==================== block 1
Block 1, metal layers overlaid:
Scale: 3 px per um. Two of the layers only.
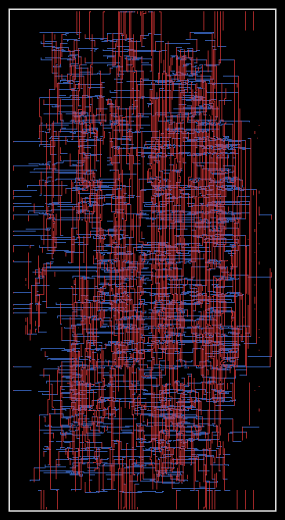
Block 1, M3 wires:
Scale: 3 px per um.
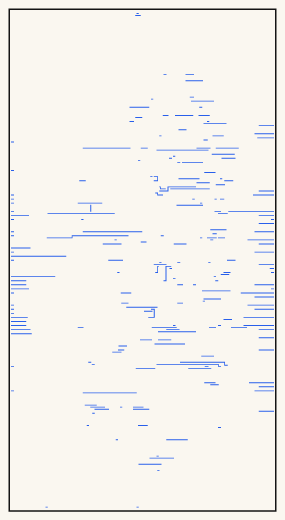
--- src/rtl/sd_block_seq_if.sv ---
// Bus between the SD block-test sequencer and its init/write/read engines,
// grouping requests, completions, received bytes, SPI pairs and run status.
interface sd_block_seq_if;
  logic        start;
  logic        init_done;
  logic        wr_req;
  logic [31:0] wr_sec;
  logic        wr_done;
  logic        rd_req;
  logic [31:0] rd_sec;
  logic        rd_done;
  logic [7:0]  rd_data;
  logic        rd_valid;
  logic        init_cs;
  logic        init_mosi;
  logic        wr_cs;
  logic        wr_mosi;
  logic        rd_cs;
  logic        rd_mosi;
  logic        SD_cs;
  logic        SD_datain;
  logic        busy;
  logic        pass;
  logic        fail;
  logic [15:0] err_cnt;

  modport master (
    input  start, init_done, wr_done, rd_done, rd_data, rd_valid,
    input  init_cs, init_mosi, wr_cs, wr_mosi, rd_cs, rd_mosi,
    output wr_req, wr_sec, rd_req, rd_sec, SD_cs, SD_datain,
    output busy, pass, fail, err_cnt
  );

  modport slave (
    output start, init_done, wr_done, rd_done, rd_data, rd_valid,
    output init_cs, init_mosi, wr_cs, wr_mosi, rd_cs, rd_mosi,
    input  wr_req, wr_sec, rd_req, rd_sec, SD_cs, SD_datain,
    input  busy, pass, fail, err_cnt
  );
endinterface

--- src/rtl/sd_block_seq.sv ---
// SD card block test sequencer: writes SEC_COUNT consecutive sectors, reads
// them back, checks every byte against a pattern and reports pass/fail.
module sd_block_seq #(
  parameter int          SEC_COUNT    = 4,
  parameter logic [31:0] START_SEC    = 32'd0,
  parameter int          PATTERN_MODE = 0,
  parameter logic [23:0] TIMEOUT_CYC  = 24'd2_000_000
) (
  input  logic          clk,
  input  logic          rst_n,
  sd_block_seq_if.master bus
);

  typedef enum logic [2:0] {
    S_IDLE  = 3'd0,
    S_INIT  = 3'd1,
    S_WRITE = 3'd2,
    S_READ  = 3'd3,
    S_DONE  = 3'd4
  } state_t;

  localparam logic [15:0] LAST_K     = 16'(SEC_COUNT - 1);
  localparam logic [23:0] TMO_LAST   = TIMEOUT_CYC - 24'd1;
  localparam logic [9:0]  BLOCK_LEN  = 10'd512;

  state_t      state_q, state_d;
  logic [15:0] k_q, k_d;
  logic [9:0]  idx_q, idx_d;
  logic [15:0] err_q, err_d;
  logic [31:0] wr_sec_q, wr_sec_d;
  logic [31:0] rd_sec_q, rd_sec_d;
  logic        wr_req_q, wr_req_d;
  logic        rd_req_q, rd_req_d;
  logic        pend_q, pend_d;
  logic [23:0] tmo_q, tmo_d;
  logic        busy_q, busy_d;
  logic        pass_q, pass_d;
  logic        fail_q, fail_d;
  logic        progress;
  logic [15:0] err_acc;

  function automatic logic [15:0] sat_inc(input logic [15:0] v);
    return (v == 16'hFFFF) ? v : v + 16'd1;
  endfunction

  function automatic logic [7:0] exp_byte(input logic [9:0] idx, input logic [31:0] sec);
    return (PATTERN_MODE == 1) ? idx[7:0] + sec[7:0] : idx[7:0];
  endfunction

  function automatic logic [31:0] sec_addr(input logic [15:0] k);
    return START_SEC + {16'd0, k};
  endfunction

  // State and datapath registers
  always_ff @(posedge clk or negedge rst_n) begin
    if (!rst_n) begin
      state_q  <= S_IDLE;
      k_q      <= '0;
      idx_q    <= '0;
      err_q    <= '0;
      wr_sec_q <= '0;
      rd_sec_q <= '0;
      wr_req_q <= 1'b0;
      rd_req_q <= 1'b0;
      pend_q   <= 1'b0;
      tmo_q    <= '0;
      busy_q   <= 1'b0;
      pass_q   <= 1'b0;
      fail_q   <= 1'b0;
    end else begin
      state_q  <= state_d;
      k_q      <= k_d;
      idx_q    <= idx_d;
      err_q    <= err_d;
      wr_sec_q <= wr_sec_d;
      rd_sec_q <= rd_sec_d;
      wr_req_q <= wr_req_d;
      rd_req_q <= rd_req_d;
      pend_q   <= pend_d;
      tmo_q    <= tmo_d;
      busy_q   <= busy_d;
      pass_q   <= pass_d;
      fail_q   <= fail_d;
    end
  end

  // Next-state and next-value logic
  always_comb begin
    state_d  = state_q;
    k_d      = k_q;
    idx_d    = idx_q;
    err_d    = err_q;
    wr_sec_d = wr_sec_q;
    rd_sec_d = rd_sec_q;
    wr_req_d = 1'b0;
    rd_req_d = 1'b0;
    pend_d   = pend_q;
    busy_d   = busy_q;
    pass_d   = pass_q;
    fail_d   = fail_q;
    tmo_d    = tmo_q + 24'd1;
    progress = 1'b0;
    err_acc  = err_q;

    case (state_q)
      S_IDLE, S_DONE: begin
        tmo_d = '0;
        if (bus.start) begin
          state_d = S_INIT;
          busy_d  = 1'b1;
          pass_d  = 1'b0;
          fail_d  = 1'b0;
          err_d   = '0;
          k_d     = '0;
          idx_d   = '0;
          pend_d  = 1'b0;
        end
      end

      S_INIT: begin
        if (bus.init_done) begin
          state_d  = S_WRITE;
          wr_sec_d = sec_addr(k_q);
          pend_d   = 1'b1;
        end
      end

      // The request pulse trails the address by one cycle so the engine
      // always samples a settled sector number.
      S_WRITE: begin
        if (pend_q) begin
          wr_req_d = 1'b1;
          pend_d   = 1'b0;
        end
        if (bus.wr_done) begin
          progress = 1'b1;
          pend_d   = 1'b1;
          if (k_q < LAST_K) begin
            k_d      = k_q + 16'd1;
            wr_sec_d = sec_addr(k_q + 16'd1);
          end else begin
            k_d      = '0;
            state_d  = S_READ;
            rd_sec_d = START_SEC;
          end
        end
      end

      S_READ: begin
        if (pend_q) begin
          rd_req_d = 1'b1;
          pend_d   = 1'b0;
        end
        if (bus.rd_valid) begin
          progress = 1'b1;
          if (idx_q == BLOCK_LEN) begin
            err_acc = sat_inc(err_acc);
          end else begin
            if (bus.rd_data != exp_byte(idx_q, rd_sec_q))
              err_acc = sat_inc(err_acc);
            idx_d = idx_q + 10'd1;
          end
        end
        // idx_d already includes a byte arriving alongside rd_done
        if (bus.rd_done) begin
          progress = 1'b1;
          if (idx_d != BLOCK_LEN)
            err_acc = sat_inc(err_acc);
          idx_d = '0;
          if (k_q < LAST_K) begin
            k_d      = k_q + 16'd1;
            rd_sec_d = sec_addr(k_q + 16'd1);
            pend_d   = 1'b1;
          end else begin
            k_d     = '0;
            state_d = S_DONE;
            busy_d  = 1'b0;
            pass_d  = (err_acc == 16'd0);
            fail_d  = (err_acc != 16'd0);
          end
        end
        err_d = err_acc;
      end

      default: begin
        state_d = S_IDLE;
        busy_d  = 1'b0;
      end
    endcase

    if (progress)
      tmo_d = '0;

    if ((state_q inside {S_INIT, S_WRITE, S_READ}) && !progress &&
        (state_d == state_q) && (tmo_q == TMO_LAST)) begin
      state_d = S_DONE;
      busy_d  = 1'b0;
      pass_d  = 1'b0;
      fail_d  = 1'b1;
      pend_d  = 1'b0;
      k_d     = '0;
      idx_d   = '0;
    end

    if (state_d != state_q)
      tmo_d = '0;
  end

  // SPI pair mux follows the registered state only
  always_comb begin
    bus.SD_cs     = 1'b1;
    bus.SD_datain = 1'b1;
    case (state_q)
      S_INIT: begin
        bus.SD_cs     = bus.init_cs;
        bus.SD_datain = bus.init_mosi;
      end
      S_WRITE: begin
        bus.SD_cs     = bus.wr_cs;
        bus.SD_datain = bus.wr_mosi;
      end
      S_READ: begin
        bus.SD_cs     = bus.rd_cs;
        bus.SD_datain = bus.rd_mosi;
      end
      default: begin
        bus.SD_cs     = 1'b1;
        bus.SD_datain = 1'b1;
      end
    endcase
  end

  assign bus.wr_req  = wr_req_q;
  assign bus.wr_sec  = wr_sec_q;
  assign bus.rd_req  = rd_req_q;
  assign bus.rd_sec  = rd_sec_q;
  assign bus.busy    = busy_q;
  assign bus.pass    = pass_q;
  assign bus.fail    = fail_q;
  assign bus.err_cnt = err_q;

endmodule

--- src/flat_wrapper.sv ---
// flat-port wrapper written by rule: the top's interface ports become plain ports
module sd_block_seq_flat 
#(
  parameter int          SEC_COUNT    = 4,
  parameter logic [31:0] START_SEC    = 32'd0,
  parameter int          PATTERN_MODE = 0,
  parameter logic [23:0] TIMEOUT_CYC  = 24'd2_000_000
)
  (clk, rst_n, bus_start, bus_init_done, bus_wr_done, bus_rd_done, bus_rd_data, bus_rd_valid, bus_init_cs, bus_init_mosi, bus_wr_cs, bus_wr_mosi, bus_rd_cs, bus_rd_mosi, bus_wr_req, bus_wr_sec, bus_rd_req, bus_rd_sec, bus_SD_cs, bus_SD_datain, bus_busy, bus_pass, bus_fail, bus_err_cnt);
  sd_block_seq_if bus_i ();
  input  logic clk;
  input  logic rst_n;
  input wire logic [$bits(bus_i.start)-1:0] bus_start;
  input wire logic [$bits(bus_i.init_done)-1:0] bus_init_done;
  input wire logic [$bits(bus_i.wr_done)-1:0] bus_wr_done;
  input wire logic [$bits(bus_i.rd_done)-1:0] bus_rd_done;
  input wire logic [$bits(bus_i.rd_data)-1:0] bus_rd_data;
  input wire logic [$bits(bus_i.rd_valid)-1:0] bus_rd_valid;
  input wire logic [$bits(bus_i.init_cs)-1:0] bus_init_cs;
  input wire logic [$bits(bus_i.init_mosi)-1:0] bus_init_mosi;
  input wire logic [$bits(bus_i.wr_cs)-1:0] bus_wr_cs;
  input wire logic [$bits(bus_i.wr_mosi)-1:0] bus_wr_mosi;
  input wire logic [$bits(bus_i.rd_cs)-1:0] bus_rd_cs;
  input wire logic [$bits(bus_i.rd_mosi)-1:0] bus_rd_mosi;
  output wire logic [$bits(bus_i.wr_req)-1:0] bus_wr_req;
  output wire logic [$bits(bus_i.wr_sec)-1:0] bus_wr_sec;
  output wire logic [$bits(bus_i.rd_req)-1:0] bus_rd_req;
  output wire logic [$bits(bus_i.rd_sec)-1:0] bus_rd_sec;
  output wire logic [$bits(bus_i.SD_cs)-1:0] bus_SD_cs;
  output wire logic [$bits(bus_i.SD_datain)-1:0] bus_SD_datain;
  output wire logic [$bits(bus_i.busy)-1:0] bus_busy;
  output wire logic [$bits(bus_i.pass)-1:0] bus_pass;
  output wire logic [$bits(bus_i.fail)-1:0] bus_fail;
  output wire logic [$bits(bus_i.err_cnt)-1:0] bus_err_cnt;
  assign bus_i.start = bus_start;
  assign bus_i.init_done = bus_init_done;
  assign bus_i.wr_done = bus_wr_done;
  assign bus_i.rd_done = bus_rd_done;
  assign bus_i.rd_data = bus_rd_data;
  assign bus_i.rd_valid = bus_rd_valid;
  assign bus_i.init_cs = bus_init_cs;
  assign bus_i.init_mosi = bus_init_mosi;
  assign bus_i.wr_cs = bus_wr_cs;
  assign bus_i.wr_mosi = bus_wr_mosi;
  assign bus_i.rd_cs = bus_rd_cs;
  assign bus_i.rd_mosi = bus_rd_mosi;
  assign bus_wr_req = bus_i.wr_req;
  assign bus_wr_sec = bus_i.wr_sec;
  assign bus_rd_req = bus_i.rd_req;
  assign bus_rd_sec = bus_i.rd_sec;
  assign bus_SD_cs = bus_i.SD_cs;
  assign bus_SD_datain = bus_i.SD_datain;
  assign bus_busy = bus_i.busy;
  assign bus_pass = bus_i.pass;
  assign bus_fail = bus_i.fail;
  assign bus_err_cnt = bus_i.err_cnt;
  sd_block_seq #(.SEC_COUNT(SEC_COUNT), .START_SEC(START_SEC), .PATTERN_MODE(PATTERN_MODE), .TIMEOUT_CYC(TIMEOUT_CYC)) u_core (.clk(clk), .rst_n(rst_n), .bus(bus_i));
endmodule
--- config.mk ---
export PLATFORM = sky130hd
export DESIGN_NAME = sd_block_seq_flat
export DESIGN_NICKNAME = d
export VERILOG_FILES = /design/src/rtl/sd_block_seq_if.sv /design/src/rtl/sd_block_seq.sv /design/src/flat_wrapper.sv
export SDC_FILE = /design/constraint.sdc
export NUM_CORES = 1
export LEC_CHECK = 0
export CORE_ASPECT_RATIO = 2
export CORE_MARGIN = 5
export CORE_UTILIZATION = 55
export DETAILED_ROUTE_END_ITERATION = 16
export PLACE_DENSITY = 0.89
export SKIP_LAST_GASP = 1
export SLEW_MARGIN = 20
export SYNTH_ARGS = -nofsm -noshare
export SYNTH_HDL_FRONTEND = slang
export SYNTH_SLANG_ARGS = --single-unit
--- constraint.sdc ---
create_clock -name clk -period 4.85 [get_ports clk]
set_input_delay 1.455 -clock clk [delete_from_list [all_inputs] [get_ports clk]]
set_output_delay 1.455 -clock clk [all_outputs]
set_load 0.01 [all_outputs]
==> flow_summary.toml <==
# implementation run metrics
[global_routing]
grt_max_degree = 48

[logic_synthesis]
ys_area_um2 = 6760
yosysCellCount = 749
top_area_cell = "dfrtp_1"

[die]
num_io_pins = 108
dieArea_um2 = 14700

[finish]
largest_register_ffs = 24
syn_to_final_growth_pct = 20.6
lay_top_cells = "dfrtp_1 (107), nor2_1 (75), clkdlybuf4s50_1 (74)"
comb_share_pct = 44.7
comb.multi_input.count = 580
num-nonclk-buffers = 141
seq_cell_count = 107
num-nonclk-inverters = 21

[detailed_routing]
drc_errors = 0
drt_iter0_drc = 352
ant_nets = 0

[final_timing]
rsz0062_at_grt = "no"
tns_ns = 0
whs_ns = 0.481
timing.fmax_mhz = 213

[power]
intPower_mw = 1.88
seq_power_mw = 1.12
power_mw = 3.04
clkPwrFrac_pct = 25.4

[worst_setup_path]
worstPathCellList = "clkdlybuf4s50_1 -> xor2_1 -> nor4_4 -> buf_4 -> a311oi_1 -> mux2i_1 -> or4_1 -> buf_4 -> nor4b_4 -> nor2_1 -> nor3_1 -> o2111ai_2 -> o31ai_1 -> a21oi_1"
critPathArrivalTime_ns = 4.93
r2r_end = "u_core.bus.err_cnt[7]"
rrSetupSlack_ns = 0.68

[clocking]
cts-resized-gates = 0
cts-buffers-inserted = 9
tritoncts = "yes"
hold_buffers = 0
cts-root-buf = "clkbuf_16"

[placed_design]
dp_slack_ns = -0.232

[run_status]
status = "complete, no violations"
Notes on 'metal layers overlaid' of block 1 above:
legend:
  blue:
    layer: met1
    wire_length: 6640 um
  red:
    layer: met2
    wire_length: 10400 um
Vias: 6200
wire length per cell: 19.1 um

Notes on 'M3 wires' of block 1 above:
longest straight run: 22.1 um
main direction: horizontal
GR Layer Usage met3: 3.31%
routed wire length: 19300 um


==================== block 2
### config.mk
export PLATFORM = sky130hd
export DESIGN_NAME = sprite_frame_scheduler
export DESIGN_NICKNAME = d
export VERILOG_FILES = /design/src/rtl/sprite_pkg.sv /design/src/rtl/sprite_shape_rom.sv /design/src/rtl/sprite_frame_scheduler.sv
export SDC_FILE = /design/constraint.sdc
export NUM_CORES = 1
export LEC_CHECK = 0
export CAP_MARGIN = 20
export CORE_AREA = 3 3 179 181
export CTS_BUF_LIST = sky130_fd_sc_hd__clkbuf_2
export DETAILED_ROUTE_END_ITERATION = 10
export DIE_AREA = 0 0 182 184
export GPL_TIMING_DRIVEN = 0
export SYNTH_ARGS = -nofsm -noshare
export SYNTH_HDL_FRONTEND = slang
export SYNTH_SLANG_ARGS = --single-unit
export TNS_END_PERCENT = 50
### constraint.sdc
create_clock -name i_clk -period 16.37 [get_ports i_clk]
set_clock_uncertainty 0.1 [all_clocks]
set_input_delay 2.4555 -clock i_clk [delete_from_list [all_inputs] [get_ports i_clk]]
set_output_delay 2.4555 -clock i_clk [all_outputs]
set_load 0.02 [all_outputs]
### src/rtl/sprite_pkg.sv
// sprite_pkg
//   Shared definitions for the sprite frame scheduler: FSM state encoding,
//   sprite shape size, per-pixel offset tables and default colours.
//   Optional feature macro: SPRITE_WING_ANIM_EN adds DY_ALT, the dy table
//   used for the second wing-flap phase.
package sprite_pkg;

  typedef enum logic [2:0] {
    ST_IDLE,
    ST_LATCH,
    ST_SEL,
    ST_ERASE,
    ST_DRAW,
    ST_DONE
  } state_t;

  // Sprite shape: 13 pixels, offsets relative to the anchor.
  localparam int PIX_N = 13;
  localparam int PIX_W = 4;
  localparam int OFS_W = 4;

  localparam logic signed [OFS_W-1:0] DX [PIX_N] = '{
    4'sd0, 4'sd0, -4'sd1, -4'sd2, -4'sd3, -4'sd4, -4'sd5,
    -4'sd3, -4'sd3, -4'sd4, -4'sd4, -4'sd5, -4'sd5
  };

  localparam logic signed [OFS_W-1:0] DY [PIX_N] = '{
    4'sd0, 4'sd1, 4'sd0, 4'sd0, 4'sd0, 4'sd0, 4'sd0,
    4'sd1, -4'sd1, 4'sd2, -4'sd2, 4'sd3, -4'sd3
  };

`ifdef SPRITE_WING_ANIM_EN
  // Wing pixels 7..12 flap: their dy is mirrored in phase 1.
  localparam logic signed [OFS_W-1:0] DY_ALT [PIX_N] = '{
    4'sd0, 4'sd1, 4'sd0, 4'sd0, 4'sd0, 4'sd0, 4'sd0,
    -4'sd1, 4'sd1, -4'sd2, 4'sd2, -4'sd3, 4'sd3
  };
`endif

  localparam logic [2:0] DEF_FG_COLOUR = 3'b111;
  localparam logic [2:0] DEF_BG_COLOUR = 3'b000;

endpackage

### src/rtl/sprite_shape_rom.sv
// sprite_shape_rom
//   Combinational lookup of the signed (dx, dy) offset of one sprite pixel.
//   Ports:
//     i_pix    pixel index 0..PIX_N-1 (out-of-range indices return 0,0)
//     i_phase  wing phase (only with SPRITE_WING_ANIM_EN)
//     o_dx     signed x offset
//     o_dy     signed y offset
//   Optional feature macro: SPRITE_WING_ANIM_EN.
module sprite_shape_rom
  import sprite_pkg::*;
(
  input  logic [PIX_W-1:0]        i_pix,
`ifdef SPRITE_WING_ANIM_EN
  input  logic                    i_phase,
`endif
  output logic signed [OFS_W-1:0] o_dx,
  output logic signed [OFS_W-1:0] o_dy
);

  always_comb begin
    o_dx = '0;
    o_dy = '0;
    if (i_pix < PIX_W'(PIX_N)) begin
      o_dx = DX[i_pix];
`ifdef SPRITE_WING_ANIM_EN
      o_dy = i_phase ? DY_ALT[i_pix] : DY[i_pix];
`else
      o_dy = DY[i_pix];
`endif
    end
  end

endmodule

### src/rtl/sprite_frame_scheduler.sv
// sprite_frame_scheduler
//   Per-frame erase/draw sequencer for up to NUM_SPRITES fixed-shape sprites.
//   On each frame tick every sprite is erased at its previously drawn
//   position and redrawn at its new one; pixels stream out over valid/ready.
//   Ports:
//     i_clk, i_rst          clock, asynchronous active-high reset
//     i_frame_tick          1-cycle pulse starting a frame pass
//     i_sprite_en/x/y       per-sprite enable and packed anchor coordinates
//     o_pix_x/y/colour      registered pixel, o_pix_valid / i_pix_ready handshake
//     o_busy                pass in progress
//     o_frame_done          1-cycle pulse at end of pass
//     o_overrun             sticky: tick seen while busy
//   Optional feature macro: SPRITE_WING_ANIM_EN (two-phase wing animation).
module sprite_frame_scheduler
  import sprite_pkg::*;
#(
  parameter int NUM_SPRITES = 7,
  parameter int X_W         = 8,
  parameter int Y_W         = 7,
  parameter int COLOUR_W    = 3,
  parameter int SCREEN_W    = 160,
  parameter int SCREEN_H    = 120,
  parameter logic [COLOUR_W-1:0] FG_COLOUR = COLOUR_W'(DEF_FG_COLOUR),
  parameter logic [COLOUR_W-1:0] BG_COLOUR = COLOUR_W'(DEF_BG_COLOUR)
) (
  input  logic                       i_clk,
  input  logic                       i_rst,
  input  logic                       i_frame_tick,
  input  logic [NUM_SPRITES-1:0]     i_sprite_en,
  input  logic [NUM_SPRITES*X_W-1:0] i_sprite_x,
  input  logic [NUM_SPRITES*Y_W-1:0] i_sprite_y,
  output logic [X_W-1:0]             o_pix_x,
  output logic [Y_W-1:0]             o_pix_y,
  output logic [COLOUR_W-1:0]        o_pix_colour,
  output logic                       o_pix_valid,
  input  logic                       i_pix_ready,
  output logic                       o_busy,
  output logic                       o_frame_done,
  output logic                       o_overrun
);

  // idx must be able to hold NUM_SPRITES itself (the "all done" value).
  localparam int IDX_W = $clog2(NUM_SPRITES + 1);
  localparam int N_PAD = 1 << IDX_W;

  state_t               r_state;
  state_t               w_state_next;
  logic [IDX_W-1:0]     r_idx;
  logic [PIX_W-1:0]     r_pix;
  logic                 r_valid;
  logic [X_W-1:0]       r_pix_x;
  logic [Y_W-1:0]       r_pix_y;
  logic [COLOUR_W-1:0]  r_pix_colour;
  logic                 r_overrun;
  logic                 r_phase;

  // Per-sprite views padded to a power of two so r_idx can index them
  // directly, including the idx==NUM_SPRITES terminal value.
  logic                 w_pad_en        [N_PAD];
  logic                 w_pad_old_valid [N_PAD];
  logic [X_W-1:0]       w_pad_sh_x      [N_PAD];
  logic [Y_W-1:0]       w_pad_sh_y      [N_PAD];
  logic [X_W-1:0]       w_pad_old_x     [N_PAD];
  logic [Y_W-1:0]       w_pad_old_y     [N_PAD];
  logic                 w_pad_old_phase [N_PAD];

  logic                 w_idx_end;
  logic                 w_cur_en;
  logic                 w_cur_old_valid;
  logic                 w_slot;
  logic                 w_last;
  logic                 w_walk_end;
  logic                 w_old_clear;
  logic                 w_old_set;
  logic                 w_latch;

  logic [X_W-1:0]       w_base_x;
  logic [Y_W-1:0]       w_base_y;
  logic                 w_rom_phase;
  logic signed [OFS_W-1:0] w_dx;
  logic signed [OFS_W-1:0] w_dy;
  logic [X_W:0]         w_sum_x;
  logic [Y_W:0]         w_sum_y;
  logic                 w_clip;

  assign w_idx_end       = (r_idx == IDX_W'(NUM_SPRITES));
  assign w_cur_en        = w_pad_en[r_idx];
  assign w_cur_old_valid = w_pad_old_valid[r_idx];
  // The output register may take a new pixel when it is empty or draining.
  assign w_slot          = !r_valid || i_pix_ready;
  assign w_last          = (r_pix == PIX_W'(PIX_N - 1));
  assign w_walk_end      = (r_state == ST_ERASE || r_state == ST_DRAW) && w_slot && w_last;
  assign w_old_clear     = w_walk_end && (r_state == ST_ERASE) && !w_cur_en;
  assign w_old_set       = w_walk_end && (r_state == ST_DRAW);
  assign w_latch         = (r_state == ST_LATCH);

  // Shadow (this frame) and old (last drawn) registers per sprite.
  for (genvar gi = 0; gi < N_PAD; gi++) begin : g_sprite
    if (gi < NUM_SPRITES) begin : g_live
      logic           r_sh_en;
      logic [X_W-1:0] r_sh_x;
      logic [Y_W-1:0] r_sh_y;
      logic           r_old_valid;
      logic [X_W-1:0] r_old_x;
      logic [Y_W-1:0] r_old_y;
      logic           r_old_phase;

      always_ff @(posedge i_clk or posedge i_rst) begin
        if (i_rst) begin
          r_sh_en     <= 1'b0;
          r_sh_x      <= '0;
          r_sh_y      <= '0;
          r_old_valid <= 1'b0;
          r_old_x     <= '0;
          r_old_y     <= '0;
          r_old_phase <= 1'b0;
        end else begin
          if (w_latch) begin
            r_sh_en <= i_sprite_en[gi];
            r_sh_x  <= i_sprite_x[gi*X_W +: X_W];
            r_sh_y  <= i_sprite_y[gi*Y_W +: Y_W];
          end
          if (r_idx == IDX_W'(gi)) begin
            if (w_old_clear) begin
              r_old_valid <= 1'b0;
            end
            if (w_old_set) begin
              r_old_valid <= 1'b1;
              r_old_x     <= r_sh_x;
              r_old_y     <= r_sh_y;
              r_old_phase <= r_phase;
            end
          end
        end
      end

      assign w_pad_en[gi]        = r_sh_en;
      assign w_pad_old_valid[gi] = r_old_valid;
      assign w_pad_sh_x[gi]      = r_sh_x;
      assign w_pad_sh_y[gi]      = r_sh_y;
      assign w_pad_old_x[gi]     = r_old_x;
      assign w_pad_old_y[gi]     = r_old_y;
      assign w_pad_old_phase[gi] = r_old_phase;
    end else begin : g_pad
      assign w_pad_en[gi]        = 1'b0;
      assign w_pad_old_valid[gi] = 1'b0;
      assign w_pad_sh_x[gi]      = '0;
      assign w_pad_sh_y[gi]      = '0;
      assign w_pad_old_x[gi]     = '0;
      assign w_pad_old_y[gi]     = '0;
      assign w_pad_old_phase[gi] = 1'b0;
    end
  end

  // Erase walks the stored position/phase, draw walks this frame's snapshot.
  always_comb begin
    w_base_x    = w_pad_sh_x[r_idx];
    w_base_y    = w_pad_sh_y[r_idx];
    w_rom_phase = r_phase;
    if (r_state == ST_ERASE) begin
      w_base_x    = w_pad_old_x[r_idx];
      w_base_y    = w_pad_old_y[r_idx];
      w_rom_phase = w_pad_old_phase[r_idx];
    end
  end

  sprite_shape_rom u_rom (
    .i_pix   (r_pix),
`ifdef SPRITE_WING_ANIM_EN
    .i_phase (w_rom_phase),
`endif
    .o_dx    (w_dx),
    .o_dy    (w_dy)
  );

  // One extra bit makes negative results visible in the MSB.
  assign w_sum_x = {1'b0, w_base_x} + {{(X_W + 1 - OFS_W){w_dx[OFS_W-1]}}, w_dx};
  assign w_sum_y = {1'b0, w_base_y} + {{(Y_W + 1 - OFS_W){w_dy[OFS_W-1]}}, w_dy};
  assign w_clip  = w_sum_x[X_W] || (w_sum_x >= (X_W + 1)'(SCREEN_W)) ||
                   w_sum_y[Y_W] || (w_sum_y >= (Y_W + 1)'(SCREEN_H));

  always_ff @(posedge i_clk or posedge i_rst) begin
    if (i_rst) begin
      r_state <= ST_IDLE;
    end else begin
      r_state <= w_state_next;
    end
  end

  always_comb begin
    w_state_next = r_state;
    case (r_state)
      ST_IDLE:  if (i_frame_tick) w_state_next = ST_LATCH;
      ST_LATCH: w_state_next = ST_SEL;
      ST_SEL: begin
        if (w_idx_end) begin
          // Hold off the done pulse until the last pixel has left.
          if (w_slot) w_state_next = ST_DONE;
        end else if (w_cur_old_valid) begin
          w_state_next = ST_ERASE;
        end else if (w_cur_en) begin
          w_state_next = ST_DRAW;
        end
      end
      ST_ERASE: if (w_walk_end) w_state_next = w_cur_en ? ST_DRAW : ST_SEL;
      ST_DRAW:  if (w_walk_end) w_state_next = ST_SEL;
      ST_DONE:  w_state_next = ST_IDLE;
      default:  w_state_next = ST_IDLE;
    endcase
  end

  always_ff @(posedge i_clk or posedge i_rst) begin
    if (i_rst) begin
      r_idx        <= '0;
      r_pix        <= '0;
      r_valid      <= 1'b0;
      r_pix_x      <= '0;
      r_pix_y      <= '0;
      r_pix_colour <= '0;
      r_overrun    <= 1'b0;
      r_phase      <= 1'b0;
    end else begin
      if (i_frame_tick && (r_state != ST_IDLE)) begin
        r_overrun <= 1'b1;
      end
      if (r_valid && i_pix_ready) begin
        r_valid <= 1'b0;
      end
      case (r_state)
        ST_LATCH: begin
          r_idx <= '0;
          r_pix <= '0;
        end
        ST_SEL: begin
          if (!w_idx_end && !w_cur_old_valid && !w_cur_en) begin
            r_idx <= r_idx + 1'b1;
          end
        end
        ST_ERASE, ST_DRAW: begin
          if (w_slot) begin
            // A clipped pixel still consumes its slot, with valid low.
            r_valid <= !w_clip;
            if (!w_clip) begin
              r_pix_x      <= w_sum_x[X_W-1:0];
              r_pix_y      <= w_sum_y[Y_W-1:0];
              r_pix_colour <= (r_state == ST_ERASE) ? BG_COLOUR : FG_COLOUR;
            end
            if (w_last) begin
              r_pix <= '0;
              if ((r_state == ST_DRAW) || !w_cur_en) begin
                r_idx <= r_idx + 1'b1;
              end
            end else begin
              r_pix <= r_pix + 1'b1;
            end
          end
        end
        ST_DONE: begin
`ifdef SPRITE_WING_ANIM_EN
          r_phase <= ~r_phase;
`endif
        end
        default: ;
      endcase
    end
  end

  assign o_pix_x      = r_pix_x;
  assign o_pix_y      = r_pix_y;
  assign o_pix_colour = r_pix_colour;
  assign o_pix_valid  = r_valid;
  assign o_busy       = (r_state != ST_IDLE);
  assign o_frame_done = (r_state == ST_DONE);
  assign o_overrun    = r_overrun;

endmodule

Block 2, cell placement:
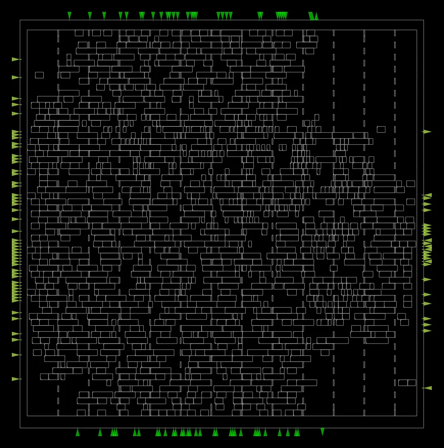
fraction of area in registers: 42.0%
fin util: 49.1%

Block 2, where the registers sit:
Scale: 3 px per um. Other sequential cells in the stronger grey, the rest of the logic in the fainter grey.
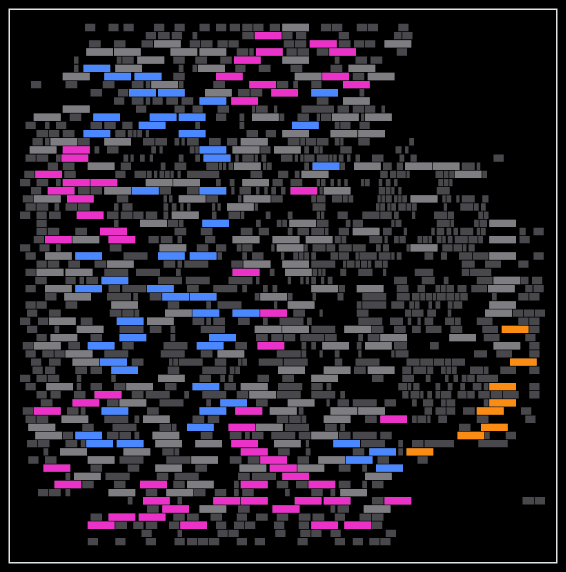
legend:
  orange:
    signal: `o_pix_x`
    sequential_cells: 8
    where: bottom right
  blue:
    signal: `g_sprite.g_live.r_old_y`
    sequential_cells: 49
  magenta:
    signal: `g_sprite.g_live.r_sh_x`
    sequential_cells: 56
not coloured: 139
Sequential Area: 6310 um2
seq pwr: 0.953 mW

==> flow_summary.toml <==
# implementation run metrics
[clocking]
clk_pin_slew_worst_paths_ns = 0.08
htreeDepth = 3
tritoncts = "yes"

[worst_setup_path]
r2r_end = "o_pix_y[1]"
crit_start = "r_idx[1]"
cp_slowest_cell = "clkbuf_1"

[logic_synthesis]
top_area_cell = "dfrtp_1"
fp_nets = 1048
synthXorXnorAreaFrac_pct = 0.772
synth.area.mux_share_pct = 33.0
ys_area_um2 = 12500
async_flop_share_pct = 100
ys_seq_share_pct = 50.6
synth_warnings = 0
flop_cell = "dfrtp_1"

[global_routing]
grt_first_pass_wirelength_um = 50100
grt_antenna_before_repair = 2
grt_max_degree = 122

[die]
dieArea_um2 = 33500
dieHeight_um = 184

[finish]
comb.multi_input.count = 577
lay_top_cells = "dfrtp_1 (252), mux2_2 (227), clkdlybuf4s50_1 (137)"
syn_to_final_growth_pct = 20.4
drive_gt1_share_pct = 38.8
largest_class = "registers"
layout_top_cell = "dfrtp_1"
comb_share_pct = 38.9

[detailed_routing]
ant_nets = 0
drt_iter0_drc = 417

[worst_hold_path]
hold_depth = 1

[placed_design]
dp_slack_ns = 11.18

[final_timing]
setup-violations-final = 0
max-slew-margin-rel_pct = 30.5
whs_ns = 0.357
period_needed_ns = 5.11
period_used_pct = 31.2
rsz0062_at_grt = "no"

[power]
pwr-share-comb_pct = 51.0
peakVddDrop_uv = 87.1
p_comb_mw = 1.47

[flow_run]
drv_cap = 0

[run_status]
status = "complete, no violations"

==================== block 3
Block 3, M3 wires:
Scale: 3 px per um.
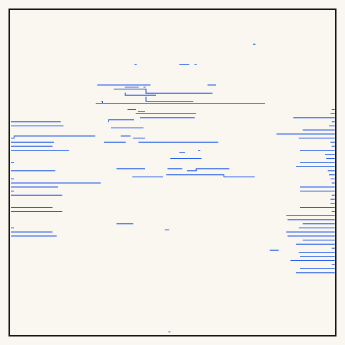
Block 3, cell placement:
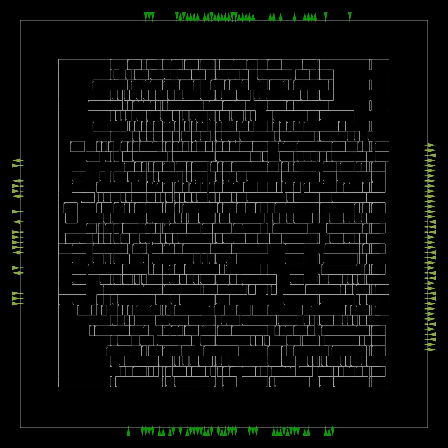
===== config.mk =====
export PLATFORM = sky130hd
export DESIGN_NAME = fetch_unit
export DESIGN_NICKNAME = d
export VERILOG_FILES = /design/src/rtl/fetch_unit.sv
export SDC_FILE = /design/constraint.sdc
export NUM_CORES = 1
export LEC_CHECK = 0
export ABC_AREA = 1
export CAP_MARGIN = 20
export CORE_MARGIN = 10
export CORE_UTILIZATION = 44
export DETAILED_ROUTE_END_ITERATION = 6
export PLACE_DENSITY = 0.89
export SLEW_MARGIN = 10
export SYNTH_ARGS = -nofsm -noshare
export SYNTH_HDL_FRONTEND = slang
export SYNTH_SLANG_ARGS = --single-unit

===== constraint.sdc =====
create_clock -name clk -period 2.15 [get_ports clk]
set_input_delay 0.3225 -clock clk [delete_from_list [all_inputs] [get_ports clk]]
set_output_delay 0.3225 -clock clk [all_outputs]
set_load 0.02 [all_outputs]

===== src/rtl/fetch_unit.sv =====
// Instruction-fetch stage: owns the PC, drives both imem read ports and hands
// opcode + optional immediate to the decoder. Optional feature: FETCH_ICOUNT_EN.
module fetch_unit #(
  parameter logic [15:0] RESET_PC = 16'h0000,
  parameter logic [4:0]  STP_OPC  = 5'b11111
) (
  input  logic        clk,
  input  logic        rst_n,
  output logic [15:0] instr_addr1,
  output logic [15:0] instr_addr2,
  input  logic [15:0] instr_q1,
  input  logic [15:0] instr_q2,
  input  logic        pc_sload,
  input  logic [15:0] new_pc,
  input  logic        out_ready,
  output logic        out_valid,
  output logic [15:0] instr_out,
  output logic [15:0] n_out,
  output logic [15:0] pc_out,
`ifdef FETCH_ICOUNT_EN
  output logic [15:0] icount,
`endif
  output logic        halted
);

  typedef enum logic [1:0] {ISSUE, CAPTURE, HOLD, HALT} state_t;

  typedef struct packed {
    logic [15:0] instr;
    logic [15:0] n;
    logic [15:0] pc;
  } fetch_rsp_t;

  state_t     state, state_nxt;
  logic [15:0] pc, pc_nxt;
  fetch_rsp_t rsp_q;
  logic       cap, consume, stp;

  assign instr_addr1 = pc;
  assign instr_addr2 = pc + 16'd1;
  assign instr_out   = rsp_q.instr;
  assign n_out       = rsp_q.n;
  assign pc_out      = rsp_q.pc;

  // A redirect flushes, so a handshake on the same edge is not a consume.
  assign consume = out_valid & out_ready & ~pc_sload;
  assign stp     = (instr_q1[15:11] == STP_OPC);

  always_ff @(posedge clk or negedge rst_n) begin
    if (!rst_n) begin
      state <= ISSUE;
      pc    <= RESET_PC;
    end else begin
      state <= state_nxt;
      pc    <= pc_nxt;
    end
  end

  always_comb begin
    state_nxt = state;
    pc_nxt    = pc;
    cap       = 1'b0;
    if (pc_sload) begin
      state_nxt = ISSUE;
      pc_nxt    = new_pc;
    end else begin
      case (state)
        ISSUE:   state_nxt = (out_valid & ~out_ready) ? HOLD : CAPTURE;
        CAPTURE: begin
          cap = 1'b1;
          if (stp) state_nxt = HALT;
          else begin
            state_nxt = ISSUE;
            pc_nxt    = pc + (instr_q1[11] ? 16'd2 : 16'd1);
          end
        end
        HOLD:    if (out_ready) state_nxt = ISSUE;
        HALT:    state_nxt = HALT;
        default: state_nxt = ISSUE;
      endcase
    end
  end

  always_ff @(posedge clk or negedge rst_n) begin
    if (!rst_n) begin
      out_valid <= 1'b0;
      halted    <= 1'b0;
      rsp_q     <= '0;
    end else if (pc_sload) begin
      out_valid <= 1'b0;
      halted    <= 1'b0;
    end else if (cap) begin
      out_valid   <= 1'b1;
      rsp_q.instr <= instr_q1;
      rsp_q.n     <= instr_q1[11] ? instr_q2 : 16'h0000;
      rsp_q.pc    <= pc;
      if (stp) halted <= 1'b1;
    end else if (consume) begin
      out_valid <= 1'b0;
    end
  end

`ifdef FETCH_ICOUNT_EN
  always_ff @(posedge clk or negedge rst_n) begin
    if (!rst_n)       icount <= 16'h0000;
    else if (consume) icount <= icount + 16'd1;
  end
`endif

endmodule


==> flow_summary.toml <==
# implementation run metrics
[worst_setup_path]
cp-end-kind = "primary output"
path_buffers = 2
worst_path_largest_cell_delay_ns = 0.43
r2r_start = "instr_addr1[0]"
worstPathCellList = "nand2_1 -> nor2_2 -> buf_4 -> xor2_1 -> clkdlybuf4s15_1"
crit_path_end = "instr_addr2[5]"

[flow_run]
log.warning_count = 27
drv_cap = 0

[clocking]
cts-resized-gates = 28
clkSinkCount = 68
post_cts_buffers = 0
clk_pin_slew_worst_paths_ns = 0.06
htreeDepth = 3

[logic_synthesis]
synth_cell_type_count = 31
topCombFamilyByArea = "simple AND/OR/NAND/NOR gates"
flop_cell = "dfrtp_1"
ys_area_um2 = 3430
synth.area.mux_share_pct = 0
common_cells = "nand2_1 (159), dfrtp_1 (68), nand3_1 (34)"
syn_inst = 423
synth_area_per_cell_um2 = 8.11
post-synth-top-count-cell = "nand2_1"
syn_area_um2 = 3430
ys_seq_share_pct = 49.6
numSynthFlops = 68

[finish]
diodes = 0
clk_share_pct = 4.20
comb_share_pct = 29.2
logic_area_um2 = 1510
lay_top_cells = "nand2_1 (159), clkdlybuf4s50_1 (118), dfrtp_1 (66)"

[global_routing]
use_met1_pct = 22.0
grt_antenna_before_repair = 0
grt_first_pass_wirelength_um = 17000
grt_pass1_vias = 3357

[placed_design]
dp_hpwl_um = 8540
dpl_cell_area_um2 = 4990
gp_congestion = 0.905

[power]
clkPwrFrac_pct = 18.4
p_clk_mw = 1.14
pwr-share-comb_pct = 48.8
power_leader = "combinational cells"
peakVddDrop_uv = 471
pwr-share-seq_pct = 32.7
power_mw = 6.21
powerDensity_nw_per_um2 = 1200

[final_timing]
worst_slew_pin_slew_ns = 0.655
period_used_pct = 95.3
timing.fmax_mhz = 488
setup-violations-final = 0
setup_slack_ns = 0.102
period_needed_ns = 2.05
hold_viol_final = 0
whs_ns = 0.0160

[run_status]
status = "complete, no violations"

[die]
dieArea_um2 = 11700
dieHeight_um = 108

[detailed_routing]
top_layer = "met4"
drt_iter0_drc = 238
Notes on 'M3 wires' of block 3 above:
wire length on this layer: 900 um
share of all routed wire: 8.4%
longest straight run: 56.1 um
GR Layer Usage met3: 4.76%
routed wire length: 10800 um

Notes on 'cell placement' of block 3 above:
fraction of area in registers: 32.9%
Core Region: 7650 um2
fin util: 67.8%
Well Taps: 102
num rows: 32


==================== block 4
Block 4, M3 wires:
Scale: 3 px per um.
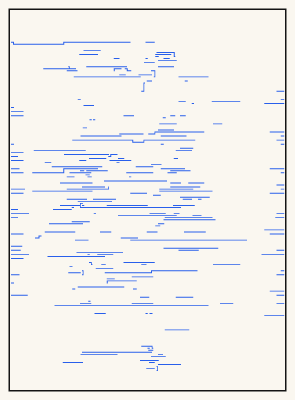
Block 4, cell placement:
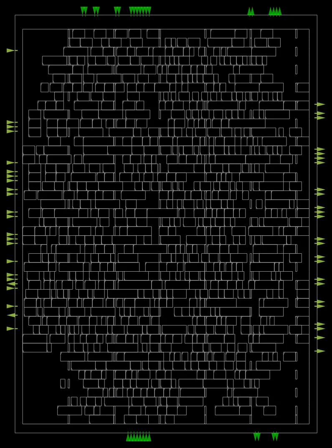
Block 4, where the registers sit:
Scale: 4 px per um. Other sequential cells in the stronger grey, the rest of the logic in the fainter grey.
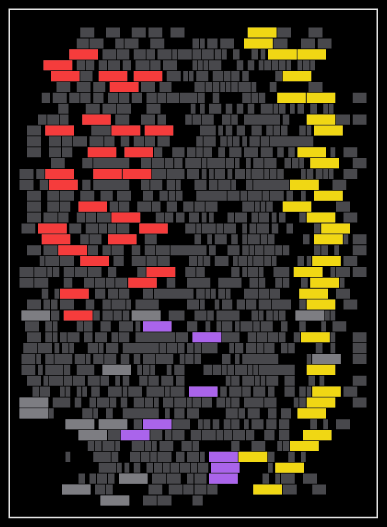
==> src/rtl/fp_pkg.sv <==
// Shared constants, state encoding and helpers for the float
// normalize/round stage.
package fp_pkg;
    localparam int EXP_W  = 8;
    localparam int MANT_W = 28;

    localparam int CARRY_BIT  = 27;
    localparam int HIDDEN_BIT = 26;
    localparam int GUARD_BIT  = 2;
    localparam int ROUND_BIT  = 1;
    localparam int STICKY_BIT = 0;

    localparam logic [EXP_W-1:0] EXP_MAX = 8'hFF;
    localparam int BIAS = 127;

    typedef enum logic [1:0] {
        IDLE,
        NORM,
        ROUND,
        OUT
    } state_t;

    // Leading zeros counted down from the hidden bit; 27 when all zero.
    function automatic logic [4:0] lzc27(input logic [26:0] m);
        logic [4:0] n;
        logic found;
        n = 5'd0;
        found = 1'b0;
        for (int i = 26; i >= 0; i--) begin
            if (!found) begin
                if (m[i]) found = 1'b1;
                else n = n + 5'd1;
            end
        end
        return n;
    endfunction
endpackage

==> src/rtl/fp_round_rne.sv <==
// Round-to-nearest-even on the extended mantissa; combinational.
// A carry out of the 24-bit significand renormalizes by one place.
module fp_round_rne
    import fp_pkg::*;
(
    input  logic [MANT_W-1:0] mantis,
    input  logic [EXP_W-1:0]  exp_in,
    output logic [23:0]       sig,
    output logic [EXP_W-1:0]  exp_out,
    output logic              overflow,
    output logic              inexact
);
    logic          rnd_up;
    logic [24:0]   sum;
    logic [EXP_W:0] e9;

    always_comb begin
        rnd_up = mantis[GUARD_BIT]
               & (mantis[ROUND_BIT] | mantis[STICKY_BIT]
                  | mantis[GUARD_BIT+1]);
        sum = mantis[CARRY_BIT:GUARD_BIT+1] + {24'd0, rnd_up};
        e9 = {1'b0, exp_in};
        sig = sum[23:0];
        if (sum[24]) begin
            sig = sum[24:1];
            e9 = e9 + 9'd1;
        end
        exp_out = e9[EXP_W-1:0];
        overflow = e9 >= {1'b0, EXP_MAX};
        inexact = |mantis[GUARD_BIT:STICKY_BIT];
    end
endmodule

==> src/rtl/fp_norm_round.sv <==
// Normalize, round-to-nearest-even and pack a single-precision result.
// Define FP_NORM_FAST_EN for single-cycle LZC + barrel normalization.
module fp_norm_round
    import fp_pkg::*;
#(
    parameter int MAX_NORM_STEPS = 27
) (
    input  logic              clk,
    input  logic              rst,
    input  logic              in_valid,
    output logic              in_ready,
    input  logic              in_sign,
    input  logic [EXP_W-1:0]  in_exp,
    input  logic [MANT_W-1:0] in_mantis,
    input  logic              in_loss,
    output logic              out_valid,
    input  logic              out_ready,
    output logic [31:0]       out_result,
    output logic              out_overflow,
    output logic              out_inexact
);
    state_t            state;
    logic              sign_q;
    logic [EXP_W-1:0]  exp_q;
    logic [MANT_W-1:0] man_q;
    logic              ovf_q;

    logic [23:0]      r_sig;
    logic [EXP_W-1:0] r_exp;
    logic [EXP_W-1:0] r_exp_f;
    logic             r_ovf;
    logic             r_inex;

    fp_round_rne u_round (
        .mantis   (man_q),
        .exp_in   (exp_q),
        .sig      (r_sig),
        .exp_out  (r_exp),
        .overflow (r_ovf),
        .inexact  (r_inex)
    );

    // A subnormal that rounds up into the hidden bit becomes normal.
    assign r_exp_f = r_exp
                   | {7'd0, r_sig[23] & (r_exp == 8'd0)};

`ifdef FP_NORM_FAST_EN
    logic [4:0]        lz;
    logic [EXP_W-1:0]  sh;
    logic [MANT_W-1:0] f_man;
    logic [EXP_W-1:0]  f_exp;

    always_comb begin
        lz = lzc27(man_q[HIDDEN_BIT:0]);
        if (exp_q <= 8'd1) sh = 8'd0;
        else if ({3'd0, lz} < exp_q) sh = {3'd0, lz};
        else sh = exp_q - 8'd1;
        f_man = man_q << sh;
        f_exp = exp_q - sh;
        if (!f_man[HIDDEN_BIT]) f_exp = 8'd0;
    end
`else
    localparam int CNT_W = $clog2(MAX_NORM_STEPS + 1);
    logic [CNT_W-1:0] cnt_q;
    logic [CNT_W-1:0] cnt_nx;

    assign cnt_nx = cnt_q + CNT_W'(1);
`endif

    always_ff @(posedge clk) begin
        if (rst) begin
            state        <= IDLE;
            in_ready     <= 1'b1;
            out_valid    <= 1'b0;
            out_result   <= 32'd0;
            out_overflow <= 1'b0;
            out_inexact  <= 1'b0;
            sign_q       <= 1'b0;
            exp_q        <= '0;
            man_q        <= '0;
            ovf_q        <= 1'b0;
`ifndef FP_NORM_FAST_EN
            cnt_q        <= '0;
`endif
        end else begin
            unique case (state)
                IDLE: begin
                    if (in_valid) begin
                        sign_q   <= in_sign;
                        exp_q    <= in_exp;
                        man_q    <= {in_mantis[MANT_W-1:1],
                                     in_mantis[STICKY_BIT] | in_loss};
                        ovf_q    <= in_exp == EXP_MAX;
                        in_ready <= 1'b0;
                        state    <= NORM;
`ifndef FP_NORM_FAST_EN
                        cnt_q    <= '0;
`endif
                    end
                end
                NORM: begin
                    if (ovf_q) begin
                        state <= ROUND;
                    end else if (man_q == '0) begin
`ifdef FP_NORM_FAST_EN
                        exp_q <= '0;
                        state <= ROUND;
`else
                        out_result   <= {sign_q, 31'd0};
                        out_overflow <= 1'b0;
                        out_inexact  <= 1'b0;
                        out_valid    <= 1'b1;
                        state        <= OUT;
`endif
                    end else if (man_q[CARRY_BIT]) begin
                        man_q <= {1'b0, man_q[CARRY_BIT:GUARD_BIT],
                                  man_q[ROUND_BIT] | man_q[STICKY_BIT]};
                        exp_q <= exp_q + 8'd1;
                        state <= ROUND;
`ifdef FP_NORM_FAST_EN
                    end else begin
                        man_q <= f_man;
                        exp_q <= f_exp;
                        state <= ROUND;
                    end
`else
                    end else if (man_q[HIDDEN_BIT]) begin
                        state <= ROUND;
                    end else if (exp_q <= 8'd1) begin
                        exp_q <= '0;
                        state <= ROUND;
                    end else begin
                        man_q <= man_q << 1;
                        exp_q <= exp_q - 8'd1;
                        cnt_q <= cnt_nx;
                        if (cnt_nx == CNT_W'(MAX_NORM_STEPS))
                            state <= ROUND;
                    end
`endif
                end
                ROUND: begin
                    if (ovf_q || r_ovf) begin
                        out_result   <= {sign_q, EXP_MAX, 23'd0};
                        out_overflow <= 1'b1;
                    end else begin
                        out_result   <= {sign_q, r_exp_f, r_sig[22:0]};
                        out_overflow <= 1'b0;
                    end
                    out_inexact <= r_inex;
                    out_valid   <= 1'b1;
                    state       <= OUT;
                end
                OUT: begin
                    if (out_ready) begin
                        out_valid <= 1'b0;
                        in_ready  <= 1'b1;
                        state     <= IDLE;
                    end
                end
                default: state <= IDLE;
            endcase
        end
    end
endmodule

==> config.mk <==
export PLATFORM = sky130hd
export DESIGN_NAME = fp_norm_round
export DESIGN_NICKNAME = d
export VERILOG_FILES = /design/src/rtl/fp_pkg.sv /design/src/rtl/fp_round_rne.sv /design/src/rtl/fp_norm_round.sv
export SDC_FILE = /design/constraint.sdc
export NUM_CORES = 1
export LEC_CHECK = 0
export CORE_ASPECT_RATIO = 1.4
export CORE_MARGIN = 2
export CORE_UTILIZATION = 55
export CTS_CLUSTER_DIAMETER = 120
export CTS_CLUSTER_SIZE = 16
export DETAILED_ROUTE_END_ITERATION = 10
export PLACE_DENSITY = 0.83
export SLEW_MARGIN = 20
export SYNTH_ARGS = -nofsm -noshare
export SYNTH_HDL_FRONTEND = slang
export SYNTH_HIERARCHICAL = 1
export SYNTH_SLANG_ARGS = --single-unit
==> constraint.sdc <==
create_clock -name clk -period 4.6 [get_ports clk]
set_clock_uncertainty 0.15 [all_clocks]
set_input_delay 1.15 -clock clk [delete_from_list [all_inputs] [get_ports clk]]
set_output_delay 1.15 -clock clk [all_outputs]
set_load 0.01 [all_outputs]
==> flow_summary.toml <==
# implementation run metrics
[run_status]
status = "complete, no violations"

[detailed_routing]
avgRoutedWirePerCell_um = 17.8
detail_route.first_pass.iterations = 5
via_per_inst = 6.81
drt-met1-wl_um = 6820

[placed_design]
gp_congestion = 0.929
port_buffers = 77
dp_slack_ns = 1.00

[logic_synthesis]
synth_cell_type_count = 75
syn_inst = 768
top_cell_area_share_pct = 27.4
ys_sh_aoi_pct = 32.3
fp_nets = 821
ys_seq_share_pct = 27.4
synth_warnings = 6
topCellsByArea = "dfxtp_1 (27%), o211ai_1 (5.5%), a21oi_1 (5.3%)"
post-synth-top-count-cell = "dfxtp_1"
synthXorXnorAreaFrac_pct = 3.55
syn_area_um2 = 5910

[power]
p_comb_mw = 2.11
power_mw = 4.07
pwr-share-seq_pct = 29.8
power_leader = "combinational cells"
leakage_nw = 2.56
switching_share_pct = 47.4

[worst_setup_path]
worstPathCellList = "and2_1 -> ha_1 -> and3_1 -> nand4_4 -> nor3_4 -> xnor2_1 -> nand2_1 -> a21oi_1 -> or2_2 -> nor2_1 -> buf_4 -> nand3_1 -> a21oi_1"
crit_path_end = "out_result[16]"
worstPathRequired_ns = 4.71
reg2regPathDepth = 13
r2r_end = "out_result[16]"
critPathLaunchType = "flip-flop"
crit_cells = 13
cpMostUsedCell = "a21oi_1"
critPathTopFamily = "simple AND/OR/NAND/NOR gates"
cp-end-kind = "flip-flop"
critPathArrivalTime_ns = 3.55

[finish]
syn_to_final_growth_pct = 17.5
largest_register_ffs = 32
logic_area_um2 = 3900
num-nonclk-buffers = 88
clk_share_pct = 4.56
layout_top_cell = "dfxtp_1"
lay_top_cells = "dfxtp_1 (81), nand2_1 (80), clkdlybuf4s50_1 (76)"
final_cells = 936
n_fill_cell = 854
num-nonclk-inverters = 23
clock_buffers = 12
design_area_um2 = 6950
comb.multi_input.count = 590

[global_routing]
use_met1_pct = 36.8
grt_use_met2_pct = 46.4
grtUsageTotal_pct = 28.0

[worst_hold_path]
min-delay-path-class = "reg2reg"
min_from = "out_result[9]"

[clocking]
cts.path.max_buffers = 2
clkSinkCount = 81
tritoncts = "yes"

[final_timing]
worst_slew_pin_slew_ns = 1.10
setup_slack_ns = 1.16

[die]
rows = 44
die_w_um = 91.6
## Picture notes: 'M3 wires' of block 4
wire length on this layer: 1310 um
main direction: horizontal
Vias: 6373
routed wire length: 16700 um
GR Layer Usage met3: 3.68%

## Picture notes: 'cell placement' of block 4
FF+latch count: 81
Well Taps: 138
fraction of area in registers: 23.3%

## Picture notes: 'where the registers sit' of block 4
legend:
  purple:
    signal: `exp_q`
    sequential_cells: 8
    where: bottom middle
  yellow:
    signal: `out_result`
    sequential_cells: 32
    where: a column on the right
  red:
    signal: `man_q`
    sequential_cells: 28
not coloured: 13
Sequential Area: 1620 um2
seq pwr: 1.21 mW
fin util: 66.8%


==================== block 5
Block 5, placed cells, one colour a class:
Scale: 3 px per um.
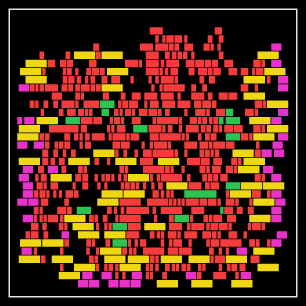
## src/rtl/measurement_sequencer_pkg.sv

```systemverilog
// Shared types and constants for the dual-slope measurement sequencer.
// Pulse-counter geometry and FSM state encoding live here.
package measurement_sequencer_pkg;

  typedef enum logic [2:0] {
    ST_IDLE,
    ST_RUN_UP,
    ST_RUN_DOWN,
    ST_CALC,
    ST_DONE
  } state_e;

  localparam int WRAP_MOD  = 1000;
  localparam int MAX_COUNT = 999;
  localparam int INC_COUNT = 998;

  localparam int CNT_W  = 10;
  localparam int WRAP_W = 8;

endpackage

```

## src/rtl/measurement_sequencer_wrap_elapsed_calc.sv

```systemverilog
// Elapsed run-down clocks from wrap count and base/end counter values.
// The increment tick precedes the 999->0 wrap, so end==999 drops one wrap.
module wrap_elapsed_calc
  import measurement_sequencer_pkg::*;
#(
  parameter int RESULT_W = 20
) (
  input  logic [WRAP_W-1:0]   wraps_i,
  input  logic [CNT_W-1:0]    base_i,
  input  logic [CNT_W-1:0]    end_i,
  input  logic                overrange_i,
  output logic [RESULT_W-1:0] result_o
);

  logic [RESULT_W-1:0] wraps_adj;
  logic [RESULT_W-1:0] scaled;

  // wraps*1000 as 1024-16-8, then add the partial-wrap span
  always_comb begin
    wraps_adj = RESULT_W'(wraps_i);
    if (end_i == CNT_W'(MAX_COUNT)) begin
      wraps_adj = wraps_adj - RESULT_W'(1);
    end
    scaled = (wraps_adj << 10)
           - (wraps_adj << 4)
           - (wraps_adj << 3);
    result_o = scaled
             + RESULT_W'(end_i)
             - RESULT_W'(base_i);
    if (overrange_i) begin
      result_o = '1;
    end
  end

endmodule

```

## src/rtl/measurement_sequencer.sv

```systemverilog
// Dual-slope conversion sequencer: run-up, run-down, result handshake.
// Drives pulse-counter trigger/stop and the integrator switches.
module measurement_sequencer
  import measurement_sequencer_pkg::*;
#(
  parameter int RUNUP_WRAPS   = 10,
  parameter int TIMEOUT_WRAPS = 40,
  parameter int RESULT_W      = 20
) (
  input  logic                clk_i,
  input  logic                rst_i,
  input  logic                start_i,
  input  logic                abort_i,
  input  logic                comp_i,
  input  logic                increment_i,
  input  logic [CNT_W-1:0]    pulse_count_i,
  output logic                trigger_o,
  output logic                stop_o,
  output logic                integrate_o,
  output logic                deintegrate_o,
  output logic                busy_o,
  output logic                result_valid_o,
  input  logic                result_ready_i,
  output logic [RESULT_W-1:0] result_o,
  output logic                overrange_o
);

  localparam logic [WRAP_W-1:0] RUNUP_N =
    WRAP_W'(RUNUP_WRAPS);
  localparam logic [WRAP_W-1:0] TMO_N =
    WRAP_W'(TIMEOUT_WRAPS);

  state_e              state_q;
  logic [WRAP_W-1:0]   wraps_q;
  logic [WRAP_W-1:0]   wraps_d;
  logic [CNT_W-1:0]    base_q;
  logic [CNT_W-1:0]    end_q;
  logic                first_q;
  logic                timeout_q;
  logic                trigger_q;
  logic                stop_q;
  logic                integ_q;
  logic                deint_q;
  logic                busy_q;
  logic                valid_q;
  logic                ovr_q;
  logic [RESULT_W-1:0] result_q;
  logic [RESULT_W-1:0] calc_res;

  assign wraps_d = wraps_q + WRAP_W'(increment_i);

  wrap_elapsed_calc #(
    .RESULT_W (RESULT_W)
  ) u_calc (
    .wraps_i     (wraps_q),
    .base_i      (base_q),
    .end_i       (end_q),
    .overrange_i (timeout_q),
    .result_o    (calc_res)
  );

  // Conversion FSM with registered switch/handshake outputs
  always_ff @(posedge clk_i) begin
    if (rst_i) begin
      state_q   <= ST_IDLE;
      wraps_q   <= '0;
      base_q    <= '0;
      end_q     <= '0;
      first_q   <= 1'b0;
      timeout_q <= 1'b0;
      trigger_q <= 1'b0;
      stop_q    <= 1'b0;
      integ_q   <= 1'b0;
      deint_q   <= 1'b0;
      busy_q    <= 1'b0;
      valid_q   <= 1'b0;
      ovr_q     <= 1'b0;
      result_q  <= '0;
    end else begin
      trigger_q <= 1'b0;
      stop_q    <= 1'b0;
      first_q   <= 1'b0;
      unique case (state_q)
        ST_IDLE: begin
          if (start_i && !abort_i) begin
            trigger_q <= 1'b1;
            wraps_q   <= '0;
            timeout_q <= 1'b0;
            integ_q   <= 1'b1;
            busy_q    <= 1'b1;
            state_q   <= ST_RUN_UP;
          end
        end
        ST_RUN_UP: begin
          if (abort_i) begin
            stop_q  <= 1'b1;
            integ_q <= 1'b0;
            busy_q  <= 1'b0;
            state_q <= ST_IDLE;
          end else if (wraps_q == RUNUP_N) begin
            wraps_q <= '0;
            integ_q <= 1'b0;
            deint_q <= 1'b1;
            first_q <= 1'b1;
            state_q <= ST_RUN_DOWN;
          end else begin
            wraps_q <= wraps_d;
          end
        end
        ST_RUN_DOWN: begin
          if (first_q) begin
            base_q <= pulse_count_i;
          end
          if (abort_i) begin
            stop_q  <= 1'b1;
            deint_q <= 1'b0;
            busy_q  <= 1'b0;
            state_q <= ST_IDLE;
          end else if (!comp_i) begin
            end_q   <= pulse_count_i;
            stop_q  <= 1'b1;
            deint_q <= 1'b0;
            state_q <= ST_CALC;
          end else if (increment_i && wraps_d == TMO_N) begin
            timeout_q <= 1'b1;
            stop_q    <= 1'b1;
            deint_q   <= 1'b0;
            state_q   <= ST_CALC;
          end else begin
            wraps_q <= wraps_d;
          end
        end
        ST_CALC: begin
          if (abort_i) begin
            busy_q  <= 1'b0;
            state_q <= ST_IDLE;
          end else begin
            result_q <= calc_res;
            ovr_q    <= timeout_q;
            valid_q  <= 1'b1;
            state_q  <= ST_DONE;
          end
        end
        ST_DONE: begin
          if (abort_i || result_ready_i) begin
            valid_q <= 1'b0;
            busy_q  <= 1'b0;
            state_q <= ST_IDLE;
          end
        end
        default: state_q <= ST_IDLE;
      endcase
    end
  end

  assign trigger_o      = trigger_q;
  assign stop_o         = stop_q;
  assign integrate_o    = integ_q;
  assign deintegrate_o  = deint_q;
  assign busy_o         = busy_q;
  assign result_valid_o = valid_q;
  assign result_o       = result_q;
  assign overrange_o    = ovr_q;

endmodule

```

## config.mk

```make
export PLATFORM = sky130hd
export DESIGN_NAME = measurement_sequencer
export DESIGN_NICKNAME = d
export VERILOG_FILES = /design/src/rtl/measurement_sequencer_pkg.sv /design/src/rtl/measurement_sequencer_wrap_elapsed_calc.sv /design/src/rtl/measurement_sequencer.sv
export SDC_FILE = /design/constraint.sdc
export NUM_CORES = 1
export LEC_CHECK = 0
export CORE_MARGIN = 2
export CORE_UTILIZATION = 50
export CTS_CLUSTER_DIAMETER = 60
export CTS_CLUSTER_SIZE = 25
export DETAILED_ROUTE_END_ITERATION = 8
export HOLD_SLACK_MARGIN = 0.1
export PLACE_DENSITY = 0.72
export SYNTH_ARGS = -nofsm -noshare
export SYNTH_HDL_FRONTEND = slang
export SYNTH_SLANG_ARGS = --single-unit
```

## constraint.sdc

```tcl
create_clock -name clk_i -period 7.35 [get_ports clk_i]
set_input_delay 1.47 -clock clk_i [delete_from_list [all_inputs] [get_ports clk_i]]
set_output_delay 1.47 -clock clk_i [all_outputs]
set_load 0.02 [all_outputs]
```

==> flow_summary.toml <==
# implementation run metrics
[finish]
clock_buffers = 11
final_cells = 678
largest_register_ffs = 20
n_fill_cell = 754
largest_class = "multi-input combinational cells"
diodes = 0
comb.multi_input.count = 393
drive_gt1_share_pct = 4.71
num-nonclk-inverters = 61
layout_top_cell = "nand2_1"
nets = 632
clk_share_pct = 3.96

[logic_synthesis]
simple_gate_area_share_pct = 20.2
edf_count = 0
top_area_cell = "dfxtp_1"
yosysCellCount = 538
synth_area_per_cell_um2 = 7.75
syn_area_um2 = 4170
synth-adder-area-share_pct = 16.0
top_cell_area_share_pct = 28.8
synth_cell_type_count = 59
ys_sh_aoi_pct = 19.6
async_flop_share_pct = 0
synth_warnings = 0

[placed_design]
port_buffers = 43
dpl_cell_area_um2 = 4640

[power]
peakVddDrop_uv = 104
leakage_nw = 1.97
powerDensity_nw_per_um2 = 145

[clocking]
cts-root-buf = "clkbuf_8"
cts-buffers-inserted = 9
htreeDepth = 3
tritoncts = "yes"
clkLatencyLatePin_ns = 0.35

[global_routing]
grt_overflow_total = 0
grt_use_met2_pct = 36.3
top_usage_layer = "met2"
grt_use_met3_pct = 4.35

[worst_setup_path]
worst_path_largest_cell_delay_ns = 0.50
worstPathCellList = "nand4_1 -> nor4_4 -> nand2_1 -> xnor2_1 -> inv_1 -> fa_1 -> inv_1 -> fa_1 -> inv_1 -> ha_1 -> o21ai_0 -> nand2b_1 -> o2111ai_1 -> a311o_1 -> a31oi_1 -> xnor2_1 -> a211oi_1"
path_max_fanout = 9
cpMostUsedCell = "inv_1"
rrSetupSlack_ns = 2.87
crit_cells = 17
worst-setup-path-type = "reg2reg"
crit_path_end = "result_o[16]"

[final_timing]
tns_ns = 0
hold_viol_final = 0
timing.fmax_mhz = 223
rsz0062_at_grt = "no"
worst_slew_pin_slew_ns = 1.11
max-slew-margin-rel_pct = 25.1

[detailed_routing]
vias = 3762

[die]
die_w_um = 95.3
dieArea_um2 = 9090

[worst_hold_path]
min_from = "base_q[8]"
min-delay-path-class = "reg2reg"

[run_status]
status = "complete, no violations"

[flow_run]
log.warning_count = 29
## Picture notes: 'placed cells, one colour a class' of block 5
legend:
  yellow:
    class: flip-flops
    cells: 60
    share_of_their_area: 26%
  red:
    class: all other logic
    cells: 454
    share_of_their_area: 61%
  green:
    class: clock drivers and dummy loads
    cells: 15
    share_of_their_area: 4.1%
  magenta:
    class: other buffers and delay cells
    cells: 44
    share_of_their_area: 9.2%
fraction of area in registers: 24.9%
fin util: 59.4%
final instance area: 4830 um2
Core Region: 8130 um2


==================== block 6
Block 6, placed cells, one colour a class:
Scale: 3 px per um.
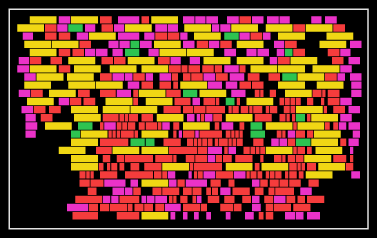
Block 6, M3 wires:
Scale: 4 px per um.
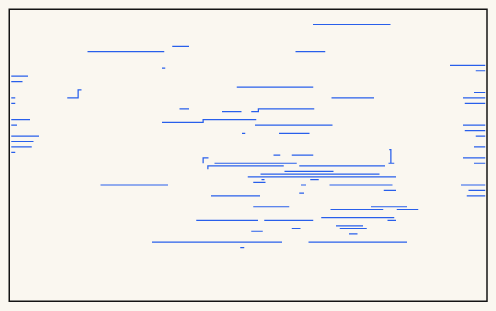
### src/rtl/adpll_chan_seq.sv
// Channel-hop sequencer in front of the ADPLL controller: parks in PD, programs FCW/mode, supervises lock.
// Optional build macro ADPLL_CHSEQ_RELOCK_EN: automatic re-hop to the same channel after lock loss.
//
// state     | meaning
// IDLE      | no hop in flight, adpll_mode = PD, ready for a request
// PARK      | adpll_mode forced to PD for SETTLE cycles before programming
// PROG      | target FCW and mode applied for one cycle
// WAIT_LOCK | waiting for channel_lock, timeout/retry supervision
// LOCKED    | channel locked, request or release accepted
// FAIL      | one-cycle error report after the retry budget is spent
module adpll_chan_seq #(
    parameter int FCWW   = 26,
    parameter int TOUTW  = 12,
    parameter int SETTLE = 16
) (
    input  logic             clk,
    input  logic             rst,
    input  logic             en,
    input  logic             req_valid,
    output logic             req_ready,
    input  logic [FCWW-1:0]  req_fcw,
    input  logic             req_tx,
    input  logic             release_req,
    input  logic [TOUTW-1:0] timeout_lim,
    input  logic [1:0]       max_retry,
    input  logic             channel_lock,
    output logic [FCWW-1:0]  fcw,
    output logic [1:0]       adpll_mode,
    output logic             busy,
    output logic             locked,
    output logic             done,
    output logic             err,
    output logic             lock_lost
);

    localparam int SW = (SETTLE > 2) ? $clog2(SETTLE) : 1;
    localparam logic [SW-1:0] PARK_LOAD = SW'(SETTLE - 1);
    localparam logic [1:0] MODE_PD = 2'd0;
    localparam logic [1:0] MODE_RX = 2'd2;
    localparam logic [1:0] MODE_TX = 2'd3;

    typedef enum logic [2:0] {
        IDLE      = 3'd0,
        PARK      = 3'd1,
        PROG      = 3'd2,
        WAIT_LOCK = 3'd3,
        LOCKED    = 3'd4,
        FAIL      = 3'd5
    } state_t;

    state_t           state;
    logic [SW-1:0]    park_cnt;
    logic [TOUTW-1:0] wait_cnt;
    logic [1:0]       retry_cnt;
    logic [FCWW-1:0]  tgt_fcw;
    logic [1:0]       tgt_mode;
    logic             accept;
    logic             timeout_hit;

    assign req_ready   = (state == IDLE) || (state == LOCKED);
    assign accept      = req_valid && req_ready;
    assign timeout_hit = (timeout_lim != '0) && (wait_cnt == timeout_lim - TOUTW'(1));

    // Controller samples its inputs on the rising edge, so this block moves on the falling edge.
    always_ff @(negedge clk or posedge rst) begin
        if (rst) begin
            state      <= IDLE;
            park_cnt   <= '0;
            wait_cnt   <= '0;
            retry_cnt  <= '0;
            tgt_fcw    <= '0;
            tgt_mode   <= MODE_PD;
            fcw        <= '0;
            adpll_mode <= MODE_PD;
            busy       <= 1'b0;
            locked     <= 1'b0;
            done       <= 1'b0;
            err        <= 1'b0;
            lock_lost  <= 1'b0;
        end else if (en) begin
            done <= 1'b0;
            if (accept) begin
                // A request in LOCKED wins over a simultaneous release or lock loss.
                tgt_fcw    <= req_fcw;
                tgt_mode   <= req_tx ? MODE_TX : MODE_RX;
                err        <= 1'b0;
                lock_lost  <= 1'b0;
                retry_cnt  <= '0;
                park_cnt   <= PARK_LOAD;
                adpll_mode <= MODE_PD;
                busy       <= 1'b1;
                locked     <= 1'b0;
                state      <= PARK;
            end else begin
                unique case (state)
                    IDLE: begin
                    end
                    PARK: begin
                        if (park_cnt == '0) begin
                            fcw        <= tgt_fcw;
                            adpll_mode <= tgt_mode;
                            state      <= PROG;
                        end else begin
                            park_cnt <= park_cnt - SW'(1);
                        end
                    end
                    PROG: begin
                        wait_cnt <= '0;
                        state    <= WAIT_LOCK;
                    end
                    WAIT_LOCK: begin
                        if (channel_lock) begin
                            busy   <= 1'b0;
                            locked <= 1'b1;
                            done   <= 1'b1;
                            state  <= LOCKED;
                        end else if (timeout_hit) begin
                            adpll_mode <= MODE_PD;
                            if (retry_cnt < max_retry) begin
                                retry_cnt <= retry_cnt + 2'd1;
                                park_cnt  <= PARK_LOAD;
                                state     <= PARK;
                            end else begin
                                busy  <= 1'b0;
                                err   <= 1'b1;
                                done  <= 1'b1;
                                state <= FAIL;
                            end
                        end else if (wait_cnt != '1) begin
                            wait_cnt <= wait_cnt + TOUTW'(1);
                        end
                    end
                    LOCKED: begin
                        if (release_req) begin
                            adpll_mode <= MODE_PD;
                            locked     <= 1'b0;
                            state      <= IDLE;
                        end else if (!channel_lock) begin
                            lock_lost <= 1'b1;
`ifdef ADPLL_CHSEQ_RELOCK_EN
                            locked     <= 1'b0;
                            retry_cnt  <= '0;
                            park_cnt   <= PARK_LOAD;
                            adpll_mode <= MODE_PD;
                            busy       <= 1'b1;
                            state      <= PARK;
`endif
                        end
                    end
                    FAIL: begin
                        state <= IDLE;
                    end
                    default: begin
                        adpll_mode <= MODE_PD;
                        busy       <= 1'b0;
                        locked     <= 1'b0;
                        state      <= IDLE;
                    end
                endcase
            end
        end
    end

endmodule

### config.mk
export PLATFORM = sky130hd
export DESIGN_NAME = adpll_chan_seq
export DESIGN_NICKNAME = d
export VERILOG_FILES = /design/src/rtl/adpll_chan_seq.sv
export SDC_FILE = /design/constraint.sdc
export NUM_CORES = 1
export LEC_CHECK = 0
export ABC_CLOCK_PERIOD_IN_PS = 2800
export CORE_ASPECT_RATIO = 0.6
export CORE_MARGIN = 1.5
export CORE_UTILIZATION = 50
export CTS_BUF_LIST = sky130_fd_sc_hd__clkbuf_4 sky130_fd_sc_hd__clkbuf_8
export CTS_CLUSTER_DIAMETER = 80
export DETAILED_ROUTE_END_ITERATION = 12
export GPL_TIMING_DRIVEN = 0
export PLACE_DENSITY = 0.81
export SYNTH_ARGS = -nofsm -noshare
export SYNTH_HDL_FRONTEND = slang
export SYNTH_SLANG_ARGS = --single-unit
### constraint.sdc
create_clock -name clk -period 2.8 [get_ports clk]
set_input_delay 0.56 -clock clk [delete_from_list [all_inputs] [get_ports clk]]
set_output_delay 0.56 -clock clk [all_outputs]
set_load 0.05 [all_outputs]
==> flow_summary.toml <==
# implementation run metrics
[logic_synthesis]
numSynthFlops = 82
fp_nets = 407
synthXorXnorAreaFrac_pct = 3.62
synth-adder-area-share_pct = 1.24

[clocking]
htreeDepth = 3
cts-root-buf = "clkbuf_8"

[placed_design]
dp_slack_ns = -2.31
port_buffers = 79
dpl_cell_area_um2 = 5190
gp_congestion = 0.898

[finish]
num-nonclk-buffers = 128

[run_status]
status = "complete, but fails checks"
violations = "negative setup slack"

[detailed_routing]
met2WireLength_um = 5080

[final_timing]
fin_skew_ns = 0.0103
setup_slack_ns = -1.14
setup-violations-final = 61
tns_ns = -27.76

[power]
p_comb_mw = 2.64

[worst_setup_path]
r2r_start = "wait_cnt[0]"

[worst_hold_path]
hold_depth = 1
## Picture notes: 'placed cells, one colour a class' of block 6
legend:
  yellow:
    class: flip-flops
    cells: 82
    share_of_their_area: 35%
  red:
    class: all other logic
    cells: 261
    share_of_their_area: 40%
  green:
    class: clock drivers and dummy loads
    cells: 16
    share_of_their_area: 3.2%
  magenta:
    class: other buffers and delay cells
    cells: 128
    share_of_their_area: 22%
num rows: 25
fin util: 75.6%
final instance area: 5940 um2
fraction of area in registers: 34.6%

## Picture notes: 'M3 wires' of block 6
longest straight run: 36.8 um
share of all routed wire: 5.8%
nets with wire on the layer: 59
routed wire length: 10600 um
GR Layer Usage met3: 6.17%


==================== block 7
### src/rtl/uart_xmit.sv
// UART transmitter: AXI-Stream byte in, start/data(LSB first)/parity/stop frame out on tx.
// Define UART_XMIT_TX_HOLD_EN to add a one-entry holding register for gap-free back-to-back frames.
module uart_xmit #(
  parameter int    CLK_FREQ  = 50_000_000,
  parameter int    BAUD      = 115200,
  parameter int    DATA_BITS = 8,
  parameter string PARITY    = "even",
  parameter int    STOP_BITS = 1
) (
  input  logic                 clk,
  input  logic                 rst_n,
  input  logic [DATA_BITS-1:0] s_axis_tdata,
  input  logic                 s_axis_tvalid,
  output logic                 s_axis_tready,
  output logic                 tx,
  output logic                 busy
);

  localparam int BAUD_DIV = CLK_FREQ / BAUD;
  localparam int CNT_W    = $clog2(BAUD_DIV) + 1;
  localparam int BIT_W    = $clog2(DATA_BITS) + 1;
  localparam bit PAR_EN   = (PARITY != "none");
  localparam bit PAR_ODD  = (PARITY == "odd");

  localparam logic [CNT_W-1:0] BAUD_LAST = CNT_W'(BAUD_DIV - 1);
  localparam logic [BIT_W-1:0] DATA_LAST = BIT_W'(DATA_BITS - 1);
  localparam logic [BIT_W-1:0] STOP_LAST = BIT_W'(STOP_BITS - 1);

  typedef enum logic [2:0] {IDLE, START, DATA, PAR, STOP} state_t;

  state_t               state_q, state_d;
  logic [CNT_W-1:0]     baud_q;
  logic [BIT_W-1:0]     bit_q, bit_d;
  logic [DATA_BITS-1:0] shift_q, shift_d;
  logic                 par_q, par_d;
  logic                 tx_q, tx_d;
  logic                 busy_q, busy_d;
  logic                 tready_q, tready_d;

  logic                 baud_tick;
  logic                 accept;
  logic                 stop_done;
  logic                 launch;
  logic [DATA_BITS-1:0] launch_data;

`ifdef UART_XMIT_TX_HOLD_EN
  logic                 hold_full_q, hold_full_d;
  logic [DATA_BITS-1:0] hold_q, hold_d;
  logic                 launch_hold, launch_new;
`endif

  assign baud_tick = (baud_q == BAUD_LAST);
  assign accept    = s_axis_tvalid & tready_q;

  always_comb begin
    // NOTE: every variable gets a default before the case so no path infers a latch.
    state_d     = state_q;
    bit_d       = bit_q;
    shift_d     = shift_q;
    par_d       = par_q;
    stop_done   = 1'b0;
    launch      = 1'b0;
    launch_data = s_axis_tdata;

    unique case (state_q)
      IDLE: ;
      START: if (baud_tick) begin
        state_d = DATA;
        bit_d   = '0;
      end
      DATA: if (baud_tick) begin
        shift_d = shift_q >> 1;
        if (bit_q == DATA_LAST) begin
          state_d = PAR_EN ? PAR : STOP;
          bit_d   = '0;
        end else begin
          bit_d = bit_q + BIT_W'(1);
        end
      end
      PAR: if (baud_tick) begin
        state_d = STOP;
        bit_d   = '0;
      end
      STOP: if (baud_tick) begin
        if (bit_q == STOP_LAST) begin
          stop_done = 1'b1;
          bit_d     = '0;
        end else begin
          bit_d = bit_q + BIT_W'(1);
        end
      end
      default: state_d = IDLE;
    endcase

    if (stop_done) state_d = IDLE;

`ifdef UART_XMIT_TX_HOLD_EN
    // A held byte always wins at the end of STOP; a fresh byte then goes to hold.
    launch_hold = stop_done & hold_full_q;
    launch_new  = accept & ((state_q == IDLE) | (stop_done & ~hold_full_q));
    launch      = launch_hold | launch_new;
    launch_data = launch_hold ? hold_q : s_axis_tdata;
    hold_d      = hold_q;
    hold_full_d = hold_full_q & ~launch_hold;
    if (accept & ~launch_new) begin
      hold_d      = s_axis_tdata;
      hold_full_d = 1'b1;
    end
    tready_d = ~hold_full_d;
`else
    // tready is only ever high in IDLE, so any accept starts a frame.
    launch   = accept;
    tready_d = (state_d == IDLE) & ~launch;
`endif

    if (launch) begin
      state_d = START;
      shift_d = launch_data;
      par_d   = PAR_ODD ? ~^launch_data : ^launch_data;
    end

    busy_d = (state_d != IDLE);

    unique case (state_q)
      START:   tx_d = 1'b0;
      DATA:    tx_d = shift_q[0];
      PAR:     tx_d = par_q;
      default: tx_d = 1'b1;
    endcase
  end

  // NOTE: sequential state uses non-blocking assignments so every register samples pre-edge values.
  always_ff @(posedge clk or negedge rst_n) begin
    if (!rst_n) begin
      state_q  <= IDLE;
      baud_q   <= '0;
      bit_q    <= '0;
      shift_q  <= '0;
      par_q    <= 1'b0;
      tx_q     <= 1'b1;
      busy_q   <= 1'b0;
      tready_q <= 1'b0;
    end else begin
      state_q  <= state_d;
      baud_q   <= (state_q == IDLE || baud_tick) ? '0 : baud_q + CNT_W'(1);
      bit_q    <= bit_d;
      shift_q  <= shift_d;
      par_q    <= par_d;
      tx_q     <= tx_d;
      busy_q   <= busy_d;
      tready_q <= tready_d;
    end
  end

`ifdef UART_XMIT_TX_HOLD_EN
  // Reset drops any held byte along with the partial frame.
  always_ff @(posedge clk or negedge rst_n) begin
    if (!rst_n) begin
      hold_full_q <= 1'b0;
      hold_q      <= '0;
    end else begin
      hold_full_q <= hold_full_d;
      hold_q      <= hold_d;
    end
  end
`endif

  assign tx            = tx_q;
  assign busy          = busy_q;
  assign s_axis_tready = tready_q;

endmodule

### config.mk
export PLATFORM = sky130hd
export DESIGN_NAME = uart_xmit
export DESIGN_NICKNAME = d
export VERILOG_FILES = /design/src/rtl/uart_xmit.sv
export SDC_FILE = /design/constraint.sdc
export NUM_CORES = 1
export LEC_CHECK = 0
export CAP_MARGIN = 20
export CORE_AREA = 2 2 77 42
export CTS_CLUSTER_DIAMETER = 200
export CTS_CLUSTER_SIZE = 40
export DETAILED_ROUTE_END_ITERATION = 12
export DIE_AREA = 0 0 79 44
export GPL_ROUTABILITY_DRIVEN = 1
export GPL_TIMING_DRIVEN = 0
export HOLD_SLACK_MARGIN = 0.12
export PLACE_DENSITY = 0.87
export SLEW_MARGIN = 20
export SYNTH_ARGS = -nofsm -noshare
export SYNTH_HDL_FRONTEND = slang
export SYNTH_SLANG_ARGS = --single-unit
### constraint.sdc
create_clock -name clk -period 3.1 [get_ports clk]
set_input_delay 0.775 -clock clk [delete_from_list [all_inputs] [get_ports clk]]
set_output_delay 0.775 -clock clk [all_outputs]
set_load 0.01 [all_outputs]
Block 7, where the registers sit:
Scale: 10 px per um. Other sequential cells in the stronger grey, the rest of the logic in the fainter grey.
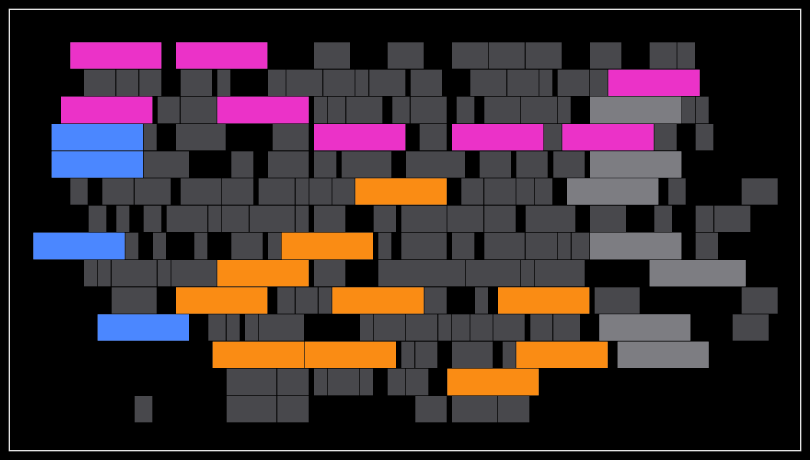
legend:
  magenta:
    signal: `shift_q`
    sequential_cells: 8
  blue:
    signal: `bit_q`
    sequential_cells: 4
    where: left middle
  orange:
    signal: `baud_q`
    sequential_cells: 10
not coloured: 7
fin util: 67.5%
Sequential Area: 727 um2
seq pwr: 0.538 mW
fraction of area in registers: 37.9%

==> flow_summary.toml <==
# implementation run metrics
[finish]
final_cells = 217
lay_top_cells = "dfrtp_1 (28), nor2_1 (13), nand2_1 (12), clkdlybuf4s50_1 (12), xnor2_1 (9)"
syn_to_final_growth_pct = 16.1
num-nonclk-buffers = 20

[logic_synthesis]
ys_sh_aoi_pct = 15.0
edf_count = 0
top_area_cell = "dfrtp_1"
ys_seq_share_pct = 44.0
async_flop_share_pct = 100
synth-adder-area-share_pct = 3.03

[placed_design]
dp_slack_ns = 0.734

[power]
leakage_nw = 0.805
pwr-share-seq_pct = 48.3
intPower_mw = 0.768

[clocking]
clkLatencyLatePin_ns = 0.28
cts-resized-gates = 0
cts-root-buf = "clkbuf_8"

[worst_setup_path]
r2r_start = "baud_q[1]"
cp-end-kind = "flip-flop"
reg2regPathDepth = 7
critPathArrivalTime_ns = 2.28
worstPathRequired_ns = 3.26
worst_path_largest_cell_delay_ns = 0.45

[global_routing]
grt_use_met3_pct = 7.08
top_usage_layer = "met2"
grt_first_pass_wirelength_um = 5840

[flow_run]
drv_cap = 0

[run_status]
status = "complete, no violations"

[final_timing]
setup_slack_ns = 0.988
whs_ns = 0.481
period_used_pct = 68.1
hold_viol_final = 0

[worst_hold_path]
hold_depth = 2
min-delay-path-class = "reg2reg"

[detailed_routing]
drt-met1-wl_um = 1640
drt_iter0_drc = 94

[die]
fp_util_pct = 58.2

==================== block 8
Block 8, cell placement:
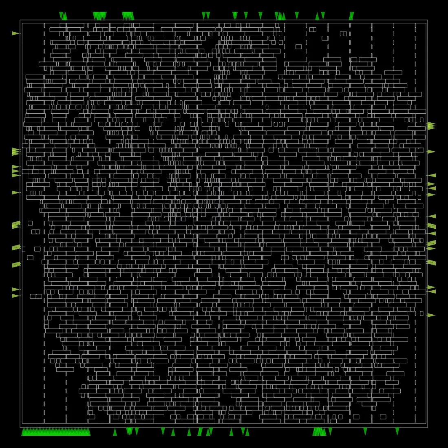
Block 8, placed cells, one colour a class:
Scale: 1 px per um.
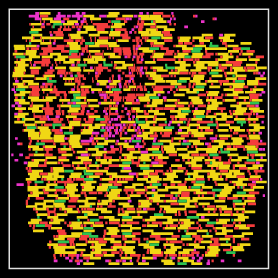
$ cat src/rtl/bp_pkg.sv
// -----------------------------------------------------------------------------
// bp_pkg
// Shared helpers for the gshare/bimodal branch predictor:
//   - PC field extraction (index and tag) for any index/tag width
//   - counter reset/allocate constants as functions of the counter width
// The table entry struct is declared inside the top because its field widths
// follow the top's parameters.
// -----------------------------------------------------------------------------
package bp_pkg;

  // Widest PC the extraction helpers accept; callers cast their PC up to this.
  localparam int BP_PC_MAX_W = 64;

  // Weak-not-taken: 2^(ctr_w-1)-1 (01 for a 2-bit counter, 0 for 1-bit).
  function automatic int bp_ctr_weak_nt(input int ctr_w);
    return (1 << (ctr_w - 1)) - 1;
  endfunction

  // Weak-taken: 2^(ctr_w-1) (10 for a 2-bit counter, 1 for 1-bit).
  function automatic int bp_ctr_weak_t(input int ctr_w);
    return 1 << (ctr_w - 1);
  endfunction

  // Index field: pc[idx_w+1:2] (word-aligned PCs, bits [1:0] ignored).
  function automatic logic [BP_PC_MAX_W-1:0] bp_pc_index(
    input logic [BP_PC_MAX_W-1:0] pc,
    input int                     idx_w
  );
    logic [BP_PC_MAX_W-1:0] mask;
    mask = (BP_PC_MAX_W'(1) << idx_w) - BP_PC_MAX_W'(1);
    return (pc >> 2) & mask;
  endfunction

  // Tag field: pc[tag_w+idx_w+1:idx_w+2], directly above the index field.
  function automatic logic [BP_PC_MAX_W-1:0] bp_pc_tag(
    input logic [BP_PC_MAX_W-1:0] pc,
    input int                     idx_w,
    input int                     tag_w
  );
    logic [BP_PC_MAX_W-1:0] mask;
    mask = (BP_PC_MAX_W'(1) << tag_w) - BP_PC_MAX_W'(1);
    return (pc >> (idx_w + 2)) & mask;
  endfunction

endpackage

$ cat src/rtl/bp_sat_ctr.sv
// -----------------------------------------------------------------------------
// bp_sat_ctr
// Combinational next-value of a saturating up/down counter.
// Ports:
//   i_ctr    current counter value
//   i_taken  1 = count up (saturate at all-ones), 0 = count down (saturate at 0)
//   o_ctr    next counter value
// -----------------------------------------------------------------------------
module bp_sat_ctr #(
  parameter int CTR_W = 2
) (
  input  logic [CTR_W-1:0] i_ctr,
  input  logic             i_taken,
  output logic [CTR_W-1:0] o_ctr
);

  always_comb begin
    o_ctr = i_ctr;
    if (i_taken) begin
      if (i_ctr != {CTR_W{1'b1}}) o_ctr = i_ctr + CTR_W'(1);
    end else begin
      if (i_ctr != {CTR_W{1'b0}}) o_ctr = i_ctr - CTR_W'(1);
    end
  end

endmodule

$ cat src/rtl/br_predictor_gshare.sv
// -----------------------------------------------------------------------------
// br_predictor_gshare
// Tagged branch target buffer with saturating direction counters. MODE 0
// indexes with the PC index field (bimodal); MODE 1 XORs that field with a
// non-speculative global history register (gshare).
// Ports:
//   CLK             clock, rising edge
//   nRST            synchronous active-low reset
//   lookup_pc       fetch PC (combinational lookup)
//   predict_hit     valid entry with matching tag
//   predict_taken   hit and counter MSB set
//   predict_target  stored target on hit, else 0
//   predict_index   table index used; carried down the pipeline
//   update_valid    a branch resolved this cycle
//   update_pc       PC of the resolved branch (supplies the tag)
//   update_index    predict_index captured at that branch's lookup
//   update_taken    actual outcome
//   update_target   actual taken target
// -----------------------------------------------------------------------------
module br_predictor_gshare
  import bp_pkg::*;
#(
  parameter int PC_W    = 32,
  parameter int ENTRIES = 16,
  parameter int IDX_W   = $clog2(ENTRIES),
  parameter int TAG_W   = 8,
  parameter int CTR_W   = 2,
  parameter int MODE    = 0,
  parameter int GHR_W   = IDX_W
) (
  input  logic             CLK,
  input  logic             nRST,
  input  logic [PC_W-1:0]  lookup_pc,
  output logic             predict_hit,
  output logic             predict_taken,
  output logic [PC_W-1:0]  predict_target,
  output logic [IDX_W-1:0] predict_index,
  input  logic             update_valid,
  input  logic [PC_W-1:0]  update_pc,
  input  logic [IDX_W-1:0] update_index,
  input  logic             update_taken,
  input  logic [PC_W-1:0]  update_target
);

  typedef struct packed {
    logic             valid;
    logic [TAG_W-1:0] tag;
    logic [PC_W-1:0]  target;
    logic [CTR_W-1:0] ctr;
  } bp_entry_t;

  localparam logic [CTR_W-1:0] CTR_WEAK_NT = CTR_W'(bp_ctr_weak_nt(CTR_W));
  localparam logic [CTR_W-1:0] CTR_WEAK_T  = CTR_W'(bp_ctr_weak_t(CTR_W));

  bp_entry_t        r_table [ENTRIES];
  logic [GHR_W-1:0] r_ghr;

  logic [IDX_W-1:0] w_lk_field;
  logic [IDX_W-1:0] w_lk_idx;
  logic [TAG_W-1:0] w_lk_tag;
  bp_entry_t        w_lk_entry;
  logic             w_lk_hit;

  logic [TAG_W-1:0] w_up_tag;
  logic             w_up_hit;
  logic [CTR_W-1:0] w_up_ctr;
  logic [CTR_W-1:0] w_up_ctr_next;

  // ---------------------------------------------------------------------------
  // Lookup: purely combinational, reads pre-update contents (no bypass).
  // ---------------------------------------------------------------------------
  assign w_lk_field = IDX_W'(bp_pc_index(BP_PC_MAX_W'(lookup_pc), IDX_W));
  assign w_lk_tag   = TAG_W'(bp_pc_tag(BP_PC_MAX_W'(lookup_pc), IDX_W, TAG_W));
  // Shorter history is zero-extended into the low index bits.
  assign w_lk_idx   = (MODE == 1) ? (w_lk_field ^ IDX_W'(r_ghr)) : w_lk_field;
  assign w_lk_entry = r_table[w_lk_idx];
  assign w_lk_hit   = w_lk_entry.valid && (w_lk_entry.tag == w_lk_tag);

  assign predict_index  = w_lk_idx;
  assign predict_hit    = w_lk_hit;
  assign predict_taken  = w_lk_hit & w_lk_entry.ctr[CTR_W-1];
  assign predict_target = w_lk_hit ? w_lk_entry.target : '0;

  // ---------------------------------------------------------------------------
  // Update path: the index comes from the pipeline, the tag from update_pc.
  // ---------------------------------------------------------------------------
  assign w_up_tag = TAG_W'(bp_pc_tag(BP_PC_MAX_W'(update_pc), IDX_W, TAG_W));
  assign w_up_hit = r_table[update_index].valid &&
                    (r_table[update_index].tag == w_up_tag);
  assign w_up_ctr = r_table[update_index].ctr;

  bp_sat_ctr #(.CTR_W(CTR_W)) u_sat_ctr (
    .i_ctr   (w_up_ctr),
    .i_taken (update_taken),
    .o_ctr   (w_up_ctr_next)
  );

  always_ff @(posedge CLK) begin
    if (!nRST) begin
      for (int i = 0; i < ENTRIES; i++) begin
        r_table[i].valid  <= 1'b0;
        r_table[i].tag    <= '0;
        r_table[i].target <= '0;
        r_table[i].ctr    <= CTR_WEAK_NT;
      end
    end else if (update_valid) begin
      if (w_up_hit) begin
        r_table[update_index].ctr <= w_up_ctr_next;
        if (update_taken) r_table[update_index].target <= update_target;
      end else if (update_taken) begin
        // Allocation overwrites whatever aliased entry sits at this index.
        r_table[update_index].valid  <= 1'b1;
        r_table[update_index].tag    <= w_up_tag;
        r_table[update_index].target <= update_target;
        r_table[update_index].ctr    <= CTR_WEAK_T;
      end
    end
  end

  // ---------------------------------------------------------------------------
  // Global history: shifted on every resolved branch, gshare only.
  // ---------------------------------------------------------------------------
  generate
    if (MODE == 1) begin : g_ghr
      logic [GHR_W-1:0] w_ghr_next;
      if (GHR_W == 1) begin : g_ghr1
        assign w_ghr_next = update_taken;
      end else begin : g_ghrn
        assign w_ghr_next = {r_ghr[GHR_W-2:0], update_taken};
      end
      always_ff @(posedge CLK) begin
        if (!nRST) begin
          r_ghr <= '0;
        end else if (update_valid) begin
          r_ghr <= w_ghr_next;
        end
      end
    end else begin : g_no_ghr
      assign r_ghr = '0;
    end
  endgenerate

endmodule

$ cat config.mk
export PLATFORM = sky130hd
export DESIGN_NAME = br_predictor_gshare
export DESIGN_NICKNAME = d
export VERILOG_FILES = /design/src/rtl/bp_pkg.sv /design/src/rtl/bp_sat_ctr.sv /design/src/rtl/br_predictor_gshare.sv
export SDC_FILE = /design/constraint.sdc
export NUM_CORES = 1
export LEC_CHECK = 0
export ABC_CLOCK_PERIOD_IN_PS = 5000
export CAP_MARGIN = 20
export CORE_UTILIZATION = 50
export DETAILED_ROUTE_END_ITERATION = 10
export PLACE_DENSITY_LB_ADDON = 0.12
export SLEW_MARGIN = 5
export SYNTH_ARGS = -nofsm -noshare
export SYNTH_HDL_FRONTEND = slang
export SYNTH_SLANG_ARGS = --single-unit
export TNS_END_PERCENT = 100
$ cat constraint.sdc
create_clock -name CLK -period 5 [get_ports CLK]
set_clock_uncertainty 0.2 [all_clocks]
set_input_delay 1 -clock CLK [delete_from_list [all_inputs] [get_ports CLK]]
set_output_delay 1 -clock CLK [all_outputs]
set_load 0.02 [all_outputs]
==> flow_summary.toml <==
# implementation run metrics
[logic_synthesis]
synth_warnings = 0
ys_area_um2 = 32700
synth_area_per_cell_um2 = 15.2

[finish]
syn_to_final_growth_pct = 13.1
comb.multi_input.count = 1224
lay_top_cells = "edfxtp_1 (672), and3_1 (450), mux4_2 (239)"

[die]
tap_cells = 855

[power]
p_clk_mw = 5.16

[worst_setup_path]
crit_start = "lookup_pc[2]"

[global_routing]
grt_use_met3_pct = 3.91

[clocking]
cts-root-buf = "clkbuf_16"
post_cts_buffers = 0

[placed_design]
dpl_cell_area_um2 = 34800

[run_status]
status = "complete, no violations"

[final_timing]
timing.fmax_mhz = 203
## Picture notes: 'cell placement' of block 8
fin util: 57.3%
fraction of area in registers: 55.4%

## Picture notes: 'placed cells, one colour a class' of block 8
legend:
  yellow:
    class: flip-flops
    cells: 688
    share_of_their_area: 57%
  green:
    class: clock drivers and dummy loads
    cells: 132
    share_of_their_area: 6.2%
  red:
    class: all other logic
    cells: 1227
    share_of_their_area: 31%
  magenta:
    class: other buffers and delay cells
    cells: 213
    share_of_their_area: 5.3%
final instance area: 37000 um2
num rows: 93
Core Region: 64600 um2


==================== block 9
===== src/rtl/sort_pkg.sv =====
// rtl/sort_pkg.sv - shared defaults, state encoding and packed-vector helpers
//
// Purpose: common definitions for the sorter output path.
//   DATA_W_DEF / INPUT_NUM_DEF : default element width and element count.
//   state_t                    : streamer FSM encoding (ST_IDLE / ST_SEND).
//   elem(vec,k,w)              : element k of width w from a packed vector.
//   is_nondecreasing(vec,n,w)  : 1 when elements 0..n-1 are in non-decreasing order (unsigned).
// Vectors are zero-extended to MAX_VEC_W so one helper serves every parameterisation.
// Vectors wider than MAX_VEC_W are not supported.
// At most MAX_ELEMS elements are compared.
// Elements wider than MAX_DATA_W are not supported.
package sort_pkg;

  localparam int DATA_W_DEF    = 8;
  localparam int INPUT_NUM_DEF = 8;
  localparam int MAX_DATA_W    = 32;
  localparam int MAX_VEC_W     = 256;
  localparam int MAX_ELEMS     = 64;

  typedef enum logic {
    ST_IDLE = 1'b0,
    ST_SEND = 1'b1
  } state_t;

  function automatic logic [MAX_DATA_W-1:0] elem(input logic [MAX_VEC_W-1:0] vec,
                                                 input int k, input int w);
    logic [MAX_DATA_W-1:0] mask;
    mask = (w >= MAX_DATA_W) ? '1 : ((MAX_DATA_W'(1) << w) - MAX_DATA_W'(1));
    return MAX_DATA_W'(vec >> (k * w)) & mask;
  endfunction

  // Loop bound is a constant so synthesis can unroll it.
  // Pairs beyond n are masked off by the k < n-1 test.
  function automatic logic is_nondecreasing(input logic [MAX_VEC_W-1:0] vec,
                                            input int n, input int w);
    logic ok;
    ok = 1'b1;
    for (int k = 0; k < MAX_ELEMS - 1; k++) begin
      if ((k < n - 1) && (elem(vec, k, w) > elem(vec, k + 1, w))) ok = 1'b0;
    end
    return ok;
  endfunction

endpackage


===== src/rtl/sorted_result_streamer_if.sv =====
// rtl/sorted_result_streamer_if.sv - capture and stream bundle for sorted_result_streamer
//
// Purpose: groups the packed-vector capture port and the element stream.
//   data_in/cks_in -> in_ready   : packed vector and its one-cycle strobe.
//   m_data/m_index/m_last/m_valid: element stream, accepted by m_ready.
//   order_err, overrun           : sticky status flags.
// Modports:
//   slave  : the streamer itself.
//   master : the environment that feeds vectors and consumes the stream.
interface sorted_result_streamer_if
  import sort_pkg::*;
#(
  parameter int input_num = INPUT_NUM_DEF,
  parameter int data_w    = DATA_W_DEF
);
  localparam int IDX_W = $clog2(input_num > 1 ? input_num : 2);

  logic [input_num*data_w-1:0] data_in;
  logic                        cks_in;
  logic                        in_ready;
  logic [data_w-1:0]           m_data;
  logic                        m_valid;
  logic                        m_ready;
  logic                        m_last;
  logic [IDX_W-1:0]            m_index;
  logic                        order_err;
  logic                        overrun;

  modport slave (
    input  data_in, cks_in, m_ready,
    output in_ready, m_data, m_valid, m_last, m_index, order_err, overrun
  );

  modport master (
    output data_in, cks_in, m_ready,
    input  in_ready, m_data, m_valid, m_last, m_index, order_err, overrun
  );

endinterface


===== src/rtl/sort_order_checker.sv =====
// rtl/sort_order_checker.sv - combinational non-decreasing order check of a packed vector
//
// Purpose: ok=1 when every element k <= element k+1 (unsigned).
//   vec : packed vector, element k at [k*data_w +: data_w].
//   ok  : order flag.
// A single element is always in order.
module sort_order_checker
  import sort_pkg::*;
#(
  parameter int input_num = INPUT_NUM_DEF,
  parameter int data_w    = DATA_W_DEF
) (
  input  logic [input_num*data_w-1:0] vec,
  output logic                        ok
);

  assign ok = is_nondecreasing(MAX_VEC_W'(vec), input_num, data_w);

endmodule


===== src/rtl/sorted_result_streamer.sv =====
// rtl/sorted_result_streamer.sv - captures a packed sorted vector and streams its elements
//
// Purpose: consumer end of the sorter output.
//   Captures data_in on cks_in while idle.
//   Streams the elements over m_* with element 0 first.
//   Flags out-of-order vectors (order_err) and strobes that arrive while busy (overrun).
// Ports:
//   clk    : rising-edge clock.
//   rst    : asynchronous active-high reset.
//   bus    : sorted_result_streamer_if.slave.
//            data_in, cks_in, m_ready           : inputs.
//            in_ready                           : output, decoded from state.
//            m_data, m_valid, m_last, m_index,
//            order_err, overrun                 : outputs, all registered.
module sorted_result_streamer
  import sort_pkg::*;
#(
  parameter int input_num = INPUT_NUM_DEF,
  parameter int data_w    = DATA_W_DEF
) (
  input  logic                     clk,
  input  logic                     rst,
  sorted_result_streamer_if.slave  bus
);

  localparam int IDX_W = $clog2(input_num > 1 ? input_num : 2);
  localparam int VEC_W = input_num * data_w;

  state_t state_q, state_d;

  logic [VEC_W-1:0]  buffer_q;
  logic [data_w-1:0] m_data_q;
  logic              m_valid_q;
  logic              m_last_q;
  logic [IDX_W-1:0]  m_index_q;
  logic              order_err_q;
  logic              overrun_q;

  logic              vec_ok;
  logic              capture;
  logic              xfer;
  logic [IDX_W-1:0]  next_idx;
  logic [data_w-1:0] first_elem;
  logic [data_w-1:0] next_elem;

  sort_order_checker #(
    .input_num (input_num),
    .data_w    (data_w)
  ) u_order_checker (
    .vec (bus.data_in),
    .ok  (vec_ok)
  );

  assign capture    = (state_q == ST_IDLE) && bus.cks_in;
  assign xfer       = m_valid_q && bus.m_ready;
  assign next_idx   = m_index_q + 1'b1;
  assign first_elem = data_w'(elem(MAX_VEC_W'(bus.data_in), 0, data_w));
  // Only used when m_last is low, so next_idx is always a real element here.
  assign next_elem  = data_w'(elem(MAX_VEC_W'(buffer_q), int'(next_idx), data_w));

  // State register
  always_ff @(posedge clk or posedge rst) begin
    if (rst) state_q <= ST_IDLE;
    else     state_q <= state_d;
  end

  // Next-state logic
  always_comb begin
    state_d = state_q;
    case (state_q)
      ST_IDLE: if (bus.cks_in) state_d = ST_SEND;
      ST_SEND: if (xfer && m_last_q) state_d = ST_IDLE;
      default: state_d = ST_IDLE;
    endcase
  end

  // Output decode: in_ready depends on state only, never on m_ready.
  always_comb begin
    bus.in_ready = 1'b0;
    if (state_q == ST_IDLE) bus.in_ready = 1'b1;
  end

  // Datapath: capture buffer, element stream registers and sticky flags.
  always_ff @(posedge clk or posedge rst) begin
    if (rst) begin
      buffer_q    <= '0;
      m_data_q    <= '0;
      m_valid_q   <= 1'b0;
      m_last_q    <= 1'b0;
      m_index_q   <= '0;
      order_err_q <= 1'b0;
      overrun_q   <= 1'b0;
    end else begin
      if (capture) begin
        buffer_q  <= bus.data_in;
        m_data_q  <= first_elem;
        m_valid_q <= 1'b1;
        m_index_q <= '0;
        m_last_q  <= (input_num == 1);
        if (!vec_ok) order_err_q <= 1'b1;
      end else if (xfer) begin
        if (m_last_q) begin
          m_valid_q <= 1'b0;
          m_last_q  <= 1'b0;
          m_index_q <= '0;
        end else begin
          m_index_q <= next_idx;
          m_data_q  <= next_elem;
          m_last_q  <= (next_idx == IDX_W'(input_num - 1));
        end
      end
      // A strobe while streaming, including on the last transfer, drops that vector.
      if ((state_q == ST_SEND) && bus.cks_in) overrun_q <= 1'b1;
    end
  end

  assign bus.m_data    = m_data_q;
  assign bus.m_valid   = m_valid_q;
  assign bus.m_last    = m_last_q;
  assign bus.m_index   = m_index_q;
  assign bus.order_err = order_err_q;
  assign bus.overrun   = overrun_q;

endmodule


===== src/flat_wrapper.sv =====
// flat-port wrapper written by rule: the top's interface ports become plain ports
module sorted_result_streamer_flat import sort_pkg::*;
#(
  parameter int input_num = INPUT_NUM_DEF,
  parameter int data_w    = DATA_W_DEF
)
  (clk, rst, bus_data_in, bus_cks_in, bus_m_ready, bus_in_ready, bus_m_data, bus_m_valid, bus_m_last, bus_m_index, bus_order_err, bus_overrun);
  sorted_result_streamer_if #(.input_num(input_num), .data_w(data_w)) bus_i ();
  input  logic clk;
  input  logic rst;
  input wire logic [$bits(bus_i.data_in)-1:0] bus_data_in;
  input wire logic [$bits(bus_i.cks_in)-1:0] bus_cks_in;
  input wire logic [$bits(bus_i.m_ready)-1:0] bus_m_ready;
  output wire logic [$bits(bus_i.in_ready)-1:0] bus_in_ready;
  output wire logic [$bits(bus_i.m_data)-1:0] bus_m_data;
  output wire logic [$bits(bus_i.m_valid)-1:0] bus_m_valid;
  output wire logic [$bits(bus_i.m_last)-1:0] bus_m_last;
  output wire logic [$bits(bus_i.m_index)-1:0] bus_m_index;
  output wire logic [$bits(bus_i.order_err)-1:0] bus_order_err;
  output wire logic [$bits(bus_i.overrun)-1:0] bus_overrun;
  assign bus_i.data_in = bus_data_in;
  assign bus_i.cks_in = bus_cks_in;
  assign bus_i.m_ready = bus_m_ready;
  assign bus_in_ready = bus_i.in_ready;
  assign bus_m_data = bus_i.m_data;
  assign bus_m_valid = bus_i.m_valid;
  assign bus_m_last = bus_i.m_last;
  assign bus_m_index = bus_i.m_index;
  assign bus_order_err = bus_i.order_err;
  assign bus_overrun = bus_i.overrun;
  sorted_result_streamer #(.input_num(input_num), .data_w(data_w)) u_core (.clk(clk), .rst(rst), .bus(bus_i));
endmodule

===== config.mk =====
export PLATFORM = sky130hd
export DESIGN_NAME = sorted_result_streamer_flat
export DESIGN_NICKNAME = d
export VERILOG_FILES = /design/src/rtl/sort_pkg.sv /design/src/rtl/sorted_result_streamer_if.sv /design/src/rtl/sort_order_checker.sv /design/src/rtl/sorted_result_streamer.sv /design/src/flat_wrapper.sv
export SDC_FILE = /design/constraint.sdc
export NUM_CORES = 1
export LEC_CHECK = 0
export CORE_MARGIN = 3
export CORE_UTILIZATION = 40
export CTS_BUF_LIST = sky130_fd_sc_hd__clkbuf_8
export DETAILED_ROUTE_END_ITERATION = 10
export GPL_ROUTABILITY_DRIVEN = 0
export GPL_TIMING_DRIVEN = 0
export PLACE_DENSITY = 0.74
export SYNTH_ARGS = -nofsm -noshare
export SYNTH_HDL_FRONTEND = slang
export SYNTH_SLANG_ARGS = --single-unit

===== constraint.sdc =====
create_clock -name clk -period 3 [get_ports clk]
set_input_delay 0.3 -clock clk [delete_from_list [all_inputs] [get_ports clk]]
set_output_delay 0.3 -clock clk [all_outputs]
set_load 0.02 [all_outputs]

Block 9, metal layers overlaid:
Scale: 3 px per um. Two of the layers only.
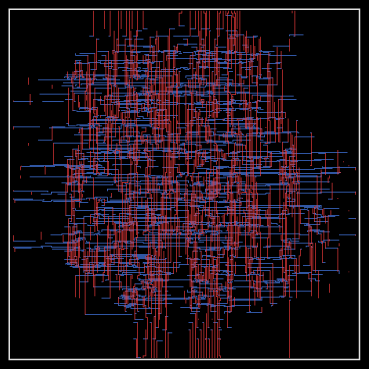
legend:
  blue:
    layer: met1
    wire_length: 5510 um
  red:
    layer: met2
    wire_length: 6610 um
wire length per cell: 17.4 um
GR Util All Layers: 20.0%
routed wire length: 13200 um

==> flow_summary.toml <==
# implementation run metrics
[run_status]
status = "complete, no violations"

[worst_setup_path]
r2r_end = "u_core.bus.m_data[6]"
critPathLaunchType = "flip-flop"
path_max_fanout = 10
worst-setup-path-type = "reg2reg"
r2r_start = "u_core.bus.m_index[0]"
rrSetupSlack_ns = 0.54

[logic_synthesis]
common_cells = "nand2_1 (103), dfrtp_1 (80), o21ai_0 (63)"
numSynthFlops = 80
edf_count = 0
fp_nets = 640
ys_seq_share_pct = 41.2
synth.area.mux_share_pct = 9.59
ys_area_um2 = 4860
syn_inst = 514
async_flop_share_pct = 100

[final_timing]
period_needed_ns = 2.46
setup-violations-final = 0
hold_viol_final = 0
rsz0062_at_grt = "no"
fin_skew_ns = 0.0107
timing.fmax_mhz = 407

[clocking]
cts-root-buf = "clkbuf_8"
tritoncts = "yes"
cts-resized-gates = 0
cts-buffers-inserted = 9
post_cts_buffers = 0

[detailed_routing]
drt_iter0_drc = 261
routed-wl-met3_um = 655
drt-met1-wl_um = 5510
detail_route.first_pass.iterations = 4
met2WireLength_um = 6610
drc_errors = 0

[finish]
ff_latch_area_um2 = 2000
top_register = "u_core.buffer_q"
comb.multi_input.count = 352
largest_class = "multi-input combinational cells"
comb_share_pct = 41.4
n_fill_cell = 1059
design_area_um2 = 6110
buf_share_pct = 15.7

[flow_run]
drv_cap = 0

[global_routing]
top_usage_layer = "met2"
grt_first_pass_wirelength_um = 20900
grt_max_degree = 77
grt_use_met2_pct = 34.2
grt_antenna_before_repair = 0

[power]
peakVddDrop_uv = 216
p_sw_mw = 0.603
switching_share_pct = 26.1

[die]
dieArea_um2 = 13500
fp_util_pct = 41.7
Block 9, M3 wires:
Scale: 3 px per um.
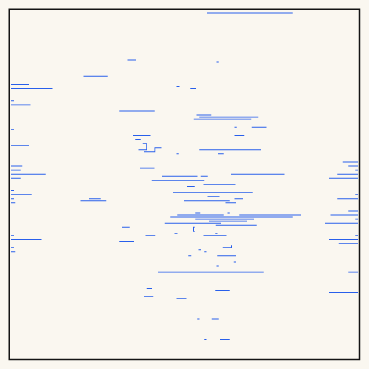
main direction: horizontal
share of all routed wire: 5.0%
wire length on this layer: 656 um
nets with wire on the layer: 72
GR Layer Usage met3: 2.59%
Vias: 4156


==================== block 10
**src/rtl/mult_seq_pkg.sv**
```systemverilog
// -----------------------------------------------------------------------------
// mult_seq_pkg
// Shared definitions for the sequential shift-and-add multiplier:
//   W_DEFAULT  default operand width (product is 2*W bits)
//   ACC_W      accumulator width for the default operand width (2*W+1)
//   STEP_W     step-counter width for the default operand width
//   state_e    one-hot controller state encoding
//   col_kept   truncation rule: a product column survives when col >= k
// -----------------------------------------------------------------------------
package mult_seq_pkg;

  localparam int W_DEFAULT = 8;
  localparam int ACC_W     = 2 * W_DEFAULT + 1;
  localparam int STEP_W    = $clog2(W_DEFAULT + 1);

  // One-hot so each status output is a single flop bit.
  typedef enum logic [2:0] {
    S_IDLE = 3'b001,
    S_RUN  = 3'b010,
    S_DONE = 3'b100
  } state_e;

  // A partial-product bit landing in column col is kept only when col >= k.
  function automatic logic col_kept(input int col, input logic [3:0] k);
    logic keep;
    if (col >= int'(k)) begin
      keep = 1'b1;
    end else begin
      keep = 1'b0;
    end
    return keep;
  endfunction

endpackage

```
**src/rtl/shift_add_mult_seq_add_row.sv**
```systemverilog
// -----------------------------------------------------------------------------
// add_row
// W-bit ripple-carry adder built from W one-bit full-adder cells.
// The chain carry-in is tied low; the final carry leaves on cout.
// Ports:
//   x    [W-1:0]  upper half of the accumulator
//   y    [W-1:0]  masked multiplicand (or zero when the multiplier bit is 0)
//   sum  [W-1:0]  x + y, low W bits
//   cout          carry out of the top cell
// -----------------------------------------------------------------------------
module add_row #(
  parameter int W = 8
) (
  input  logic [W-1:0] x,
  input  logic [W-1:0] y,
  output logic [W-1:0] sum,
  output logic         cout
);

  logic [W:0] carry_s;

  assign carry_s[0] = 1'b0;

  for (genvar i = 0; i < W; i++) begin : g_fa
    assign sum[i]         = x[i] ^ y[i] ^ carry_s[i];
    assign carry_s[i + 1] = (x[i] & y[i]) | (carry_s[i] & (x[i] ^ y[i]));
  end

  assign cout = carry_s[W];

endmodule

```
**src/rtl/shift_add_mult_seq.sv**
```systemverilog
// -----------------------------------------------------------------------------
// shift_add_mult_seq
// Sequential unsigned W x W multiplier with optional truncation of the low
// approx_k product columns. One multiplier bit is consumed per cycle: the
// masked multiplicand is added into the top half of a 2W+1-bit accumulator,
// then the accumulator shifts right by one.
// Ports:
//   clk        rising-edge clock
//   rst_n      asynchronous active-low reset
//   in_valid   operands offered            in_ready   accepting (IDLE)
//   a, b       unsigned operands           approx_k   low columns to drop
//   out_valid  product valid (DONE)        out_ready  downstream accepts
//   product    2W-bit result               busy       computing (RUN)
// -----------------------------------------------------------------------------
module shift_add_mult_seq
  import mult_seq_pkg::*;
#(
  parameter int W = W_DEFAULT
) (
  input  logic           clk,
  input  logic           rst_n,
  input  logic           in_valid,
  output logic           in_ready,
  input  logic [W-1:0]   a,
  input  logic [W-1:0]   b,
  input  logic [3:0]     approx_k,
  output logic           out_valid,
  input  logic           out_ready,
  output logic [2*W-1:0] product,
  output logic           busy
);

  localparam int AW = 2 * W + 1;
  localparam int SW = $clog2(W + 1);
  localparam logic [SW-1:0] LAST_STEP = SW'(W - 1);

  state_e        state_q, state_d;
  logic [W-1:0]  a_q, a_d;
  logic [W-1:0]  b_q, b_d;
  logic [3:0]    k_q, k_d;
  logic [AW-1:0] acc_q, acc_d;
  logic [SW-1:0] cnt_q, cnt_d;

  logic [W-1:0]  mask_a_s;
  logic [W-1:0]  addend_s;
  logic [W-1:0]  sum_s;
  logic          cout_s;
  logic [AW-1:0] acc_step_s;

  // Truncation mask: multiplicand bit j in step i lands in column i+j.
  always_comb begin
    mask_a_s = {W{1'b0}};
    for (int j = 0; j < W; j++) begin
      if (col_kept(int'(cnt_q) + j, k_q)) begin
        mask_a_s[j] = a_q[j];
      end else begin
        mask_a_s[j] = 1'b0;
      end
    end
  end

  // Adder operand: b_q is shifted each step, so bit 0 is the current multiplier bit.
  always_comb begin
    if (b_q[0]) begin
      addend_s = mask_a_s;
    end else begin
      addend_s = {W{1'b0}};
    end
  end

  add_row #(.W(W)) u_add_row (
    .x    (acc_q[2*W-1:W]),
    .y    (addend_s),
    .sum  (sum_s),
    .cout (cout_s)
  );

  // Add-then-shift in one step. The top accumulator bit only ever reloads
  // itself, so it stays zero from the clear; the adder carry lands one below it.
  assign acc_step_s = {acc_q[AW-1], cout_s, sum_s, acc_q[W-1:1]};

  // Controller next-state and datapath load/step selection.
  always_comb begin
    state_d = state_q;
    a_d     = a_q;
    b_d     = b_q;
    k_d     = k_q;
    acc_d   = acc_q;
    cnt_d   = cnt_q;
    case (state_q)
      S_IDLE: begin
        if (in_valid) begin
          a_d   = a;
          b_d   = b;
          k_d   = approx_k;
          acc_d = {AW{1'b0}};
          cnt_d = {SW{1'b0}};
          // A zero operand needs no iterations: the cleared accumulator is the answer.
          if ((a == {W{1'b0}}) || (b == {W{1'b0}})) begin
            state_d = S_DONE;
          end else begin
            state_d = S_RUN;
          end
        end else begin
          state_d = S_IDLE;
        end
      end
      S_RUN: begin
        acc_d = acc_step_s;
        b_d   = b_q >> 1;
        cnt_d = cnt_q + SW'(1'b1);
        if (cnt_q == LAST_STEP) begin
          state_d = S_DONE;
        end else begin
          state_d = S_RUN;
        end
      end
      S_DONE: begin
        if (out_ready) begin
          state_d = S_IDLE;
        end else begin
          state_d = S_DONE;
        end
      end
      default: begin
        state_d = S_IDLE;
      end
    endcase
  end

  // State and datapath registers.
  always_ff @(posedge clk or negedge rst_n) begin
    if (!rst_n) begin
      state_q <= S_IDLE;
      a_q     <= {W{1'b0}};
      b_q     <= {W{1'b0}};
      k_q     <= 4'd0;
      acc_q   <= {AW{1'b0}};
      cnt_q   <= {SW{1'b0}};
    end else begin
      state_q <= state_d;
      a_q     <= a_d;
      b_q     <= b_d;
      k_q     <= k_d;
      acc_q   <= acc_d;
      cnt_q   <= cnt_d;
    end
  end

  // Status outputs are the one-hot state flops; the product is the held accumulator.
  assign in_ready  = state_q[0];
  assign busy      = state_q[1];
  assign out_valid = state_q[2];
  assign product   = acc_q[2*W-1:0];

endmodule

```
**config.mk**
```make
export PLATFORM = sky130hd
export DESIGN_NAME = shift_add_mult_seq
export DESIGN_NICKNAME = d
export VERILOG_FILES = /design/src/rtl/mult_seq_pkg.sv /design/src/rtl/shift_add_mult_seq_add_row.sv /design/src/rtl/shift_add_mult_seq.sv
export SDC_FILE = /design/constraint.sdc
export NUM_CORES = 1
export LEC_CHECK = 0
export CAP_MARGIN = 25
export CORE_UTILIZATION = 45
export DETAILED_ROUTE_END_ITERATION = 10
export DONT_BUFFER_PORTS = 1
export GPL_ROUTABILITY_DRIVEN = 0
export PLACE_DENSITY = 0.65
export SLEW_MARGIN = 20
export SYNTH_ARGS = -nofsm -noshare
export SYNTH_HDL_FRONTEND = slang
export SYNTH_SLANG_ARGS = --single-unit
```
**constraint.sdc**
```tcl
create_clock -name clk -period 6.1 [get_ports clk]
set_clock_uncertainty 0.15 [all_clocks]
set_input_delay 1.22 -clock clk [delete_from_list [all_inputs] [get_ports clk]]
set_output_delay 1.22 -clock clk [all_outputs]
set_load 0.03 [all_outputs]
```
Block 10, placed cells, one colour a class:
Scale: 3 px per um.
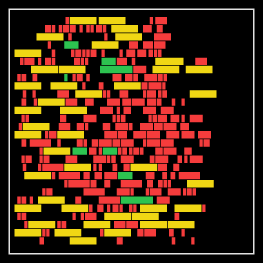
legend:
  yellow:
    class: flip-flops
    cells: 43
    share_of_their_area: 38%
  red:
    class: all other logic
    cells: 236
    share_of_their_area: 58%
  green:
    class: clock drivers and dummy loads
    cells: 8
    share_of_their_area: 4.6%
final instance area: 2950 um2
Core Region: 5990 um2

Block 10, where the registers sit:
Scale: 8 px per um. Other sequential cells in the stronger grey, the rest of the logic in the fainter grey.
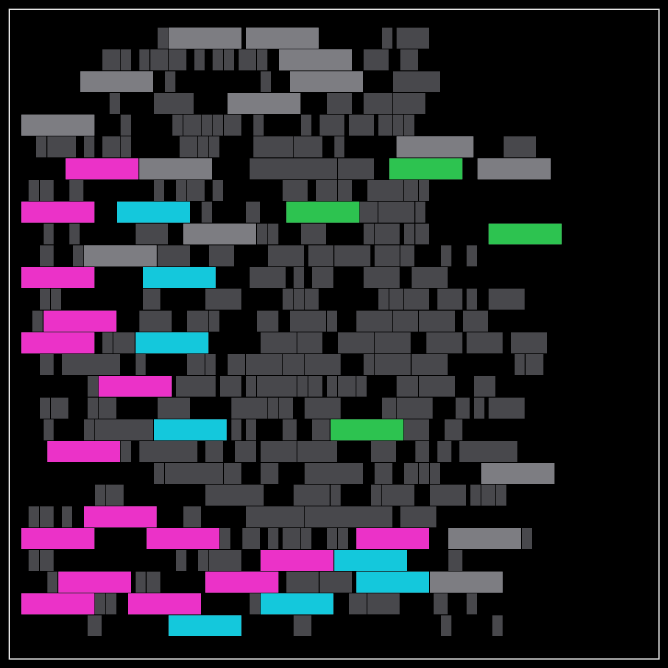
legend:
  cyan:
    signal: `a_q`
    sequential_cells: 8
  magenta:
    signal: `acc_q`
    sequential_cells: 16
  green:
    signal: `cnt_q`
    sequential_cells: 4
not coloured: 15
fraction of area in registers: 36.5%
Sequential Area: 1080 um2
fin util: 49.3%

==> flow_summary.toml <==
# implementation run metrics
[run_status]
status = "complete, no violations"

[logic_synthesis]
synth_area_per_cell_um2 = 9.63
post-synth-top-count-cell = "nand2_1"
flop_cell = "dfrtp_1"
topCombFamilyByArea = "adder cells"
synth.area.mux_share_pct = 3.96
syn_inst = 292
topCellsByArea = "dfrtp_1 (37%), ha_1 (14%), nand2_1 (7.1%)"
top_area_cell = "dfrtp_1"
syn_area_um2 = 2810
synth-adder-area-share_pct = 19.9

[power]
power_mw = 1.40
clkPwrFrac_pct = 18.7
pwr-share-seq_pct = 37.9
pwr-share-comb_pct = 43.4
seq_power_mw = 0.531
intPower_mw = 0.805
p_comb_mw = 0.607

[finish]
largest_register_ffs = 16
comb.multi_input.count = 207
seq_cell_count = 43
num-nonclk-buffers = 0
nets = 350
syn_to_final_growth_pct = 5.03
largest_class = "multi-input combinational cells"
reg.largest.list = "acc_q (16), a_q (8), b_q (8)"
final_cells = 362
layout_top_cell = "nand2_1"

[clocking]
cts.path.max_buffers = 2
clkLatencyLatePin_ns = 0.30
clk_pin_slew_worst_paths_ns = 0.08
hold_buffers = 0
post_cts_buffers = 0

[final_timing]
timing.fmax_mhz = 205
worst_slew_pin_slew_ns = 0.855
hold_viol_final = 0
period_needed_ns = 4.87
rsz0062_at_grt = "no"

[detailed_routing]
vias = 1963
wl_um = 5690
avgRoutedWirePerCell_um = 15.7
drt-met1-wl_um = 2630
drt_iter0_drc = 120
met2WireLength_um = 2700
routed-wl-met3_um = 248
drc_errors = 0

[die]
rows = 28
num_io_pins = 43
die_w_um = 81.0
tap_cells = 75

[worst_setup_path]
crit_cells = 17
crit_path_end = "acc_q[14]"
worstPathRequired_ns = 6.10
critPathLaunchType = "flip-flop"
critPathTopFamily = "adder cells"

[global_routing]
grt_pass1_vias = 2037
top_usage_layer = "met2"
use_met1_pct = 25.1
grtUsageTotal_pct = 19.7
grt_antenna_before_repair = 0
grt_use_met2_pct = 31.9
grt_overflow_total = 0

[flow_run]
drv_cap = 0

[placed_design]
port_buffers = 0

[worst_hold_path]
min-delay-path-class = "reg2reg"
min_from = "a_q[7]"

==================== block 11
Block 11, metal layers overlaid:
Scale: 1.5 px per um. Two of the layers only.
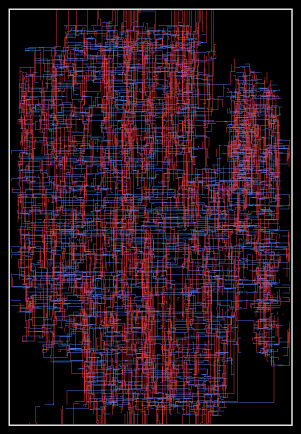
Block 11, cell placement:
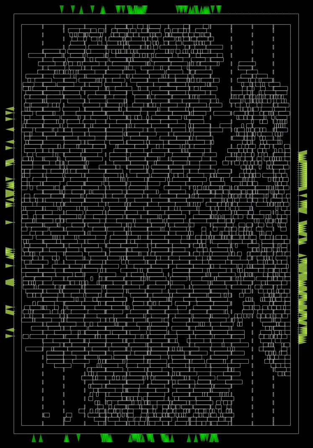
===== config.mk =====
export PLATFORM = sky130hd
export DESIGN_NAME = aixh_mxc_left_qtile_ocollect
export DESIGN_NICKNAME = d
export VERILOG_FILES = /design/src/rtl/aixh_mxc_left_qtile_ocollect.sv
export SDC_FILE = /design/constraint.sdc
export NUM_CORES = 1
export LEC_CHECK = 0
export CORE_ASPECT_RATIO = 1.5
export CORE_MARGIN = 5
export CORE_UTILIZATION = 53
export DETAILED_ROUTE_END_ITERATION = 12
export GPL_ROUTABILITY_DRIVEN = 0
export PLACE_DENSITY = 0.7
export SLEW_MARGIN = 10
export SYNTH_ARGS = -nofsm -noshare
export SYNTH_HDL_FRONTEND = slang
export SYNTH_SLANG_ARGS = --single-unit

===== constraint.sdc =====
create_clock -name aixh_core_clk2x -period 8.6 [get_ports aixh_core_clk2x]
set_input_delay 2.15 -clock aixh_core_clk2x [delete_from_list [all_inputs] [get_ports aixh_core_clk2x]]
set_output_delay 2.15 -clock aixh_core_clk2x [all_outputs]
set_load 0.02 [all_outputs]

===== src/rtl/aixh_mxc_left_qtile_ocollect.sv =====
// Output collector behind the left tile cell: buffers non-stallable result words and
// writes them to the output buffer at sequential addresses, one job per start pulse.
module aixh_mxc_left_qtile_ocollect #(
    parameter int unsigned DWIDTH     = 64,
    parameter int unsigned FIFO_DEPTH = 8,
    parameter int unsigned AWIDTH     = 16,
    parameter int unsigned CWIDTH     = 16
) (
    input  logic                          aixh_core_clk2x,
    input  logic                          aixh_core_rst,
    input  logic                          i_start,
    input  logic [AWIDTH-1:0]             i_base_addr,
    input  logic [CWIDTH-1:0]             i_word_count,
    input  logic                          i_lqc_vld,
    input  logic [DWIDTH-1:0]             i_lqc_dat,
    output logic                          o_mem_vld,
    output logic [AWIDTH-1:0]             o_mem_addr,
    output logic [DWIDTH-1:0]             o_mem_dat,
    input  logic                          i_mem_rdy,
    output logic                          o_busy,
    output logic                          o_done,
    output logic [1:0]                    o_err,
    output logic [$clog2(FIFO_DEPTH):0]   o_level
);

    localparam int unsigned PW = $clog2(FIFO_DEPTH);
    localparam int unsigned LW = PW + 1;

    typedef enum logic [1:0] {StIdle, StRun, StDone} state_e;

    state_e              state_q, state_d;
    logic [AWIDTH-1:0]   addr_q, addr_d;
    logic [CWIDTH-1:0]   count_q, count_d;
    logic [CWIDTH-1:0]   rx_cnt_q, rx_cnt_d;
    logic [1:0]          err_q, err_d;
    logic [LW-1:0]       wptr_q, wptr_d;
    logic [LW-1:0]       rptr_q, rptr_d;
    logic                out_vld_q, out_vld_d;
    logic [DWIDTH-1:0]   out_dat_q, out_dat_d;
    logic [DWIDTH-1:0]   mem_q [FIFO_DEPTH];

    logic [LW-1:0] level, level_d;
    logic fifo_empty, fifo_full, hs, out_free, in_job;
    logic push_req, stray, pop, bypass, fifo_wr, drop;

    always_comb begin
        level      = wptr_q - rptr_q;
        fifo_empty = (level == '0);
        fifo_full  = (level == LW'(FIFO_DEPTH));
        hs         = out_vld_q & i_mem_rdy;
        out_free   = ~out_vld_q | hs;
        // rx_cnt never exceeds count, so inequality means words are still expected
        in_job     = (state_q == StRun) && (rx_cnt_q != count_q);
        push_req   = i_lqc_vld & in_job;
        stray      = i_lqc_vld & ~in_job;
        pop        = out_free & ~fifo_empty;
        // Empty FIFO and free output register: skip the FIFO for single-cycle latency
        bypass     = out_free & fifo_empty & push_req;
        fifo_wr    = push_req & ~bypass & (~fifo_full | pop);
        drop       = push_req & ~bypass & fifo_full & ~pop;
    end

    always_comb begin
        state_d   = state_q;
        count_d   = count_q;
        out_vld_d = out_vld_q;
        out_dat_d = out_dat_q;
        wptr_d    = wptr_q + LW'(fifo_wr);
        rptr_d    = rptr_q + LW'(pop);
        level_d   = wptr_d - rptr_d;
        addr_d    = hs ? addr_q + AWIDTH'(1) : addr_q;
        rx_cnt_d  = push_req ? rx_cnt_q + CWIDTH'(1) : rx_cnt_q;
        err_d     = err_q | {stray, drop};

        if (out_free) begin
            if (pop) begin
                out_vld_d = 1'b1;
                out_dat_d = mem_q[rptr_q[PW-1:0]];
            end else if (bypass) begin
                out_vld_d = 1'b1;
                out_dat_d = i_lqc_dat;
            end else begin
                out_vld_d = 1'b0;
            end
        end

        unique case (state_q)
            StIdle: begin
                if (i_start) begin
                    err_d    = {stray, 1'b0};
                    count_d  = i_word_count;
                    addr_d   = i_base_addr;
                    rx_cnt_d = '0;
                    state_d  = (i_word_count == '0) ? StDone : StRun;
                end
            end
            StRun: begin
                // Look at next-cycle values so o_done follows the last handshake directly
                if ((rx_cnt_d == count_q) && (level_d == '0) && !out_vld_d) begin
                    state_d = StDone;
                end
            end
            StDone:  state_d = StIdle;
            default: state_d = StIdle;
        endcase
    end

    always_ff @(posedge aixh_core_clk2x) begin
        if (aixh_core_rst) begin
            state_q   <= StIdle;
            addr_q    <= '0;
            count_q   <= '0;
            rx_cnt_q  <= '0;
            err_q     <= '0;
            wptr_q    <= '0;
            rptr_q    <= '0;
            out_vld_q <= 1'b0;
            out_dat_q <= '0;
        end else begin
            state_q   <= state_d;
            addr_q    <= addr_d;
            count_q   <= count_d;
            rx_cnt_q  <= rx_cnt_d;
            err_q     <= err_d;
            wptr_q    <= wptr_d;
            rptr_q    <= rptr_d;
            out_vld_q <= out_vld_d;
            out_dat_q <= out_dat_d;
        end
    end

    always_ff @(posedge aixh_core_clk2x) begin
        if (fifo_wr) begin
            mem_q[wptr_q[PW-1:0]] <= i_lqc_dat;
        end
    end

    assign o_mem_vld  = out_vld_q;
    assign o_mem_addr = addr_q;
    assign o_mem_dat  = out_dat_q;
    assign o_busy     = (state_q != StIdle);
    assign o_done     = (state_q == StDone);
    assign o_err      = err_q;
    assign o_level    = level;

endmodule


==> flow_summary.toml <==
# implementation run metrics
[run_status]
status = "complete, no violations"

[logic_synthesis]
synth_cell_type_count = 52
yosysCellCount = 1588
topCombFamilyByArea = "multiplexers"
synth_warnings = 0
edf_count = 512
synthXorXnorAreaFrac_pct = 2.06
common_cells = "edfxtp_1 (512), nand2_1 (246), mux4_2 (128)"
post-synth-top-count-cell = "edfxtp_1"

[finish]
post-route-util_pct = 62.9
clk_share_pct = 6.33
clock_buffers = 78
n_fill_cell = 3285
comb.multi_input.count = 839
largest_register_ffs = 512
syn_to_final_growth_pct = 17.4
drive_gt1_share_pct = 14.3
lay_top_cells = "edfxtp_1 (512), nand2_1 (245), clkdlybuf4s50_1 (188)"

[power]
peakVddDrop_uv = 208
pwr-share-comb_pct = 26.6
leakage_nw = 9.43
powerDensity_nw_per_um2 = 288
p_comb_mw = 2.25
p_clk_mw = 2.52

[final_timing]
period_needed_ns = 5.56
fin_skew_ns = 0.0217
hold_viol_final = 0

[worst_setup_path]
crit_path_end = "o_level[3]"
cp_slowest_cell = "dfxtp_4"
worst-setup-path-type = "reg2out"
critPathTopFamily = "flip-flops"
worstPathRequired_ns = 6.45

[detailed_routing]
detail_route.first_pass.iterations = 4
drc_errors = 0

[clocking]
clk_pin_slew_worst_paths_ns = 0.06
htreeDepth = 2
hold_buffers = 0
cts-root-buf = "clkbuf_16"
cts-buffers-inserted = 57

[placed_design]
dp_slack_ns = 2.64
post-place-cells = 2295
dp_hpwl_um = 32000

[global_routing]
grt_pass1_vias = 14800
grt_overflow_total = 0
grt_antenna_before_repair = 1

[die]
dieHeight_um = 276
tap_cells = 594
die_w_um = 188

[worst_hold_path]
whs_endpoint = "o_mem_dat[13]"
Notes on 'metal layers overlaid' of block 11 above:
legend:
  blue:
    layer: met1
    wire_length: 21.1 mm
  red:
    layer: met2
    wire_length: 29.2 mm
wire length per cell: 22.7 um
routed wire length: 54600 um
GR Util All Layers: 20.9%
Vias: 14200

Notes on 'cell placement' of block 11 above:
num rows: 97
FF+latch count: 637
fraction of area in registers: 60.8%



==> notes/layouts.md <==
Pictures saved along the way, in no particular order.

Cell placement.
shot_01.png
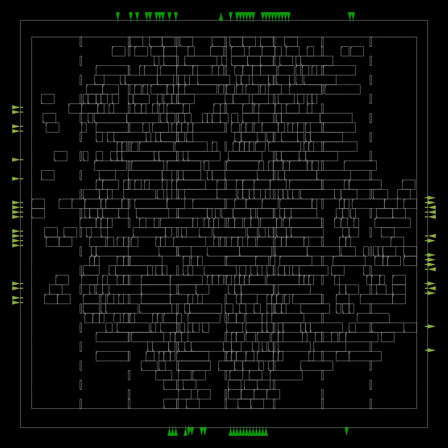
shot_02.png
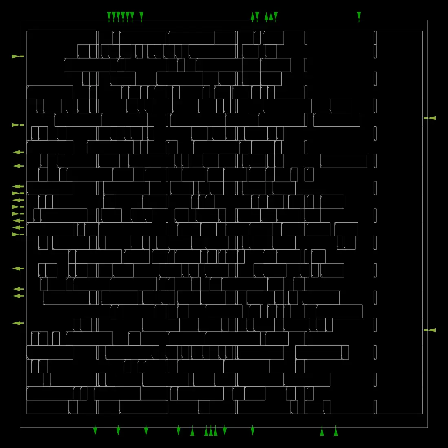
shot_03.png
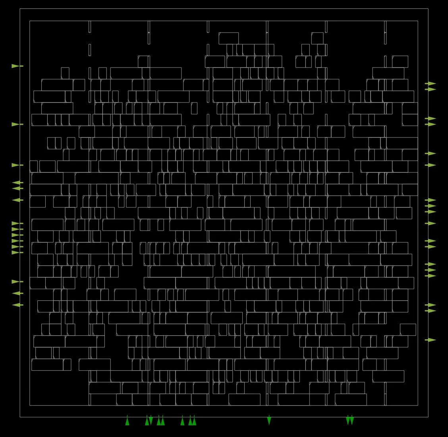
shot_04.png
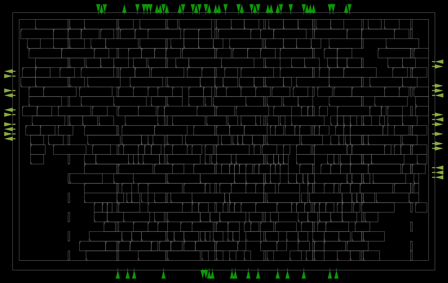
shot_05.png
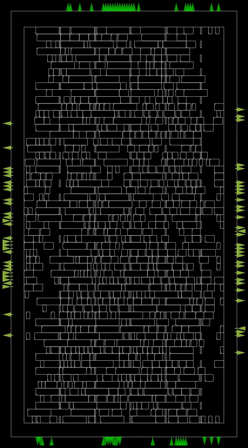
The one with the most cells is shot_05.png.
The one with the most sequential cells is shot_05.png.
block 6 -> shot_04.png
block 5 -> shot_03.png
block 9 -> shot_01.png
block 10 -> shot_02.png
block 1 -> shot_05.png


## Gallery

Metal layers overlaid.
Plate I
Scale: 3 px per um. Two of the layers only.
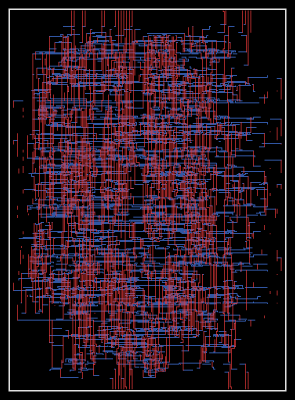
Plate II
Scale: 6 px per um. Two of the layers only.
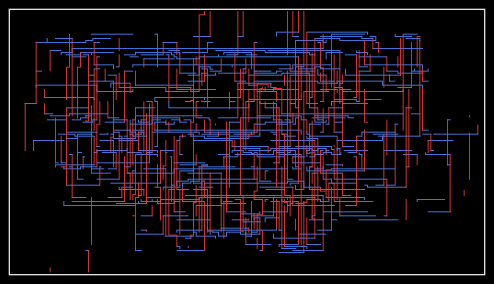
Plate III
Scale: 1.5 px per um. Two of the layers only.
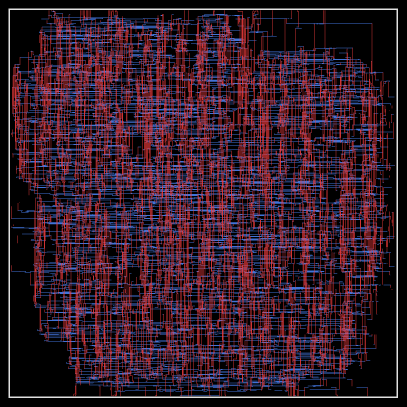
Plate IV
Scale: 3 px per um. Two of the layers only.
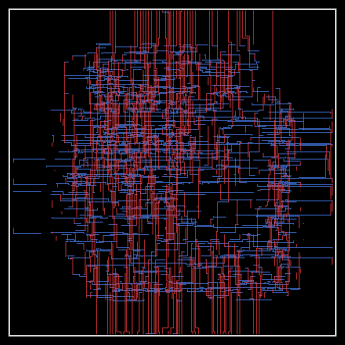
Plate V
Scale: 2 px per um. Two of the layers only.
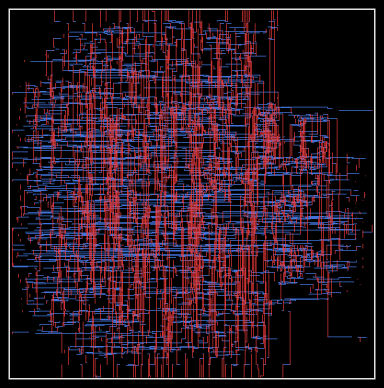
Plate VI
Scale: 4 px per um. Two of the layers only.
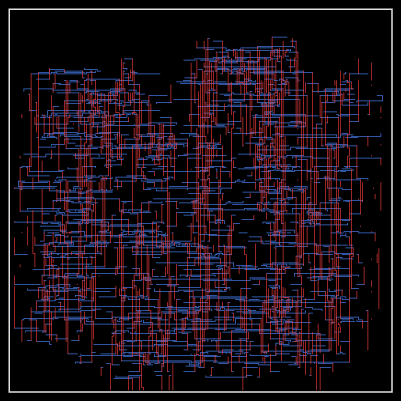
block 4 -> Plate I
block 7 -> Plate II
block 5 -> Plate VI
block 2 -> Plate V
block 3 -> Plate IV
block 8 -> Plate III

Key to Plate VI:
legend:
  red:
    layer: met2
    wire_length: 4490 um
  blue:
    layer: met1
    wire_length: 4370 um

Power and IR drop assume default switching activity.
